==================== design 1
==> design_1/gates.png <==
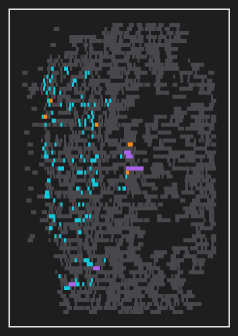
==> design_1/port_trees.png <==
Scale bar: 50 um.
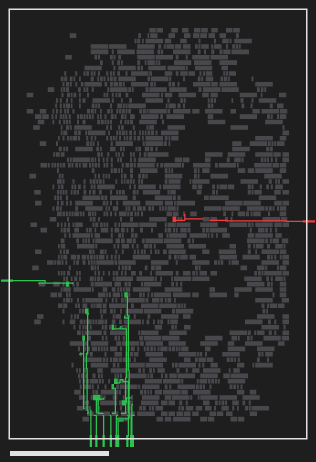
--- config.mk ---
export PLATFORM = sky130hd
export DESIGN_NAME = ifetch
export DESIGN_NICKNAME = d
export VERILOG_FILES = /design/src/rtl/ifetch.sv
export SDC_FILE = /design/constraint.sdc
export NUM_CORES = 1
export LEC_CHECK = 0
export ABC_AREA = 1
export CAP_MARGIN = 30
export CORE_ASPECT_RATIO = 1.5
export CORE_MARGIN = 8
export CORE_UTILIZATION = 40
export CTS_CLUSTER_DIAMETER = 30
export CTS_CLUSTER_SIZE = 16
export DETAILED_ROUTE_END_ITERATION = 16
export HOLD_SLACK_MARGIN = 0.05
export PLACE_DENSITY = 0.7
export SETUP_SLACK_MARGIN = 0.15
export SYNTH_ARGS = -nofsm -noshare
export SYNTH_HDL_FRONTEND = slang
export SYNTH_SLANG_ARGS = --single-unit
--- constraint.sdc ---
create_clock -name clk -period 16.69 [get_ports clk]
set_input_delay 3.338 -clock clk [delete_from_list [all_inputs] [get_ports clk]]
set_output_delay 3.338 -clock clk [all_outputs]
set_load 0.05 [all_outputs]
--- src/rtl/ifetch.sv ---
// Instruction fetch unit: owns the PC, drives the synchronous ROM address
// every cycle, and queues returned words with their PCs in a 2-entry FIFO
// toward decode. Redirects from execute restart fetch with a one-cycle
// address bypass so the target word is requested in the redirect cycle.
module ifetch #(
  parameter int          DATA_WIDTH = 32,
  parameter int          ADDR_WIDTH = 10,
  parameter logic [31:0] RESET_PC   = 32'h0000_0000
) (
  input  logic                  clk,
  input  logic                  rst,
  output logic [ADDR_WIDTH-1:0] rom_addr,
  input  logic [DATA_WIDTH-1:0] rom_rdata,
  input  logic                  rom_rdata_valid,
  input  logic                  redirect_valid,
  input  logic [31:0]           redirect_pc,
  output logic                  instr_valid,
  input  logic                  instr_ready,
  output logic [DATA_WIDTH-1:0] instr,
  output logic [31:0]           instr_pc
);

  localparam logic [31:0] RESET_PC_ALIGNED = {RESET_PC[31:2], 2'b00};

  // Request side: next PC to issue and the request whose word returns this cycle
  logic [31:0] fetch_pc_reg;
  logic [31:0] req_pc_reg;
  logic        req_valid_reg;

  // Queue bookkeeping
  logic [1:0]  count_reg;
  logic        rd_ptr_reg;
  logic        wr_ptr_reg;

  // Per-slot contents gathered for the head read mux
  logic [31:0]           entry_pc   [2];
  logic [DATA_WIDTH-1:0] entry_word [2];

  logic        pop;
  logic        push;
  logic        replay;
  logic        issue;
  logic [2:0]  occupancy;
  logic [31:0] redirect_pc_aligned;
  logic        unused_redirect_lsbs;

  assign unused_redirect_lsbs = ^redirect_pc[1:0];

  // Handshake, credit and address decisions for the current cycle
  always_comb begin
    redirect_pc_aligned = {redirect_pc[31:2], 2'b00};
    // The redirect target goes straight to the ROM so its word returns next cycle
    rom_addr    = redirect_valid ? redirect_pc[ADDR_WIDTH+1:2]
                                 : fetch_pc_reg[ADDR_WIDTH+1:2];
    instr_valid = (count_reg != 2'd0) && !redirect_valid;
    pop         = instr_valid && instr_ready;
    push        = req_valid_reg && rom_rdata_valid && !redirect_valid;
    replay      = req_valid_reg && !rom_rdata_valid;
    // Queued words plus the one in flight, less what leaves now; issuing only
    // below two guarantees every returning word has a free slot
    occupancy   = {1'b0, count_reg} + {2'b00, req_valid_reg} - {2'b00, pop};
    issue       = redirect_valid || (occupancy < 3'd2);
  end

  // PC and in-flight request tracking; redirect beats replay beats normal issue
  always_ff @(posedge clk or posedge rst) begin
    if (rst) begin
      fetch_pc_reg  <= RESET_PC_ALIGNED;
      req_pc_reg    <= 32'd0;
      req_valid_reg <= 1'b0;
    end else if (redirect_valid) begin
      req_valid_reg <= 1'b1;
      req_pc_reg    <= redirect_pc_aligned;
      fetch_pc_reg  <= redirect_pc_aligned + 32'd4;
    end else if (replay) begin
      // Unqualified word: rewind so the same PC is requested again
      fetch_pc_reg  <= req_pc_reg;
      req_valid_reg <= 1'b0;
    end else if (issue) begin
      req_valid_reg <= 1'b1;
      req_pc_reg    <= fetch_pc_reg;
      fetch_pc_reg  <= fetch_pc_reg + 32'd4;
    end else begin
      // The word the ROM reads this cycle is simply not tracked
      req_valid_reg <= 1'b0;
    end
  end

  // Queue pointers and occupancy; a redirect empties the queue
  always_ff @(posedge clk or posedge rst) begin
    if (rst) begin
      count_reg  <= 2'd0;
      rd_ptr_reg <= 1'b0;
      wr_ptr_reg <= 1'b0;
    end else if (redirect_valid) begin
      count_reg  <= 2'd0;
      rd_ptr_reg <= 1'b0;
      wr_ptr_reg <= 1'b0;
    end else begin
      if (push) wr_ptr_reg <= ~wr_ptr_reg;
      if (pop)  rd_ptr_reg <= ~rd_ptr_reg;
      count_reg <= count_reg + {1'b0, push} - {1'b0, pop};
    end
  end

  genvar gi;
  generate
    for (gi = 0; gi < 2; gi++) begin : g_entry
      localparam logic SLOT = (gi == 1);
      logic [31:0]           pc_reg;
      logic [DATA_WIDTH-1:0] word_reg;

      // Slot storage: written when the returning word lands on this slot
      always_ff @(posedge clk or posedge rst) begin
        if (rst) begin
          pc_reg   <= 32'd0;
          word_reg <= '0;
        end else if (push && (wr_ptr_reg == SLOT)) begin
          pc_reg   <= req_pc_reg;
          word_reg <= rom_rdata;
        end
      end

      assign entry_pc[gi]   = pc_reg;
      assign entry_word[gi] = word_reg;
    end
  endgenerate

  assign instr    = entry_word[rd_ptr_reg];
  assign instr_pc = entry_pc[rd_ptr_reg];

endmodule

==> qor.yml <==
vias: 9138
combGateArea_mm2: 0.004783
synthTopCellsByArea: "dfrtp_1 46%, nand2_1 14%, o21ai_0 9.1%"
dieWidth_um: 149.0
crit_path_max_incr_delay_ns: 0.87
holdPathStages: 2
ant_nets: 0
critPathLaunch: "redirect_valid"
viasPerCell: 5.032
final-seq-area_mm2: 0.004931
outcome: "finished clean"
top_area_cell: "dfrtp_1"
rsz0062_at_grt: "no"
leakagePower_nw: 6.027
mux_share: 0.06786
## Picture notes: design_1/gates.png
legend:
  nor cells:
    colour: cyan
    cells: 119
  and/or cells:
    colour: orange
    cells: 5
  fa/ha/maj cells:
    colour: purple
    cells: 6
    where: centre
Non-Filler Instances: 1816
Commonest Layout Cell: nand2_1
Comb/total area: 0.3737

## Picture notes: design_1/port_trees.png
legend:
  `rom_addr`:
    colour: green
    bits: 10
    direction: output
    end_cells: 10
    buffers: 10
    wire: 437 um
  `instr_valid`:
    colour: red
    bits: 1
    direction: output
    end_cells: 1
    buffers: 1
    wire: 66.8 um
IO buf count: 141
Ports: 144

-- per-stage QoR --
stage                     instances    util  total power, mW  hold WS, ns  area [um2]
after floorplan                1359       -            1.658       0.4474       10620
after global placement         1783  0.4639            1.980       0.4597       12200
after detailed placement       1783  0.4639            2.008       0.4671       12200
after CTS                      1815  0.4855            2.415       0.4849       12770
after global routing           1816  0.4866            2.555       0.4987       12800
final                          1816  0.4866            2.395       0.4787       12800
-- synthesized netlist by cell type, types with 8 or more instances --
cell	instances
buf_2	21
dfrtp_1	197
mux2_2	64
o211ai_1	15
nor2_2	8
nand2_1	390
inv_1	160
clkbuf_1	23
nor2_4	9
nor2_1	100
o21ai_0	193
xor2_1	9
o21ai_1	13
a21oi_1	24
nand3_1	67
-- worst min-delay path, cell delays in order (launching register included) --
cell	delay, ns
dfrtp_1	0.34
nand2_1	0.05
o21ai_0	0.06
-- final cells by class --
class | instances | share of cell area
clock buffers | 20 | 0.03490
inverters | 162 | 0.04809
repair buffers | 148 | 0.1155
multi-input cells | 940 | 0.3737
flip-flops and latches | 197 | 0.3852
well taps | 337 | 0.03294
clock inverters | 12 | 0.009580

==================== design 2
==> design_2/gates.png <==
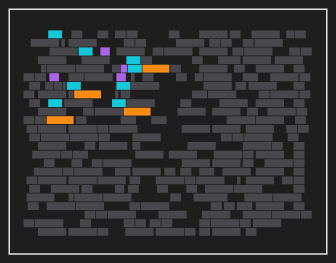
==> design_2/ff_map.png <==
Scale bar: 20 um. Other sequential cells in the stronger grey, the rest of the logic in the fainter grey.
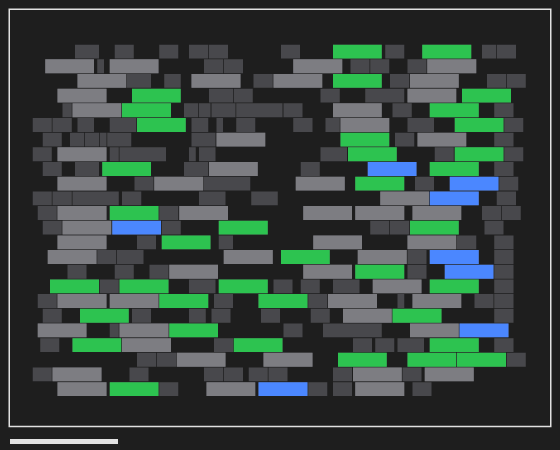
`config.mk`:
```
export PLATFORM = sky130hd
export DESIGN_NAME = pipelined_node_link
export DESIGN_NICKNAME = d
export VERILOG_FILES = /design/src/rtl/noc_params.sv /design/src/rtl/pipelined_node_link_delay_line.sv /design/src/rtl/pipelined_node_link.sv
export SDC_FILE = /design/constraint.sdc
export NUM_CORES = 1
export LEC_CHECK = 0
export ABC_CLOCK_PERIOD_IN_PS = 4300
export CAP_MARGIN = 40
export CORE_ASPECT_RATIO = 0.75
export CORE_MARGIN = 4
export CORE_UTILIZATION = 48
export DETAILED_ROUTE_END_ITERATION = 7
export PLACE_DENSITY_LB_ADDON = 0.2
export SLEW_MARGIN = 30
export SYNTH_ARGS = -nofsm -noshare
export SYNTH_HDL_FRONTEND = slang
export SYNTH_SLANG_ARGS = --single-unit
```
`constraint.sdc`:
```
create_clock -name clk -period 4.3 [get_ports clk]
set_clock_uncertainty 0.05 [all_clocks]
set_input_delay 0.645 -clock clk [delete_from_list [all_inputs] [get_ports clk]]
set_output_delay 0.645 -clock clk [all_outputs]
set_load 0.005 [all_outputs]
```
`src/rtl/noc_params.sv`:
```
// noc_params: shared NoC constants, flit format and link-stage defaults.
package noc_params;

    localparam int VC_NUM          = 4;
    localparam int VC_SIZE         = $clog2(VC_NUM);
    localparam int PAYLOAD_W       = 32;
    localparam int LINK_FWD_STAGES = 2;
    localparam int LINK_BWD_STAGES = 2;

    typedef enum logic [1:0] {HEAD, BODY, TAIL, HEADTAIL} flit_label_t;

    typedef struct packed {
        flit_label_t           flit_label;
        logic [VC_SIZE-1:0]    vc_id;
        logic [PAYLOAD_W-1:0]  payload;
    } flit_t;

    typedef struct packed {
        flit_t data;
        logic  valid;
    } link_fwd_t;

endpackage

```
`src/rtl/pipelined_node_link_delay_line.sv`:
```
// link_delay_line: DEPTH-stage shift register with async active-low reset; DEPTH=0 is a wire.
module link_delay_line #(
    parameter int               WIDTH     = 1,
    parameter int               DEPTH     = 1,
    parameter logic [WIDTH-1:0] RESET_VAL = '0
) (
    input  logic             clk,
    input  logic             rst,
    input  logic [WIDTH-1:0] d,
    output logic [WIDTH-1:0] q
);

    generate
        if (DEPTH == 0) begin : g_wire
            assign q = d;
        end else begin : g_pipe
            logic [DEPTH-1:0][WIDTH-1:0] stg;
            always_ff @(posedge clk or negedge rst) begin
                if (!rst) begin
                    stg <= {DEPTH{RESET_VAL}};
                end else begin
                    stg[0] <= d;
                    for (int i = 1; i < DEPTH; i++) stg[i] <= stg[i-1];
                end
            end
            assign q = stg[DEPTH-1];
        end
    endgenerate

endmodule

```
`src/rtl/pipelined_node_link.sv`:
```
// pipelined_node_link: retimed router-to-router link with per-VC in-flight counters.
// Optional LINK_STATS_EN adds saturating per-VC emitted-flit counters with sync clear.
module pipelined_node_link
    import noc_params::*;
#(
    parameter  int FWD_STAGES = LINK_FWD_STAGES,
    parameter  int BWD_STAGES = LINK_BWD_STAGES,
    localparam int CNT_W      = $clog2(FWD_STAGES + 2)
) (
    input  logic                     clk,
    input  logic                     rst,
    input  flit_t                    data_i,
    input  logic                     is_valid_i,
    output logic [VC_NUM-1:0]        is_on_off_o,
    output logic [VC_NUM-1:0]        is_allocatable_o,
    output flit_t                    data_o,
    output logic                     is_valid_o,
    input  logic [VC_NUM-1:0]        is_on_off_i,
    input  logic [VC_NUM-1:0]        is_allocatable_i,
    output logic [VC_NUM*CNT_W-1:0]  inflight_o
`ifdef LINK_STATS_EN
    ,
    output logic [VC_NUM*32-1:0]     flit_cnt_o,
    input  logic                     stats_clr_i
`endif
);

    link_fwd_t                 fwd_in, fwd_out;
    logic [2*VC_NUM-1:0]       bwd_q;
    logic [VC_NUM-1:0]         inc, dec;
    logic [VC_NUM-1:0][CNT_W-1:0] inflight;

    assign fwd_in = '{data: data_i, valid: is_valid_i};

    link_delay_line #(.WIDTH($bits(link_fwd_t)), .DEPTH(FWD_STAGES)) u_fwd (
        .clk (clk),
        .rst (rst),
        .d   (fwd_in),
        .q   (fwd_out)
    );

    link_delay_line #(.WIDTH(2*VC_NUM), .DEPTH(BWD_STAGES)) u_bwd (
        .clk (clk),
        .rst (rst),
        .d   ({is_on_off_i, is_allocatable_i}),
        .q   (bwd_q)
    );

    assign data_o           = fwd_out.data;
    assign is_valid_o       = fwd_out.valid;
    assign is_on_off_o      = bwd_q[2*VC_NUM-1:VC_NUM];
    assign is_allocatable_o = bwd_q[VC_NUM-1:0];

    always_comb begin
        inc = '0;
        dec = '0;
        for (int v = 0; v < VC_NUM; v++) begin
            inc[v] = is_valid_i && data_i.vc_id == VC_SIZE'(v);
            dec[v] = is_valid_o && data_o.vc_id == VC_SIZE'(v);
        end
    end

    // Bounded by FWD_STAGES since every accepted flit leaves after exactly FWD_STAGES cycles.
    always_ff @(posedge clk or negedge rst) begin
        if (!rst) inflight <= '0;
        else for (int v = 0; v < VC_NUM; v++) inflight[v] <= inflight[v] + CNT_W'(inc[v]) - CNT_W'(dec[v]);
    end

    assign inflight_o = inflight;

`ifdef LINK_STATS_EN
    logic [VC_NUM-1:0][31:0] flit_cnt;

    always_ff @(posedge clk or negedge rst) begin
        if (!rst) flit_cnt <= '0;
        else for (int v = 0; v < VC_NUM; v++)
            flit_cnt[v] <= stats_clr_i ? '0 : (dec[v] && flit_cnt[v] != '1) ? flit_cnt[v] + 32'd1 : flit_cnt[v];
    end

    assign flit_cnt_o = flit_cnt;
`endif

endmodule

```
==> qor.yml <==
outcome: "finished clean"
worst_path_max_delay_cell: "clkdlybuf4s50_1"
antenna_found_initial: 0
clock-sinks: 98
p_comb_frac: 0.140
r2r-end: "inflight_o[1]$_DFF_PN0_"
cts_tree: "yes"
p_comb_mw: 0.260
critPathKind: "input pin to register"
die_h_um: 77.07
p_sw_mw: 0.3991
core.rowCount: 24
maxCapViolCount: 0
slew_headroom: 0.7271
gp_congestion: 0.6748
critPathMaxFanout: 5
critPathLaunch: "is_valid_i"
synthesis.area_mm2: 0.003053
synthTopLogicFamily: "buffers and inverters"
final_max_slew_viol_count: 0
ioPinCount: 100
warnings: 26
grt_max_degree: 70
place_area_mm2: 0.003816
period_needed_ns: 2.053
hold_viol: 0
fp_util: 0.5109
ant_nets: 0
final_cell_mix: "98 x dfrtp_1, 98 x clkdlybuf4s50_1, 9 x clkbuf_8"
cp_num_buf_inv: 2
clk-power_mw: 0.560
ctsHoldBuffers: 0
setup.worst_path.end: "inflight_o[1]$_DFF_PN0_"
post_cts_buffers: 0
first_pass_iters: 2
ys_warn_count: 0
floorplan.nets: 221
layout.nets: 289
drive_gt1_frac: 0.07531
cp-end-kind: "register"
cp_common_cell: "ha_1"
cts_root_buffer: "clkbuf_8"
p_seq_frac: 0.559
clk_pin_slew_ns: 0.09
wire_per_inst_um: 14.30
mux_share: 0
drc: 0
p_clk_frac: 0.301
r2r-start: "u_fwd.q[34]$_DFF_PN0_"
intPower_mw: 1.461
period_used_share: 0.4775
design_area_mm2: 0.004029
reg2regPathDepth: 5
fillCellCount: 414
grt_pass1_wl_mm: 7.238
syn_area_per_cell_um2: 18.39
ys_types: 11
crit_family: "buffers and inverters"
max-vdd-ir-drop_mv: 0.2138
chip_area_mm2: 0.007713
Notes on design_2/gates.png above:
legend:
  fa/ha/maj cells:
    colour: cyan
    cells: 8
  xor and xnor cells:
    colour: orange
    cells: 4
  and/or cells:
    colour: purple
    cells: 4
Comb/total area: 0.06335
Non-Filler Instances: 317

Notes on design_2/ff_map.png above:
legend:
  `u_bwd.q`:
    colour: blue
    sequential_cells: 8
  `u_fwd.q`:
    colour: green
    sequential_cells: 37
    where: spread over the die
not coloured: 53
Layout Utilization: 0.6742
sequential cell power: 1.04 mW
Seq area share: 0.6087

[area by class of cell]
cell class / count / area, um2 / area share
multi-input cells: 20 / 255.2 / 0.06335
well taps: 78 / 97.59 / 0.02422
flip-flops and latches: 98 / 2452 / 0.6087
inverters: 4 / 15.01 / 0.003727
clock inverters: 6 / 65.06 / 0.01615
clock buffers: 10 / 127.6 / 0.03168
repair buffers: 101 / 1016 / 0.2522
[sequential cells by signal, indices dropped and copies added (netlist names)]
register and cells:
inflight_o 8, u_bwd.g_pipe.stg 8, u_bwd.q 8, u_fwd.g_pipe.stg 37
u_fwd.q 37
[cells in the mapped netlist]
library cell / n / area, um2
nor3b_1: 1 / 7.510
inv_1: 4 / 15.01
and3b_1: 2 / 17.52
nand3_1: 1 / 5.000
and3_1: 1 / 6.260
ha_1: 8 / 100.1
or3b_1: 1 / 8.760
nand3b_1: 2 / 15.01
buf_4: 44 / 330.3
xor3_1: 4 / 95.09
dfrtp_1: 98 / 2452
[metal layers]
layer  routed length [um]  GRT usage  vias up
met5                    0          0        -
met4                   59    0.05653        0
met3                  562    0.07978        8
met2                 2155     0.1917       65
met1                 1756     0.1515      620
li1                     -          -      615

==================== design 3
==> design_3/port_trees.png <==
Scale bar: 50 um.
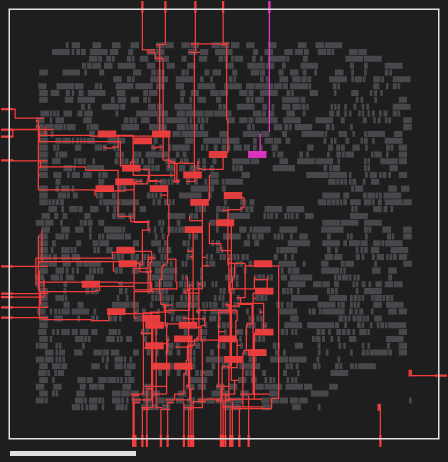
--- src/rtl/if_fetch_stage.sv ---
// Instruction-fetch stage with the IF/ID pipeline register feeding decode.
// Handles load-use stall hold, redirect flush, imem wait bubbles and saturating perf counters.
module if_fetch_stage #(
   parameter logic [31:0] RESET_PC = 32'h0000_0000,
   parameter logic [31:0] NOP_INST = 32'h0000_0000,
   parameter int          CNT_W    = 16
) (
   input  logic              clk,
   input  logic              clrn,
   input  logic              stall,
   input  logic [1:0]        pcsource,
   input  logic [31:0]       bpc,
   input  logic [31:0]       rpc,
   input  logic [31:0]       jpc,
   output logic [31:0]       imem_addr,
   input  logic [31:0]       imem_rdata,
   input  logic              imem_ready,
   output logic [31:0]       pc,
   output logic [31:0]       id_pc4,
   output logic [31:0]       id_inst,
   output logic              id_valid,
   output logic [CNT_W-1:0]  stall_cnt,
   output logic [CNT_W-1:0]  flush_cnt
);

   localparam logic [CNT_W-1:0] CNT_MAX = {CNT_W{1'b1}};
   localparam logic [CNT_W-1:0] CNT_ONE = {{(CNT_W-1){1'b0}}, 1'b1};

   logic [31:0]      pc_q, pc_d;
   logic [31:0]      id_pc4_q, id_pc4_d;
   logic [31:0]      id_inst_q, id_inst_d;
   logic             id_valid_q, id_valid_d;
   logic [CNT_W-1:0] stall_cnt_q, stall_cnt_d;
   logic [CNT_W-1:0] flush_cnt_q, flush_cnt_d;
   logic [31:0]      pc4_s;
   logic [31:0]      target_raw_s;
   logic [31:0]      target_s;

   assign pc4_s     = pc_q + 32'd4;
   assign target_s  = {target_raw_s[31:2], 2'b00};
   assign imem_addr = pc_q;
   assign pc        = pc_q;
   assign id_pc4    = id_pc4_q;
   assign id_inst   = id_inst_q;
   assign id_valid  = id_valid_q;
   assign stall_cnt = stall_cnt_q;
   assign flush_cnt = flush_cnt_q;

   // Redirect target mux; low bits are cleared so fetch stays word-aligned.
   always_comb begin
      target_raw_s = pc4_s;
      case (pcsource)
         2'b01:   target_raw_s = bpc;
         2'b10:   target_raw_s = rpc;
         2'b11:   target_raw_s = jpc;
         default: target_raw_s = pc4_s;
      endcase
   end

   // Next-state: stall > redirect > imem wait > normal fetch.
   always_comb begin
      pc_d        = pc_q;
      id_pc4_d    = id_pc4_q;
      id_inst_d   = id_inst_q;
      id_valid_d  = id_valid_q;
      stall_cnt_d = stall_cnt_q;
      flush_cnt_d = flush_cnt_q;
      if (stall) begin
         if (stall_cnt_q != CNT_MAX) begin
            stall_cnt_d = stall_cnt_q + CNT_ONE;
         end else begin
            stall_cnt_d = stall_cnt_q;
         end
      end else if (pcsource != 2'b00) begin
         // Wrong-path word is dropped even if imem has it ready.
         pc_d       = target_s;
         id_pc4_d   = pc4_s;
         id_inst_d  = NOP_INST;
         id_valid_d = 1'b0;
         if (flush_cnt_q != CNT_MAX) begin
            flush_cnt_d = flush_cnt_q + CNT_ONE;
         end else begin
            flush_cnt_d = flush_cnt_q;
         end
      end else if (!imem_ready) begin
         id_inst_d  = NOP_INST;
         id_valid_d = 1'b0;
      end else begin
         pc_d       = pc4_s;
         id_pc4_d   = pc4_s;
         id_inst_d  = imem_rdata;
         id_valid_d = 1'b1;
      end
   end

   // State registers with synchronous active-low reset.
   always_ff @(posedge clk) begin
      if (!clrn) begin
         pc_q        <= RESET_PC;
         id_pc4_q    <= 32'h0000_0000;
         id_inst_q   <= NOP_INST;
         id_valid_q  <= 1'b0;
         stall_cnt_q <= {CNT_W{1'b0}};
         flush_cnt_q <= {CNT_W{1'b0}};
      end else begin
         pc_q        <= pc_d;
         id_pc4_q    <= id_pc4_d;
         id_inst_q   <= id_inst_d;
         id_valid_q  <= id_valid_d;
         stall_cnt_q <= stall_cnt_d;
         flush_cnt_q <= flush_cnt_d;
      end
   end

endmodule

--- config.mk ---
export PLATFORM = sky130hd
export DESIGN_NAME = if_fetch_stage
export DESIGN_NICKNAME = d
export VERILOG_FILES = /design/src/rtl/if_fetch_stage.sv
export SDC_FILE = /design/constraint.sdc
export NUM_CORES = 1
export LEC_CHECK = 0
export ABC_AREA = 1
export CAP_MARGIN = 25
export CELL_PAD_IN_SITES_DETAIL_PLACEMENT = 0
export CELL_PAD_IN_SITES_GLOBAL_PLACEMENT = 1
export CORE_MARGIN = 10
export CORE_UTILIZATION = 31
export DETAILED_ROUTE_END_ITERATION = 8
export HOLD_SLACK_MARGIN = 0.1
export PLACE_DENSITY_LB_ADDON = 0.1
export SLEW_MARGIN = 20
export SYNTH_ARGS = -nofsm -noshare
export SYNTH_HDL_FRONTEND = slang
export SYNTH_SLANG_ARGS = --single-unit
export TNS_END_PERCENT = 100
--- constraint.sdc ---
create_clock -name clk -period 2.9 [get_ports clk]
set_input_delay 0.58 -clock clk [delete_from_list [all_inputs] [get_ports clk]]
set_output_delay 0.58 -clock clk [all_outputs]
set_load 0.02 [all_outputs]
==> qor.yml <==
outcome: "finished clean"
use_met2: 0.3097
p_clk_frac: 0.432
final_common_cell: "nand2_1"
maxCapViolCount: 0
setup.worst_path.end: "pc[4]"
dp_hpwl_mm: 20.89
seq_share: 0.2389
design.seq.count: 125
worst_path_max_delay_cell: "clkdlybuf4s50_1"
fmax_mhz: 454.9
cts_max_path_buffers: 2
ys_types: 36
combGateArea_mm2: 0.003720
intPower_mw: 3.664
area_growth_pct: 49.38
dpl_worst_slack_ns: 0.5091
cts_resized: 0
min_from: "id_inst[31]$_SDFFE_PN0N_"
fillCellCount: 2304
num-clock-buffers: 18
whs_ns: 0.4657
synth_seq_share: 0.3569
r2r-end: "imem_addr[16]$_SDFFE_PN0P_"
post_cts_buffers: 0
crit_path_max_incr_delay_ns: 0.68
p_per_area_mw_per_mm2: 496.5
fp_util: 0.3183
cp-start-kind: "register"
clk_pin_slew_ns: 0.07
leakagePower_nw: 3.971
viasPerCell: 4.741
setup-violations-final: 0
antenna_found_initial: 0
die_h_um: 170.4
placedCellCount: 1564
synthTopCellsByArea: "dfxtp_1 36%, nand2_1 17%, a21oi_1 6.8%"
synthesis.area_mm2: 0.007012
vias: 7566
chip_area_mm2: 0.02903
drt_iter0_drc: 438
drive_gt1_frac: 0.05623
grt_pass1_wl_mm: 42.15
clock_cell_area_share: 0.05854
synthFlopType: "dfxtp_1"
hold_end: "id_inst[31]$_SDFFE_PN0N_"
p_sw_mw: 1.537
finalSetupTns_ns: 0
ys_warn_count: 0
edf_count: 0
critPathKind: "register to primary output"
yosys_area_mm2: 0.007012
buffer_area_frac: 0.2881
comb_cells: 785
final_cell_mix: "321 x nand2_1, 281 x clkdlybuf4s50_1, 125 x dfxtp_1"
n_all_buffers: 302
grt_pass1_vias: 7391
period_used_share: 0.7581
first_pass_iters: 4
cts_tree: "yes"
Notes on design_3/port_trees.png above:
legend:
  `id_valid`:
    colour: magenta
    bits: 1
    direction: output
    end_cells: 1
    buffers: 1
    wire: 58.2 um
  `imem_addr`:
    colour: red
    bits: 32
    direction: output
    end_cells: 32
    buffers: 30
    wire: 2970 um
Ports: 295
IO buf count: 282

state kept, by name, indices dropped and copies added, names as in the netlist:
name and cells:
id_inst 32, id_pc4 30, imem_addr 30, flush_cnt 16, stall_cnt 16, id_valid 1
cell families (layout without fill, tap and decap cells):
| group | after synthesis | in the layout | synth area share |
|---|---|---|---|
| xor gates and xnor gates | 29 | 29 | 0.03623 |
| other | 1 | 6 | 0.0005348 |
| and+or+nand+nor | 546 | 546 | 0.3314 |
| AOI/OAI and AO/OA | 201 | 201 | 0.1540 |
| buffers and inverters | 164 | 406 | 0.1156 |
| DFF | 125 | 125 | 0.3569 |
| adders and majority gates | 3 | 3 | 0.005354 |
power by group through the flow:
stage	registers, mW	clock network, mW	logic [mW]
2_1_floorplan	2.03	0	0.444
3_3_place_gp	1.95	0	1.05
3_5_place_dp	1.95	0	1.05
4_1_cts	1.92	2.28	1.06
5_1_grt	1.93	2.36	1.13
6_report	1.92	2.25	1.04
layer usage:
layer  part of all wire  vias up
li1                   -     3922
met1               0.44     3415
met2               0.48      207
met3              0.069       22
met4             0.0098        0
met5                  0        -

==================== design 4
### config.mk
export PLATFORM = sky130hd
export DESIGN_NAME = dmem_responder_flat
export DESIGN_NICKNAME = d
export VERILOG_FILES = /design/src/rtl/dmem_pkg.sv /design/src/rtl/dmem_if.sv /design/src/rtl/dmem_lane.sv /design/src/rtl/dmem_responder.sv /design/src/flat_wrapper.sv
export SDC_FILE = /design/constraint.sdc
export NUM_CORES = 2
export LEC_CHECK = 0
export ABC_CLOCK_PERIOD_IN_PS = 8300
export CAP_MARGIN = 0
export CORE_UTILIZATION = 50
export DETAILED_ROUTE_END_ITERATION = 7
export PLACE_DENSITY = 0.66
export SYNTH_ARGS = -nofsm -noshare
export SYNTH_HDL_FRONTEND = slang
export SYNTH_SLANG_ARGS = --single-unit
export TNS_END_PERCENT = 20
### constraint.sdc
create_clock -name clk -period 8.3 [get_ports clk]
set_input_delay 1.66 -clock clk [delete_from_list [all_inputs] [get_ports clk]]
set_output_delay 1.66 -clock clk [all_outputs]
set_load 0.005 [all_outputs]
### src/rtl/dmem_pkg.sv
// Shared definitions for the data-memory responder.
//   state_t  : responder FSM states
//   LANES    : number of byte lanes per word
//   LANE_W   : width of one lane in bits
//   word_idx : byte address -> word index
package dmem_pkg;

    typedef enum logic [1:0] {
        IDLE,
        WAIT,
        RESP
    } state_t;

    localparam int LANES  = 4;
    localparam int LANE_W = 8;

    // Drops the byte-within-word bits; callers truncate to their index width.
    function automatic int word_idx(input int addr);
        return addr >> 2;
    endfunction

endpackage

### src/rtl/dmem_if.sv
// Core data-port bus between the initiator (master) and the responder (slave).
//   req   : request, held with addr/we/wdata until ack
//   addr  : byte address (ADDR_W bits)
//   we    : byte-lane write strobes, 0 = read
//   wdata : write data
//   rdata : read data, meaningful while ack=1
//   ack   : one-cycle completion pulse
//   err   : access error, meaningful while ack=1
interface dmem_if #(
    parameter int ADDR_W = 8
);
    logic              req;
    logic [ADDR_W-1:0] addr;
    logic [3:0]        we;
    logic [31:0]       wdata;
    logic [31:0]       rdata;
    logic              ack;
    logic              err;

    modport master (
        output req, addr, we, wdata,
        input  rdata, ack, err
    );

    modport slave (
        input  req, addr, we, wdata,
        output rdata, ack, err
    );
endinterface

### src/rtl/dmem_lane.sv
// One 8-bit storage lane of the data memory.
//   clk   : clock
//   nrst  : synchronous active-low reset; clears the read register, blocks writes
//   wr_en : write mem[idx] with wdata on this edge
//   rd_en : capture mem[idx] (pre-write value) into rdata on this edge
//   clr   : when capturing, load 0 instead of the stored byte
//   idx   : word index
//   wdata : write byte
//   rdata : registered read byte
// Storage itself is never cleared by reset.
module dmem_lane #(
    parameter int IW     = 6,
    parameter int LANE_W = 8
) (
    input  logic              clk,
    input  logic              nrst,
    input  logic              wr_en,
    input  logic              rd_en,
    input  logic              clr,
    input  logic [IW-1:0]     idx,
    input  logic [LANE_W-1:0] wdata,
    output logic [LANE_W-1:0] rdata
);

    logic [LANE_W-1:0] mem [2**IW];

    always_ff @(posedge clk) begin
        if (nrst && wr_en) begin
            mem[idx] <= wdata;
        end
    end

    // Same-edge read sees the old contents, giving read-before-write.
    always_ff @(posedge clk) begin
        if (!nrst) begin
            rdata <= '0;
        end else if (rd_en) begin
            rdata <= clr ? '0 : mem[idx];
        end
    end

endmodule

### src/rtl/dmem_responder.sv
// Data-memory responder: memory end of the core's byte-lane load/store port.
// Serves one req/ack transaction at a time, inserting WAIT_STATES wait cycles
// after accept, then a one-cycle ack. Reads return the word as it was before
// any write in the same transaction.
//   clk  : clock, rising edge
//   nrst : synchronous active-low reset
//   bus  : dmem_if slave modport (req/addr/we/wdata in, rdata/ack/err out)
// Parameters: ADDR_W (byte address width), WAIT_STATES (0..15).
// Optional feature macro DMEM_ALIGN_CHK_EN: flags accesses with addr[1:0]!=0
// with err=1, rdata=0 and no write. Without it err is constant 0.
module dmem_responder
    import dmem_pkg::*;
#(
    parameter int ADDR_W      = 8,
    parameter int WAIT_STATES = 2
) (
    input logic   clk,
    input logic   nrst,
    dmem_if.slave bus
);

    localparam int IW = ADDR_W - 2;
    localparam int CW = (WAIT_STATES == 0) ? 1 : $clog2(WAIT_STATES + 1);

    state_t              state, state_nxt;
    logic [CW-1:0]       cnt, cnt_nxt;
    logic [ADDR_W-1:0]   addr_q;
    logic [3:0]          we_q;
    logic [31:0]         wdata_q;

    logic [ADDR_W-1:0]   eff_addr;
    logic [3:0]          eff_we;
    logic [31:0]         eff_wdata;
    logic [IW-1:0]       eff_idx;
    logic                enter_resp;
    logic                mis;
    logic [31:0]         lane_rdata;

    always_ff @(posedge clk) begin
        if (!nrst) begin
            state   <= IDLE;
            cnt     <= '0;
            addr_q  <= '0;
            we_q    <= '0;
            wdata_q <= '0;
        end else begin
            state <= state_nxt;
            cnt   <= cnt_nxt;
            if (state == IDLE && bus.req) begin
                addr_q  <= bus.addr;
                we_q    <= bus.we;
                wdata_q <= bus.wdata;
            end
        end
    end

    always_comb begin
        state_nxt = state;
        cnt_nxt   = cnt;
        case (state)
            IDLE: begin
                if (bus.req) begin
                    cnt_nxt   = CW'(WAIT_STATES);
                    state_nxt = (WAIT_STATES == 0) ? RESP : WAIT;
                end
            end
            WAIT: begin
                if (cnt == CW'(1)) begin
                    state_nxt = RESP;
                end else begin
                    cnt_nxt = cnt - CW'(1);
                end
            end
            RESP:    state_nxt = IDLE;
            default: state_nxt = IDLE;
        endcase
    end

    // With zero wait states the commit edge is the accept edge, so the
    // request fields come straight off the bus rather than from the latches.
    assign eff_addr   = (state == IDLE) ? bus.addr  : addr_q;
    assign eff_we     = (state == IDLE) ? bus.we    : we_q;
    assign eff_wdata  = (state == IDLE) ? bus.wdata : wdata_q;
    assign eff_idx    = IW'(word_idx(int'(eff_addr)));
    assign enter_resp = (state_nxt == RESP);

`ifdef DMEM_ALIGN_CHK_EN
    logic err_q;

    assign mis = (eff_addr[1:0] != 2'b00);

    always_ff @(posedge clk) begin
        if (!nrst) begin
            err_q <= 1'b0;
        end else if (enter_resp) begin
            err_q <= mis;
        end
    end

    assign bus.err = err_q;
`else
    assign mis     = 1'b0;
    assign bus.err = 1'b0;
`endif

    for (genvar i = 0; i < LANES; i++) begin : g_lane
        dmem_lane #(
            .IW     (IW),
            .LANE_W (LANE_W)
        ) u_lane (
            .clk   (clk),
            .nrst  (nrst),
            .wr_en (enter_resp & eff_we[i] & ~mis),
            .rd_en (enter_resp),
            .clr   (mis),
            .idx   (eff_idx),
            .wdata (eff_wdata[i*LANE_W +: LANE_W]),
            .rdata (lane_rdata[i*LANE_W +: LANE_W])
        );
    end

    assign bus.rdata = lane_rdata;
    assign bus.ack   = (state == RESP);

endmodule
### src/flat_wrapper.sv
// flat-port wrapper written by rule: the top's interface ports become plain ports
module dmem_responder_flat import dmem_pkg::*;
#(
    parameter int ADDR_W      = 8,
    parameter int WAIT_STATES = 2
)
  (clk, nrst, bus_req, bus_addr, bus_we, bus_wdata, bus_rdata, bus_ack, bus_err);
  dmem_if #(.ADDR_W(ADDR_W)) bus_i ();
  input logic clk;
  input logic nrst;
  input wire logic [$bits(bus_i.req)-1:0] bus_req;
  input wire logic [$bits(bus_i.addr)-1:0] bus_addr;
  input wire logic [$bits(bus_i.we)-1:0] bus_we;
  input wire logic [$bits(bus_i.wdata)-1:0] bus_wdata;
  output wire logic [$bits(bus_i.rdata)-1:0] bus_rdata;
  output wire logic [$bits(bus_i.ack)-1:0] bus_ack;
  output wire logic [$bits(bus_i.err)-1:0] bus_err;
  assign bus_i.req = bus_req;
  assign bus_i.addr = bus_addr;
  assign bus_i.we = bus_we;
  assign bus_i.wdata = bus_wdata;
  assign bus_rdata = bus_i.rdata;
  assign bus_ack = bus_i.ack;
  assign bus_err = bus_i.err;
  dmem_responder #(.ADDR_W(ADDR_W), .WAIT_STATES(WAIT_STATES)) u_core (.clk(clk), .nrst(nrst), .bus(bus_i));
endmodule
==> qor.yml <==
reg2reg_slack_ns: 3.05
final_max_slew_viol_count: 2
dp_hpwl_mm: 133.3
largestPowerGroup: "sequential cells"
placedCellCount: 7256
maxCapViolCount: 1
fin_ws_ns: 2.895
top_cells_by_count: "2048 x edfxtp_1, 539 x nand2_1, 428 x mux2i_1"
p_seq_frac: 0.527
p_comb_frac: 0.081
synth-compound-area-share: 0.1018
ys_cells: 5256
cts_tree: "yes"
synthArstFlopShare: 0
violations: "max-capacitance violations, max-slew violations"
grt_pass1_wl_mm: 330.2
outcome: "finished with violations"
grt_pass1_vias: 46884
worst max-delay path, stage by stage:
cell             delay, ns
clkdlybuf4s50_1       0.70
nand2_1               0.48
mux2_8                0.78
buf_4                 0.50
a21oi_1               0.08
nor4_1                0.45
o22ai_1               0.25
a2111oi_0             0.94
a21oi_1               0.16
through the flow:
step	instance area [um2]	hold WS, ns
2_1_floorplan	82390	0.4394
3_3_place_gp	85600	0.4387
3_5_place_dp	85600	0.4539
4_1_cts	91900	0.4620
5_1_grt	91910	0.4828
6_report	91910	0.4594
metal layers:
metal | part of all wire | global-route usage | vias to the layer above
met5 | 0.00026 | 0 | -
met4 | 0.037 | 0.1005 | 10
met3 | 0.11 | 0.05745 | 487
met2 | 0.46 | 0.4201 | 3076
met1 | 0.39 | 0.3830 | 24995
li1 | - | - | 20831
layout make-up:
| cell class | count | share of cell area |
|---|---|---|
| sequential | 2126 | 0.6861 |
| multi-input combinational | 2757 | 0.1959 |
| clock buffer | 289 | 0.06172 |
| tap | 2175 | 0.02961 |
| timing repair buffer | 193 | 0.01960 |
| clock inverter | 85 | 0.006766 |
| inverter | 5 | 0.0002042 |
| antenna | 5 | 0.0001361 |
==> design_4/closeup.png <==
Scale bar: 10 um. Region (89, 89) to (114, 114) um. Cells in grey, sequential cells in the stronger grey; small squares are vias.
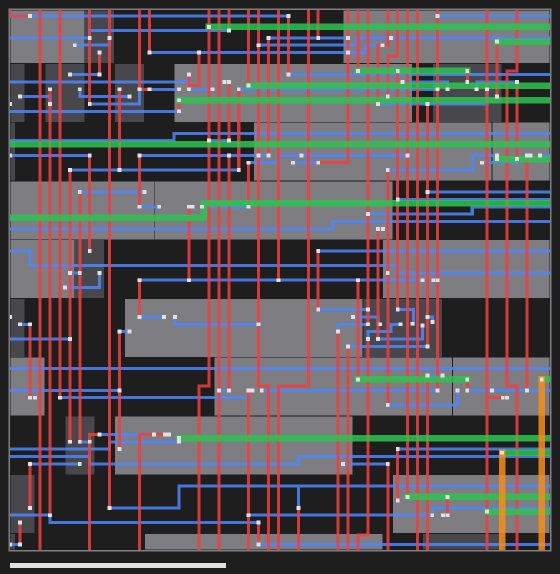
legend:
  M2:
    colour: red
  M3:
    colour: green
  M4:
    colour: orange
  M1:
    colour: blue
netlist names of flops here include: `u_core.g_lane.u_lane.mem` (10)
cells with their middle in the window: 19
sequential cells in the window: 10
most frequent: edfxtp_1 (10), nand2_1 (5), a21oi_1 (2)

==> design_4/port_trees.png <==
Scale bar: 100 um.
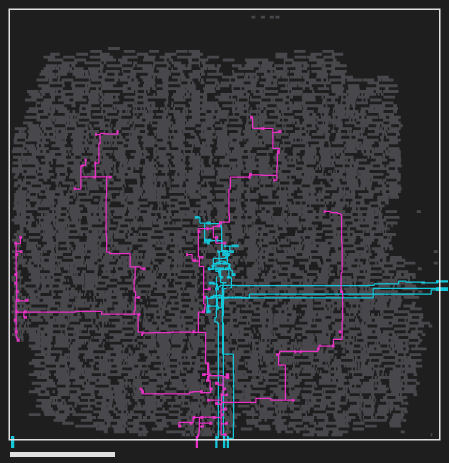
legend:
  `bus_addr`:
    colour: cyan
    bits: 8
    direction: input
    end_cells: 34
    buffers: 6
    wire: 1580 um
  `nrst`:
    colour: magenta
    bits: 1
    direction: input
    end_cells: 82
    buffers: 2
    wire: 1760 um
IO buf count: 77
Ports: 81

==> design_4/ff_map.png <==
Scale bar: 100 um. Other sequential cells in the stronger grey, the rest of the logic in the fainter grey.
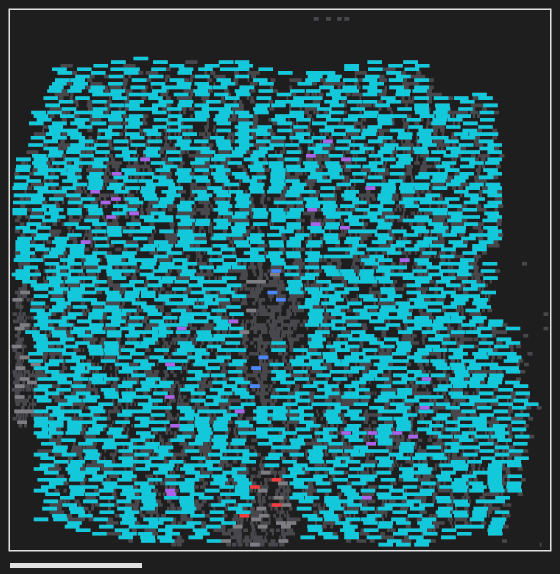
legend:
  `u_core.we_q`:
    colour: red
    sequential_cells: 4
    where: south
  `u_core.g_lane.u_lane.rdata`:
    colour: purple
    sequential_cells: 32
  `u_core.g_lane.u_lane.mem`:
    colour: cyan
    sequential_cells: 2048
    where: spread over the die
  `u_core.addr_q`:
    colour: blue
    sequential_cells: 6
    where: centre
not coloured: 36
sequential cell power: 12.0 mW
Seq area share: 0.6861
register area: 0.06306 mm2


==================== design 5
==> design_5/gates.png <==
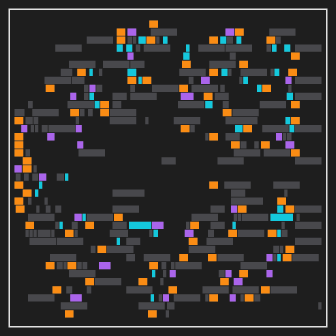
==> design_5/closeup.png <==
Scale bar: 10 um. Region (14, 14) to (39, 39) um. Cells in grey, sequential cells in the stronger grey; small squares are vias.
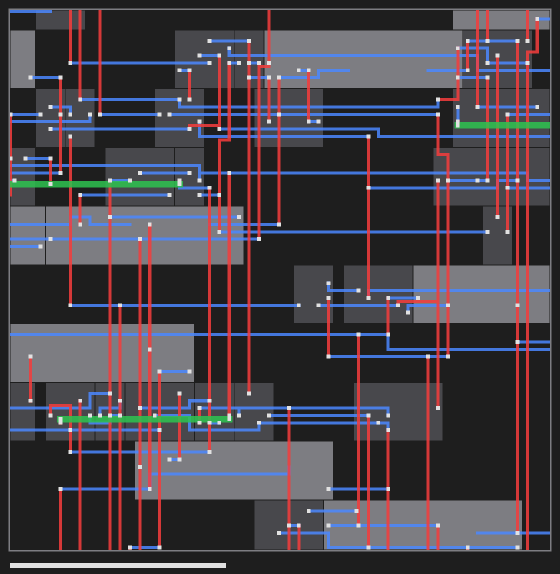
File: src/rtl/cpu_types_pkg.sv
// Shared CPU types: register-select type and pipeline controller FSM states.
package cpu_types_pkg;

  // Register-select width used by the datapath register file.
  localparam int REGBITS = 5;

  typedef logic [REGBITS-1:0] regbits_t;

  // Sequencer states: normal flow, waiting on data, waiting on fetch, halted.
  typedef enum logic [1:0] {
    RUN    = 2'd0,
    DWAIT  = 2'd1,
    IWAIT  = 2'd2,
    HALTED = 2'd3
  } ctrl_state_t;

  // A load in execute whose destination feeds a decode-stage source forces a
  // one-cycle bubble; register zero never carries a dependency.
  function automatic logic load_use(input logic ex_dren, input regbits_t ex_wsel,
                                    input regbits_t id_rs, input regbits_t id_rt);
    return ex_dren && (ex_wsel != '0) && ((ex_wsel == id_rs) || (ex_wsel == id_rt));
  endfunction

endpackage

File: src/rtl/hazard_detect.sv
// Combinational load-use hazard detector between execute and decode stages.
module hazard_detect
  import cpu_types_pkg::*;
#(
  parameter int REG_W = 5
) (
  input  logic             i_ex_dREN,
  input  logic [REG_W-1:0] i_ex_wsel,
  input  logic [REG_W-1:0] i_id_rs,
  input  logic [REG_W-1:0] i_id_rt,
  output logic             o_lu_hazard
);

  logic w_wsel_nonzero;
  logic w_rs_match;
  logic w_rt_match;

  // Compare the execute-stage destination against both decode sources.
  always_comb begin
    w_wsel_nonzero = (i_ex_wsel != '0);
    w_rs_match     = (i_ex_wsel == i_id_rs);
    w_rt_match     = (i_ex_wsel == i_id_rt);
    o_lu_hazard    = i_ex_dREN & w_wsel_nonzero & (w_rs_match | w_rt_match);
  end

endmodule

File: src/rtl/pipeline_controller.sv
// Pipeline sequencer: latch enables/flushes, PC enable, memory wait FSM,
// halt, and stall/flush performance counters.
module pipeline_controller
  import cpu_types_pkg::*;
#(
  parameter int CNT_W = 32,
  parameter int REG_W = 5
) (
  input  logic             CLK,
  input  logic             RST,
  input  logic             ihit,
  input  logic             dhit,
  input  logic             mem_dREN,
  input  logic             mem_dWEN,
  input  logic             mem_redirect,
  input  logic             wb_halt,
  input  logic             ex_dREN,
  input  logic [REG_W-1:0] ex_wsel,
  input  logic [REG_W-1:0] id_rs,
  input  logic [REG_W-1:0] id_rt,
  output logic             pc_en,
  output logic             fl_en,
  output logic             dl_en,
  output logic             el_en,
  output logic             ml_en,
  output logic             fl_flush,
  output logic             dl_flush,
  output logic             el_flush,
  output logic             ml_flush,
  output logic             dmem_suppress,
  output logic             halt,
  output logic [CNT_W-1:0] stall_cycles,
  output logic [CNT_W-1:0] flush_events
);

  ctrl_state_t      r_state;
  logic             r_halt;
  logic             r_dmem_suppress;
  logic [CNT_W-1:0] r_stall_cycles;
  logic [CNT_W-1:0] r_flush_events;

  logic w_memop;
  logic w_lu_hazard;
  logic w_advance;
  logic w_pc_en;
  logic w_fl_en, w_dl_en, w_el_en, w_ml_en;
  logic w_fl_flush, w_dl_flush, w_el_flush, w_ml_flush;

  assign w_memop = mem_dREN | mem_dWEN;

  hazard_detect #(
    .REG_W(REG_W)
  ) u_hazard_detect (
    .i_ex_dREN  (ex_dREN),
    .i_ex_wsel  (ex_wsel),
    .i_id_rs    (id_rs),
    .i_id_rt    (id_rt),
    .o_lu_hazard(w_lu_hazard)
  );

  // Decide whether the memory stage (and everything behind it) may move this cycle.
  always_comb begin
    w_advance = 1'b0;
    unique case (r_state)
      RUN:     w_advance = ihit & (~w_memop | dhit);
      DWAIT:   w_advance = dhit & ihit;
      IWAIT:   w_advance = ihit;
      HALTED:  w_advance = 1'b0;
      default: w_advance = 1'b0;
    endcase
  end

  // Latch enables and flushes: redirect beats load-use, which beats normal flow.
  always_comb begin
    w_pc_en    = 1'b0;
    w_fl_en    = 1'b0;
    w_dl_en    = 1'b0;
    w_el_en    = 1'b0;
    w_ml_en    = 1'b0;
    w_fl_flush = 1'b0;
    w_dl_flush = 1'b0;
    w_el_flush = 1'b0;
    w_ml_flush = 1'b0;
    if (w_advance) begin
      if (mem_redirect) begin
        // Everything younger than the redirecting instruction is discarded,
        // so a pending load-use dependency no longer matters.
        w_pc_en    = 1'b1;
        w_fl_en    = 1'b1;
        w_dl_en    = 1'b1;
        w_el_en    = 1'b1;
        w_ml_en    = 1'b1;
        w_fl_flush = 1'b1;
        w_dl_flush = 1'b1;
        w_el_flush = 1'b1;
      end else if (w_lu_hazard) begin
        // Hold fetch/decode, push a bubble into execute, let memory drain.
        w_el_en    = 1'b1;
        w_el_flush = 1'b1;
        w_ml_en    = 1'b1;
      end else begin
        w_pc_en = 1'b1;
        w_fl_en = 1'b1;
        w_dl_en = 1'b1;
        w_el_en = 1'b1;
        w_ml_en = 1'b1;
      end
    end
  end

  // Memory wait / halt FSM with registered halt and data-request suppress.
  always_ff @(posedge CLK or posedge RST) begin
    if (RST) begin
      r_state         <= RUN;
      r_halt          <= 1'b0;
      r_dmem_suppress <= 1'b0;
    end else if (wb_halt) begin
      r_state         <= HALTED;
      r_halt          <= 1'b1;
      r_dmem_suppress <= 1'b1;
    end else begin
      unique case (r_state)
        RUN: begin
          if (w_memop && !dhit) begin
            r_state         <= DWAIT;
            r_dmem_suppress <= 1'b0;
          end else if (w_memop && dhit && !ihit) begin
            // Data already returned: block reissue while fetch catches up.
            r_state         <= IWAIT;
            r_dmem_suppress <= 1'b1;
          end
        end
        DWAIT: begin
          if (dhit && ihit) begin
            r_state         <= RUN;
            r_dmem_suppress <= 1'b0;
          end else if (dhit && !ihit) begin
            r_state         <= IWAIT;
            r_dmem_suppress <= 1'b1;
          end
        end
        IWAIT: begin
          if (ihit) begin
            r_state         <= RUN;
            r_dmem_suppress <= 1'b0;
          end
        end
        HALTED: begin
          r_state         <= HALTED;
          r_halt          <= 1'b1;
          r_dmem_suppress <= 1'b1;
        end
        default: begin
          r_state         <= RUN;
          r_halt          <= 1'b0;
          r_dmem_suppress <= 1'b0;
        end
      endcase
    end
  end

  // Count cycles where the PC is held while the core is still live.
  always_ff @(posedge CLK or posedge RST) begin
    if (RST) begin
      r_stall_cycles <= '0;
    end else if ((r_state != HALTED) && !w_pc_en) begin
      r_stall_cycles <= r_stall_cycles + 1'b1;
    end
  end

  // Count redirect flushes actually taken.
  always_ff @(posedge CLK or posedge RST) begin
    if (RST) begin
      r_flush_events <= '0;
    end else if (w_advance && mem_redirect) begin
      r_flush_events <= r_flush_events + 1'b1;
    end
  end

  assign pc_en         = w_pc_en;
  assign fl_en         = w_fl_en;
  assign dl_en         = w_dl_en;
  assign el_en         = w_el_en;
  assign ml_en         = w_ml_en;
  assign fl_flush      = w_fl_flush;
  assign dl_flush      = w_dl_flush;
  assign el_flush      = w_el_flush;
  assign ml_flush      = w_ml_flush;
  assign dmem_suppress = r_dmem_suppress;
  assign halt          = r_halt;
  assign stall_cycles  = r_stall_cycles;
  assign flush_events  = r_flush_events;

endmodule
File: config.mk
export PLATFORM = sky130hd
export DESIGN_NAME = pipeline_controller
export DESIGN_NICKNAME = d
export VERILOG_FILES = /design/src/rtl/cpu_types_pkg.sv /design/src/rtl/hazard_detect.sv /design/src/rtl/pipeline_controller.sv
export SDC_FILE = /design/constraint.sdc
export NUM_CORES = 1
export LEC_CHECK = 0
export CAP_MARGIN = 20
export CORE_UTILIZATION = 30
export CTS_BUF_LIST = sky130_fd_sc_hd__clkbuf_2 sky130_fd_sc_hd__clkbuf_4 sky130_fd_sc_hd__clkbuf_8
export CTS_CLUSTER_SIZE = 8
export DETAILED_ROUTE_END_ITERATION = 6
export DONT_BUFFER_PORTS = 1
export PLACE_DENSITY = 0.42
export SLEW_MARGIN = 20
export SYNTH_ARGS = -nofsm -noshare
export SYNTH_HDL_FRONTEND = slang
export SYNTH_SLANG_ARGS = --single-unit
File: constraint.sdc
create_clock -name CLK -period 9.7 [get_ports CLK]
set_input_delay 2.91 -clock CLK [delete_from_list [all_inputs] [get_ports CLK]]
set_output_delay 2.91 -clock CLK [all_outputs]
set_load 0.005 [all_outputs]
==> qor.yml <==
p_per_area_mw_per_mm2: 175.7
antenna_found_initial: 0
outcome: "finished clean"
grt_util_met1: 0.1809
h-tree-depth: 3
finalSetupTns_ns: 0
wire_per_inst_um: 16.49
ys_cells: 306
placedCellCount: 432
fmax_mhz: 130.2
grt_overflow: 0
worstHoldPathType: "register to register"
p_comb_mw: 0.0318
cp_num_buf_inv: 1
clk-power_mw: 0.295
cts_max_path_buffers: 2
ant_nets: 0
synth-adder-area-share: 0.007605
fp_util: 0.3145
final_cell_mix: "67 x dfrtp_1, 40 x xnor2_1, 32 x xor2_1"
synth_cells: 306
use_met2: 0.2106
combGateArea_mm2: 0.001500
yosys_area_mm2: 0.003291
grt_pass1_vias: 2265
ctsHoldBuffers: 0
place_area_mm2: 0.003392
hold_end: "stall_cycles[31]$_DFFE_PP0P_"
busiest_layer: "met2"
chip_area_mm2: 0.01139
rsz0062_at_grt: "no"
die_h_um: 106.7
arrival_ns: 4.77
clock_cell_area_share: 0.06870
finClkSkew_ns: 0.01200
## Picture notes: design_5/gates.png
legend:
  and/or cells:
    colour: purple
    cells: 29
    where: spread over the die
  nor cells:
    colour: cyan
    cells: 39
  xor and xnor cells:
    colour: orange
    cells: 72
    where: spread over the die
Non-Filler Instances: 448
Comb/total area: 0.4119
Commonest Layout Cell: dfrtp_1

## Picture notes: design_5/closeup.png
legend:
  M1:
    colour: blue
  M3:
    colour: green
  M2:
    colour: red
netlist names of flops here include: `flush_events` (6)
sequential cells in the window: 6
cells with their middle in the window: 28
most frequent: dfrtp_1 (6), xnor2_1 (4)

## cell families (layout without fill, tap and decap cells)
group / Yosys count / after routing
other: 1 / 1
AOI/OAI and AO/OA: 8 / 8
muxes: 1 / 1
DFF: 67 / 67
buffers and inverters: 21 / 27
and+or+nand+nor: 134 / 134
adders and majority gates: 2 / 2
xor gates and xnor gates: 72 / 72
## synth_stat cells, drive strengths merged
cell type | number | area (um2)
and4 | 7 | 63.81
and3 | 11 | 73.82
o21ai | 1 | 5.000
nor4b | 1 | 8.760
nand2 | 30 | 112.6
o21ba | 1 | 10.01
clkbuf | 1 | 3.750
and2 | 2 | 12.51
ha | 2 | 25.02
o22ai | 2 | 12.51
nor3b | 3 | 22.52
nor2 | 14 | 52.55
and2b | 1 | 7.510
o21bai | 1 | 7.510
a21o | 1 | 7.510
or3 | 3 | 18.77
and4bb | 1 | 12.51
xor2 | 32 | 280.3
buf | 10 | 72.56
nand4 | 14 | 87.58
nor4 | 10 | 92.59
dfrtp | 67 | 1677
mux2 | 1 | 11.26
a21oi | 2 | 10.01
xnor2 | 40 | 350.3
nand3 | 22 | 122.6
nor3 | 11 | 55.05
inv | 10 | 37.54
or2b | 1 | 7.510
conb | 1 | 3.750
or4 | 3 | 26.27

==================== design 6
==> design_6/congestion_map.png <==
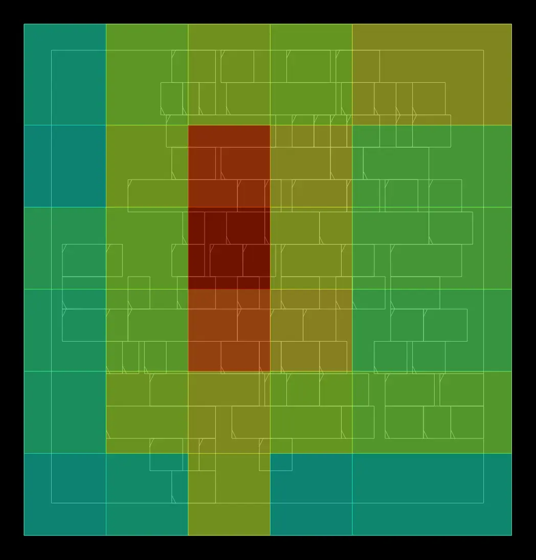
==> design_6/gates.png <==
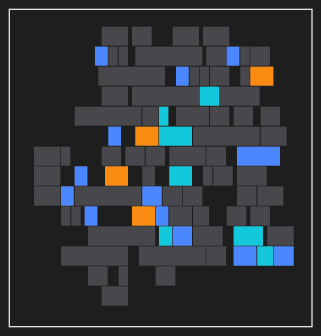
--- config.mk ---
export PLATFORM = sky130hd
export DESIGN_NAME = tt_settle_timer
export DESIGN_NICKNAME = d
export VERILOG_FILES = /design/src/rtl/tt_chk_pkg.sv /design/src/rtl/tt_settle_timer.sv
export SDC_FILE = /design/constraint.sdc
export NUM_CORES = 1
export LEC_CHECK = 0
export CORE_AREA = 2 2 39 41
export CTS_BUF_LIST = sky130_fd_sc_hd__clkbuf_4
export DETAILED_ROUTE_END_ITERATION = 7
export DIE_AREA = 0 0 41 43
export HOLD_SLACK_MARGIN = 0.06
export PLACE_DENSITY = 0.72
export SYNTH_ARGS = -nofsm -noshare
export SYNTH_HDL_FRONTEND = slang
export SYNTH_SLANG_ARGS = --single-unit
--- constraint.sdc ---
create_clock -name clk -period 1.8 [get_ports clk]
set_input_delay 0.36 -clock clk [delete_from_list [all_inputs] [get_ports clk]]
set_output_delay 0.36 -clock clk [all_outputs]
set_load 0.02 [all_outputs]
--- src/rtl/tt_chk_pkg.sv ---
`default_nettype none
// ============================================================================
//  Module   : tt_chk_pkg
//  Brief    : Shared types and constants for the truth-table checker.
//  Revision : 1.0 - initial release
// ============================================================================
package tt_chk_pkg;

    // Checker FSM states
    typedef enum logic [1:0] {
        IDLE   = 2'd0,
        SETTLE = 2'd1,
        CHECK  = 2'd2,
        DONE   = 2'd3
    } state_t;

    localparam int         VEC_W    = 4;
    localparam int         N_VEC    = 16;
    localparam logic [3:0] LAST_VEC = 4'd15;
    localparam int         ERR_W    = 5;
    localparam int         TMR_W    = $clog2(256);

    // Golden {y,z,f2} for one vector, picked out of the three truth tables
    function automatic logic [2:0] expected_resp(
        input logic [N_VEC-1:0] tbl_y,
        input logic [N_VEC-1:0] tbl_z,
        input logic [N_VEC-1:0] tbl_f2,
        input logic [VEC_W-1:0] vec
    );
        return {tbl_y[vec], tbl_z[vec], tbl_f2[vec]};
    endfunction

endpackage
`default_nettype wire

--- src/rtl/tt_settle_timer.sv ---
`default_nettype none
// ============================================================================
//  Module   : tt_settle_timer
//  Brief    : Loadable down-counter that flags when the settle time expired.
//  Revision : 1.0 - initial release
// ============================================================================
module tt_settle_timer
    import tt_chk_pkg::*;
#(
    parameter int WIDTH = TMR_W
) (
    input  logic             clk,
    input  logic             rst,
    input  logic             i_load,
    input  logic             i_en,
    input  logic [WIDTH-1:0] i_load_val,
    output logic             o_zero
);

    logic [WIDTH-1:0] r_count;

    // Load takes priority; otherwise count down while enabled, parking at zero
    always_ff @(posedge clk or posedge rst) begin
        if (rst) begin
            r_count <= '0;
        end else if (i_load) begin
            r_count <= i_load_val;
        end else if (i_en && (r_count != '0)) begin
            r_count <= r_count - WIDTH'(1);
        end
    end

    assign o_zero = (r_count == '0);

endmodule
`default_nettype wire

==> qor.yml <==
ant_nets: 0
setup-violations-final: 3
placedCellCount: 94
final_cell_mix: "17 x buf_4, 11 x clkdlybuf4s50_1, 8 x nand2_1, 8 x dfrtp_1, 4 x o21ai_0"
p_sw_mw: 0.1600
critPathKind: "register to primary output"
cts_tree: "yes"
cts_root_buffer: "clkbuf_4"
dieWidth_um: 41
grt_max_degree: 15
met3_usage: 0.06283
period_needed_ns: 1.918
synth_cells: 53
largest_reg_flops: 8
synthesis.area_um2: 495.5
hold_viol: 0
fin_ws_ns: -0.1175
p_per_area_mw_per_mm2: 685.0
synthArstFlopShare: 1.000
core.rowCount: 14
pg_seq_mw: 0.215
vias: 485
die_h_um: 43
top_cells_by_count: "8 x dfrtp_1, 8 x nand2_1, 4 x o21ai_0"
clock-sinks: 8
p_seq_frac: 0.385
fin_cells: 100
final_max_slew_viol_count: 0
slew_headroom: 0.7669
mux_share: 0.02273
period_used_share: 1.065
top_register: "r_count"
finClkSkew_ns: 0.001086
fmax_mhz: 521.5
synthTopCellsByArea: "dfrtp_1 40%, nand2_1 6.1%, ha_1 5.1%"
violations: "negative setup slack"
r2r-start: "r_count[1]$_DFFE_PP0P_"
area_growth_pct: 64.39
h-tree-depth: 1
core_area_mm2: 0.001384
cp-end-kind: "primary output"
crit_family: "simple AND/OR/NAND/NOR gates"
ys_sh_simple: 0.2424
whs_ns: 0.3427
numCtsBuffers: 3
synthFlopType: "dfrtp_1"
drc: 0
floorplan.nets: 67
leakagePower_nw: 0.3458
outcome: "finished with violations"
drt_iter0_drc: 2
ys_warn_count: 0
finalSetupTns_ns: -0.2560
yosys.area.top_type_share: 0.4040
total_power_mw: 0.5579
clk-power_mw: 0.136
fillCellCount: 113
ys_sh_xor: 0.07071
arrival_ns: 1.56
chip_area_mm2: 0.001763
viasPerCell: 4.850
ioPinCount: 13
ys_types: 28
first_pass_iters: 4
combGateArea_um2: 311.5
p_comb_frac: 0.372
layout.nets: 100
drt-total-wl_mm: 1.140
top_layer: "met4"
Notes on design_6/congestion_map.png above:
met1 Usage GRT: 0.2114
DR WL/cell: 11.40 um
Total GRT Usage: 0.1750
Layout Utilization: 0.5886

Notes on design_6/gates.png above:
legend:
  xor and xnor cells:
    colour: orange
    cells: 4
    where: centre
  nor cells:
    colour: cyan
    cells: 7
  aoi and oai cells:
    colour: blue
    cells: 13
Comb/total area: 0.3825
Commonest Layout Cell: buf_4

repair_timing:
item                                   CTS  global route
endpoints found under the hold margin    0             0
pin swaps                                1             0
setup buffers                            3             0
setup endpoints to repair                3             4
resized                                 14             0
cell type report:
class                   count  share of cell area
clock buffers               3             0.02765
inverters                   3             0.01382
multi-input cells          41              0.3825
flip-flops and latches      8              0.2458
well taps                  16             0.02458
repair buffers             29              0.3057
worst register-to-register path, delay by kind of cell (launching register included):
kind	cells	cell delay, ns
flip-flops	1	0.39
multiplexers	1	0.31
adder cells (fa/ha/maj)	1	0.12
buffers and inverters	2	0.25
AND-OR/OR-AND	2	0.27
AND/OR/NAND/NOR	1	0.48
how the worst max path moves through the flow:
stage | startpoint | endpoint | depth (start not counted)
global placement | r_count[1]$_DFFE_PP0P_ | o_zero | 5
floorplan | r_count[0]$_DFFE_PP0P_ | o_zero | 4
finish | r_count[1]$_DFFE_PP0P_ | o_zero | 5
CTS | r_count[1]$_DFFE_PP0P_ | o_zero | 5
global route | r_count[0]$_DFFE_PP0P_ | r_count[1]$_DFFE_PP0P_ | 7
detailed placement | r_count[1]$_DFFE_PP0P_ | o_zero | 5

==================== design 7
==> design_7/gates.png <==
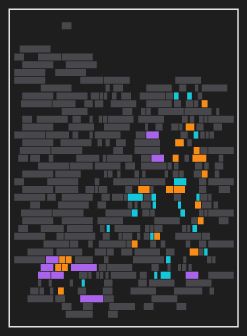
==> design_7/port_trees.png <==
Scale bar: 20 um.
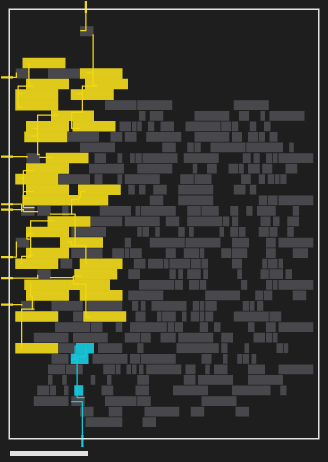
==> design_7/ff_map.png <==
Scale bar: 20 um. Other sequential cells in the stronger grey, the rest of the logic in the fainter grey.
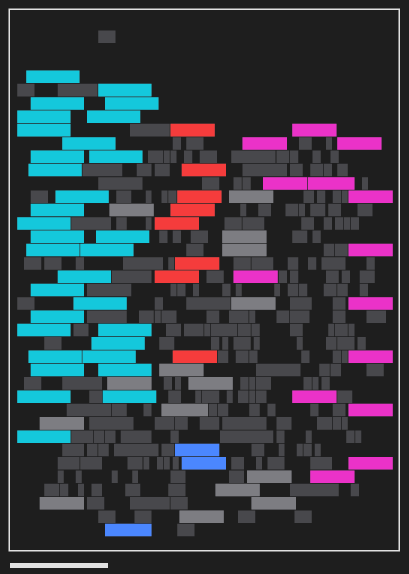
File: src/rtl/uart_tx_fifo_if.sv
// Producer-side handshake bundle for uart_tx_fifo: character push plus queue status.
`timescale 1ns / 1ps

interface uart_tx_fifo_if #(
  parameter int unsigned DATA_BITS  = 8,
  parameter int unsigned FIFO_DEPTH = 4
);
  logic                               data_valid;
  logic [DATA_BITS-1:0]               data;
  logic                               data_ready;
  logic [$clog2(FIFO_DEPTH+1)-1:0]    fifo_count;

  // Producer side
  modport master (
    output data_valid,
    output data,
    input  data_ready,
    input  fifo_count
  );

  // Transmitter side
  modport slave (
    input  data_valid,
    input  data,
    output data_ready,
    output fifo_count
  );
endinterface

File: src/rtl/uart_tx_fifo.sv
// Parametrised UART transmitter with an input FIFO and a CTS-gated framing FSM.
// Frames are START, DATA_BITS data bits LSB first, optional parity, STOP_BITS stop bits.
`timescale 1ns / 1ps

module uart_tx_fifo #(
  parameter int unsigned BAUD       = 9600,
  parameter int unsigned CLK_FREQ   = 100000000,
  parameter int unsigned DATA_BITS  = 8,
  parameter int unsigned PARITY     = 0,
  parameter int unsigned STOP_BITS  = 1,
  parameter int unsigned FIFO_DEPTH = 4
) (
  input  logic          clk,
  input  logic          rst_n,
  uart_tx_fifo_if.slave bus,
  input  logic          cts,
  output logic          tx_busy,
  output logic          tx
);

  localparam int unsigned CLK_PER_BIT = CLK_FREQ / BAUD;
  localparam int unsigned CNT_W       = ($clog2(CLK_PER_BIT) > 1) ? $clog2(CLK_PER_BIT) : 1;
  localparam int unsigned IDX_W       = $clog2(DATA_BITS);
  localparam int unsigned PTR_W       = $clog2(FIFO_DEPTH);
  localparam int unsigned COUNT_W     = $clog2(FIFO_DEPTH + 1);

  localparam logic [CNT_W-1:0]   BitLast   = CNT_W'(CLK_PER_BIT - 1);
  localparam logic [IDX_W-1:0]   IdxLast   = IDX_W'(DATA_BITS - 1);
  localparam logic               StopLast  = 1'(STOP_BITS - 1);
  localparam logic [COUNT_W-1:0] CountFull = COUNT_W'(FIFO_DEPTH);

  typedef enum logic [2:0] {
    StIdle,
    StStart,
    StData,
    StParity,
    StStop
  } state_e;

  // ---------------------------------------------------------------------------
  // CTS synchroniser
  // ---------------------------------------------------------------------------
  logic cts_meta_q;
  logic cts_s;

  // Two-flop synchroniser; only cts_s is used past this point.
  always_ff @(posedge clk or negedge rst_n) begin
    if (!rst_n) begin
      cts_meta_q <= 1'b0;
      cts_s      <= 1'b0;
    end else begin
      cts_meta_q <= cts;
      cts_s      <= cts_meta_q;
    end
  end

  // ---------------------------------------------------------------------------
  // FIFO
  // ---------------------------------------------------------------------------
  logic [DATA_BITS-1:0] mem_q [FIFO_DEPTH];
  logic [PTR_W-1:0]     wr_ptr_q, wr_ptr_d;
  logic [PTR_W-1:0]     rd_ptr_q, rd_ptr_d;
  logic [COUNT_W-1:0]   count_q, count_d;
  logic                 full;
  logic                 empty;
  logic                 push;
  logic                 pop;
  logic [DATA_BITS-1:0] head;

  assign full           = (count_q == CountFull);
  assign empty          = (count_q == '0);
  assign push           = bus.data_valid & ~full;
  assign head           = mem_q[rd_ptr_q];
  // A same-cycle pop never frees a slot for the push.
  assign bus.data_ready = ~full;
  assign bus.fifo_count = count_q;

  // Storage array has no reset; entries are only read after being written.
  always_ff @(posedge clk) begin
    if (push) begin
      mem_q[wr_ptr_q] <= bus.data;
    end
  end

  // Pointer and occupancy next-state; depth is a power of two so pointers wrap naturally.
  always_comb begin
    wr_ptr_d = wr_ptr_q;
    rd_ptr_d = rd_ptr_q;
    count_d  = count_q;
    if (push) begin
      wr_ptr_d = wr_ptr_q + 1'b1;
    end
    if (pop) begin
      rd_ptr_d = rd_ptr_q + 1'b1;
    end
    unique case ({push, pop})
      2'b10:   count_d = count_q + 1'b1;
      2'b01:   count_d = count_q - 1'b1;
      default: count_d = count_q;
    endcase
  end

  // FIFO pointer and occupancy registers.
  always_ff @(posedge clk or negedge rst_n) begin
    if (!rst_n) begin
      wr_ptr_q <= '0;
      rd_ptr_q <= '0;
      count_q  <= '0;
    end else begin
      wr_ptr_q <= wr_ptr_d;
      rd_ptr_q <= rd_ptr_d;
      count_q  <= count_d;
    end
  end

  // ---------------------------------------------------------------------------
  // Framing FSM
  // ---------------------------------------------------------------------------
  state_e               state_q, state_d;
  logic [CNT_W-1:0]     bit_cnt_q, bit_cnt_d;
  logic [IDX_W-1:0]     idx_q, idx_d;
  logic                 stop_cnt_q, stop_cnt_d;
  logic [DATA_BITS-1:0] shift_q, shift_d;
  logic                 par_q, par_d;
  logic                 tx_q, tx_d;
  logic                 busy_q, busy_d;
  logic                 bit_done;
  logic                 start_ok;
  logic                 load;

  assign bit_done = (bit_cnt_q == BitLast);
  assign start_ok = ~empty & cts_s;

  // Next-state, pop and registered line level; tx_d is derived from the next state so the
  // start bit appears on the same edge as the pop.
  always_comb begin
    state_d    = state_q;
    bit_cnt_d  = bit_cnt_q;
    idx_d      = idx_q;
    stop_cnt_d = stop_cnt_q;
    shift_d    = shift_q;
    par_d      = par_q;
    load       = 1'b0;
    pop        = 1'b0;
    tx_d       = 1'b1;
    busy_d     = 1'b0;

    if (state_q != StIdle) begin
      bit_cnt_d = bit_done ? '0 : bit_cnt_q + 1'b1;
    end

    unique case (state_q)
      StIdle: begin
        if (start_ok) begin
          load = 1'b1;
        end
      end
      StStart: begin
        if (bit_done) begin
          state_d = StData;
          idx_d   = '0;
        end
      end
      StData: begin
        if (bit_done) begin
          if (idx_q == IdxLast) begin
            stop_cnt_d = 1'b0;
            state_d    = (PARITY != 0) ? StParity : StStop;
          end else begin
            idx_d   = idx_q + 1'b1;
            shift_d = shift_q >> 1;
          end
        end
      end
      StParity: begin
        if (bit_done) begin
          stop_cnt_d = 1'b0;
          state_d    = StStop;
        end
      end
      StStop: begin
        if (bit_done) begin
          if (stop_cnt_q == StopLast) begin
            // Chain straight into the next frame when possible: no idle gap.
            if (start_ok) begin
              load = 1'b1;
            end else begin
              state_d = StIdle;
            end
          end else begin
            stop_cnt_d = stop_cnt_q + 1'b1;
          end
        end
      end
      default: state_d = StIdle;
    endcase

    if (load) begin
      pop       = 1'b1;
      state_d   = StStart;
      bit_cnt_d = '0;
      shift_d   = head;
      par_d     = (PARITY == 2) ? ~(^head) : ^head;
    end

    unique case (state_d)
      StStart:  tx_d = 1'b0;
      StData:   tx_d = shift_d[0];
      StParity: tx_d = par_d;
      default:  tx_d = 1'b1;
    endcase
    busy_d = (state_d != StIdle);
  end

  // FSM, datapath and output registers; reset aborts any frame and idles the line.
  always_ff @(posedge clk or negedge rst_n) begin
    if (!rst_n) begin
      state_q    <= StIdle;
      bit_cnt_q  <= '0;
      idx_q      <= '0;
      stop_cnt_q <= 1'b0;
      shift_q    <= '0;
      par_q      <= 1'b0;
      tx_q       <= 1'b1;
      busy_q     <= 1'b0;
    end else begin
      state_q    <= state_d;
      bit_cnt_q  <= bit_cnt_d;
      idx_q      <= idx_d;
      stop_cnt_q <= stop_cnt_d;
      shift_q    <= shift_d;
      par_q      <= par_d;
      tx_q       <= tx_d;
      busy_q     <= busy_d;
    end
  end

  assign tx      = tx_q;
  assign tx_busy = busy_q;

endmodule

File: src/flat_wrapper.sv
// flat-port wrapper written by rule: the top's interface ports become plain ports
module uart_tx_fifo_flat 
#(
  parameter int unsigned BAUD       = 9600,
  parameter int unsigned CLK_FREQ   = 100000000,
  parameter int unsigned DATA_BITS  = 8,
  parameter int unsigned PARITY     = 0,
  parameter int unsigned STOP_BITS  = 1,
  parameter int unsigned FIFO_DEPTH = 4
)
  (clk, rst_n, cts, tx_busy, tx, bus_data_valid, bus_data, bus_data_ready, bus_fifo_count);
  uart_tx_fifo_if #(.DATA_BITS(DATA_BITS), .FIFO_DEPTH(FIFO_DEPTH)) bus_i ();
  input  logic clk;
  input  logic rst_n;
  input  logic cts;
  output logic tx_busy;
  output logic tx;
  input wire logic [$bits(bus_i.data_valid)-1:0] bus_data_valid;
  input wire logic [$bits(bus_i.data)-1:0] bus_data;
  output wire logic [$bits(bus_i.data_ready)-1:0] bus_data_ready;
  output wire logic [$bits(bus_i.fifo_count)-1:0] bus_fifo_count;
  assign bus_i.data_valid = bus_data_valid;
  assign bus_i.data = bus_data;
  assign bus_data_ready = bus_i.data_ready;
  assign bus_fifo_count = bus_i.fifo_count;
  uart_tx_fifo #(.BAUD(BAUD), .CLK_FREQ(CLK_FREQ), .DATA_BITS(DATA_BITS), .PARITY(PARITY), .STOP_BITS(STOP_BITS), .FIFO_DEPTH(FIFO_DEPTH)) u_core (.clk(clk), .rst_n(rst_n), .bus(bus_i), .cts(cts), .tx_busy(tx_busy), .tx(tx));
endmodule
File: config.mk
export PLATFORM = sky130hd
export DESIGN_NAME = uart_tx_fifo_flat
export DESIGN_NICKNAME = d
export VERILOG_FILES = /design/src/rtl/uart_tx_fifo_if.sv /design/src/rtl/uart_tx_fifo.sv /design/src/flat_wrapper.sv
export SDC_FILE = /design/constraint.sdc
export NUM_CORES = 1
export LEC_CHECK = 0
export CAP_MARGIN = 20
export CORE_ASPECT_RATIO = 1.4
export CORE_UTILIZATION = 40
export DETAILED_ROUTE_END_ITERATION = 12
export GPL_TIMING_DRIVEN = 0
export SYNTH_ARGS = -nofsm -noshare
export SYNTH_HDL_FRONTEND = slang
export SYNTH_SLANG_ARGS = --single-unit
File: constraint.sdc
create_clock -name clk -period 2.95 [get_ports clk]
set_input_delay 0.7375 -clock clk [delete_from_list [all_inputs] [get_ports clk]]
set_output_delay 0.7375 -clock clk [all_outputs]
set_load 0.1 [all_outputs]
==> qor.yml <==
post_cts_buffers: 2
fin_ws_ns: 0.08479
leakagePower_nw: 1.595
vias: 2180
syn_area_per_cell_um2: 12.72
synthFlopType: "dfrtp_1"
layout.nets: 320
grt_overflow: 0
ys_cells: 263
drt_iter0_drc: 101
cts_resized: 3
chip_area_mm2: 0.008736
comb_cells: 171
outcome: "finished clean"
cp-start-kind: "register"
path_cells: "inv_1 > nand3_4 > clkdlybuf4s50_1"
r2r-start: "u_core.bit_cnt_q[4]$_DFFE_PN0P_"
ant_nets: 0
yosys.area.top_type_share: 0.2918
use_met2: 0.2857
max-vdd-ir-drop_mv: 0.6386
h-tree-depth: 3
synth_cells: 263
synth_dominant_cell_count: "dfrtp_1"
insertion_delay_ns: 0.33
grt_pass1_vias: 2166
viasPerCell: 5.369
## Picture notes: design_7/gates.png
legend:
  nor cells:
    colour: cyan
    cells: 19
  fa/ha/maj cells:
    colour: purple
    cells: 9
  and/or cells:
    colour: orange
    cells: 20
Non-Filler Instances: 406
Commonest Layout Cell: dfrtp_1
Comb/total area: 0.3252

## Picture notes: design_7/port_trees.png
legend:
  `bus_data_valid`:
    colour: cyan
    bits: 1
    direction: input
    end_cells: 5
    buffers: 1
    wire: 35.2 um
  `bus_data`:
    colour: yellow
    bits: 8
    direction: input
    end_cells: 32
    buffers: 8
    wire: 239 um
IO buf count: 17
Ports: 18

## Picture notes: design_7/ff_map.png
legend:
  `u_core.bit_cnt_q`:
    colour: magenta
    sequential_cells: 14
  `u_core.mem_q`:
    colour: cyan
    sequential_cells: 32
  `u_core.bus.fifo_count`:
    colour: blue
    sequential_cells: 3
  `u_core.shift_q`:
    colour: red
    sequential_cells: 8
not coloured: 15
Layout Utilization: 0.4972
sequential cell power: 1.46 mW
register area: 0.001966 mm2

report_power, final:
part | switching [mW] | internal [mW] | total (mW)
clock network | 0.417 | 0.654 | 1.07
logic | 0.882 | 0.603 | 1.48
registers | 0.141 | 1.32 | 1.46
total | 1.44 | 2.57 | 4.01
cells by family (layout without fill, tap and decap cells):
kind of cell,Yosys count,after routing,synth area share
and+or+nand+nor,79,79,0.1309
DFF,72,72,0.5870
AOI/OAI and AO/OA,52,52,0.1006
buffers and inverters,20,61,0.02731
muxes,18,18,0.08418
xor gates and xnor gates,13,13,0.03404
adders and majority gates,9,9,0.03592
path summary, 6_finish.rpt:
path,depth (start not counted),slack [ns],end
max reg2reg,11,0.09,u_core.bus.fifo_count[2]$_DFFE_PN0P_
min in group asynchronous,1,0.36,u_core.bit_cnt_q[2]$_DFFE_PN0P_
max in group asynchronous,2,2.10,u_core.bit_cnt_q[6]$_DFFE_PN0P_
max,3,0.08,bus_data_ready
min reg2reg,0,0.35,u_core.cts_s$_DFF_PN0_
min,0,0.35,u_core.cts_s$_DFF_PN0_


==> screenshots <==
A small window of the routed layout.
Plate I
Scale bar: 10 um. Region (13, 7) to (38, 32) um. Cells in grey, sequential cells in the stronger grey; small squares are vias.
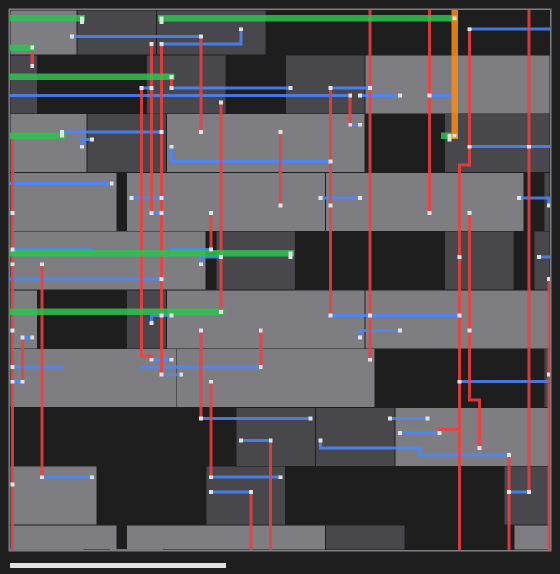
Plate II
Scale bar: 10 um. Region (25, 41) to (50, 66) um. Cells in grey, sequential cells in the stronger grey; small squares are vias.
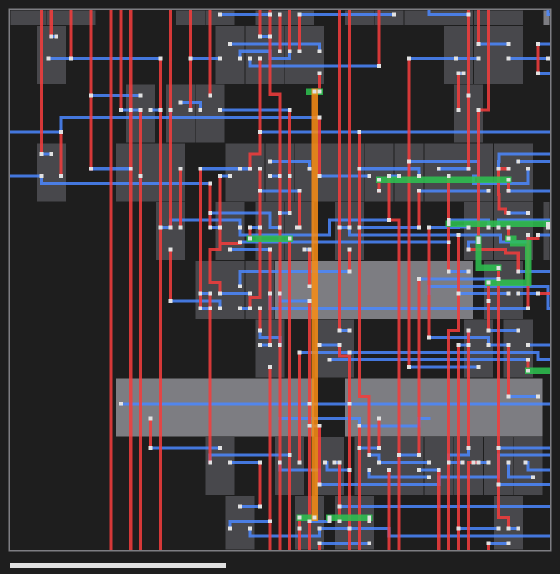
Plate III
Scale bar: 10 um. Region (7, 15) to (32, 40) um. Cells in grey, sequential cells in the stronger grey; small squares are vias.
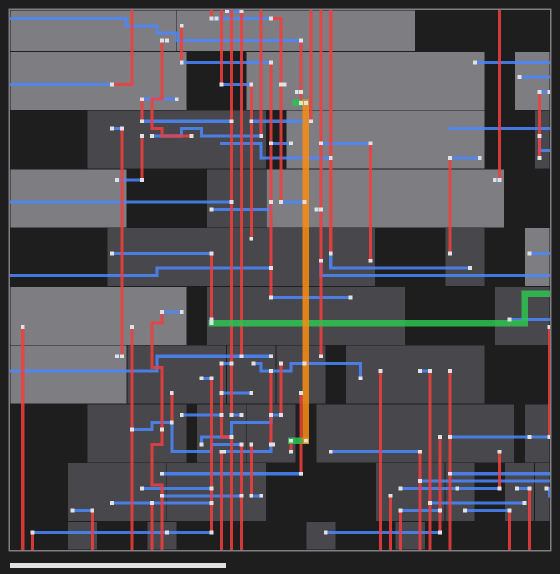
Plate IV
Scale bar: 10 um. Region (0, 0) to (25, 25) um. Cells in grey, sequential cells in the stronger grey; small squares are vias.
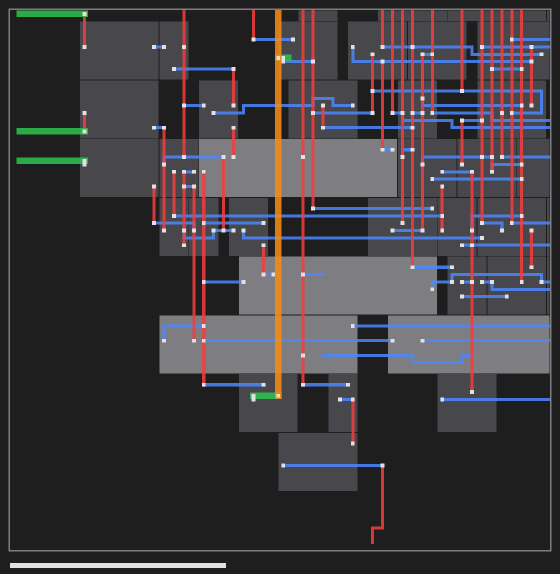
Plate V
Scale bar: 10 um. Region (30, 30) to (55, 55) um. Cells in grey, sequential cells in the stronger grey; small squares are vias.
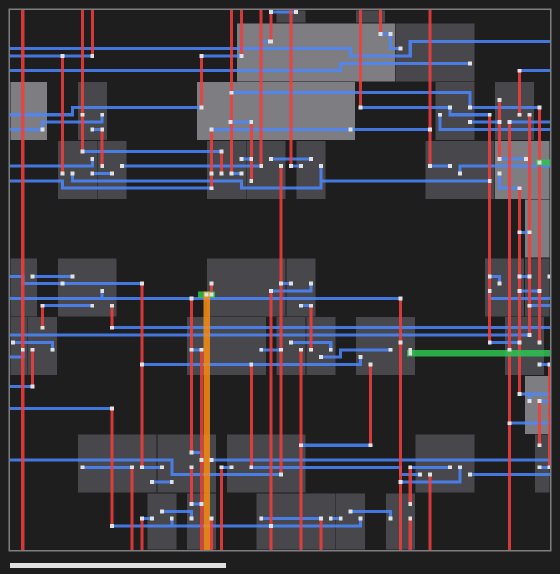
- smallest die: Plate IV
Plate V -> design 3
Plate I -> design 2
Plate III -> design 7
Plate IV -> design 6
Plate II -> design 1


==> screenshots <==
Sequential cells grouped by signal name.
panel A
Scale bar: 20 um. Other sequential cells in the stronger grey, the rest of the logic in the fainter grey.
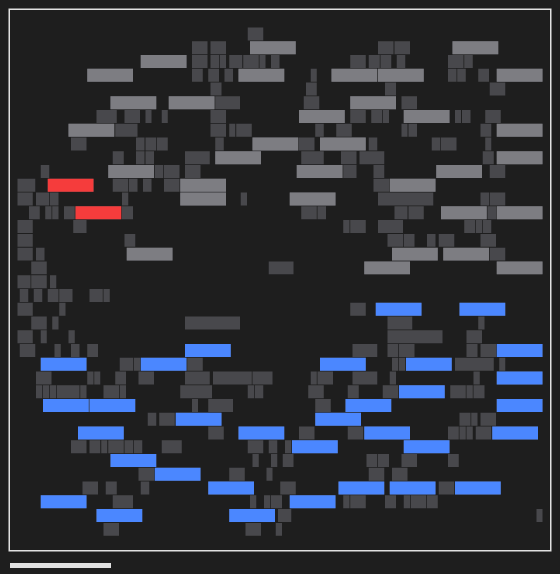
panel B
Scale bar: 50 um. Other sequential cells in the stronger grey, the rest of the logic in the fainter grey.
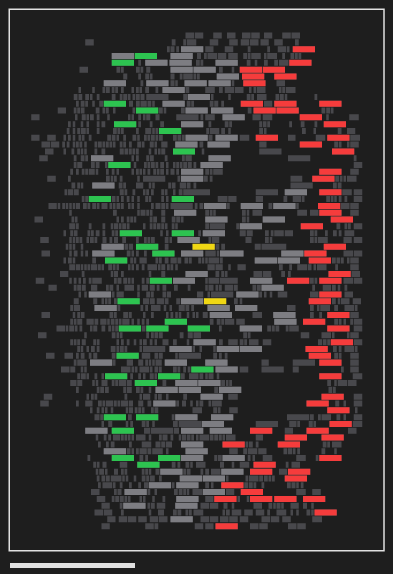
panel C
Scale bar: 50 um. Other sequential cells in the stronger grey, the rest of the logic in the fainter grey.
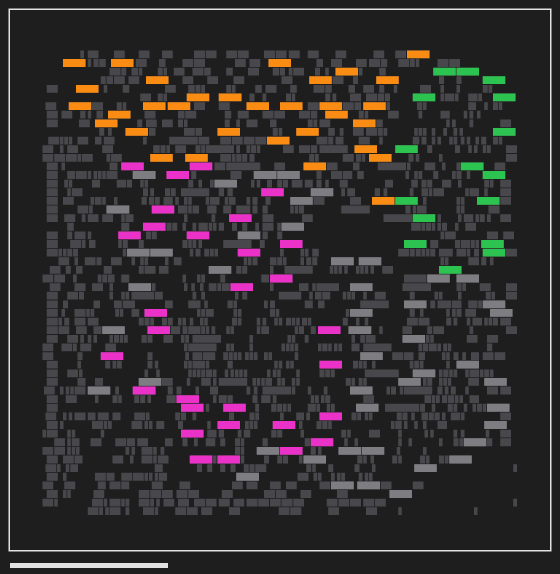
- design 5 = panel A
- design 1 = panel B
- design 3 = panel C
The one with the fewest cells is panel A.
The one with the fewest sequential cells is panel A.

Power is estimated from default activity; no workload was simulated.
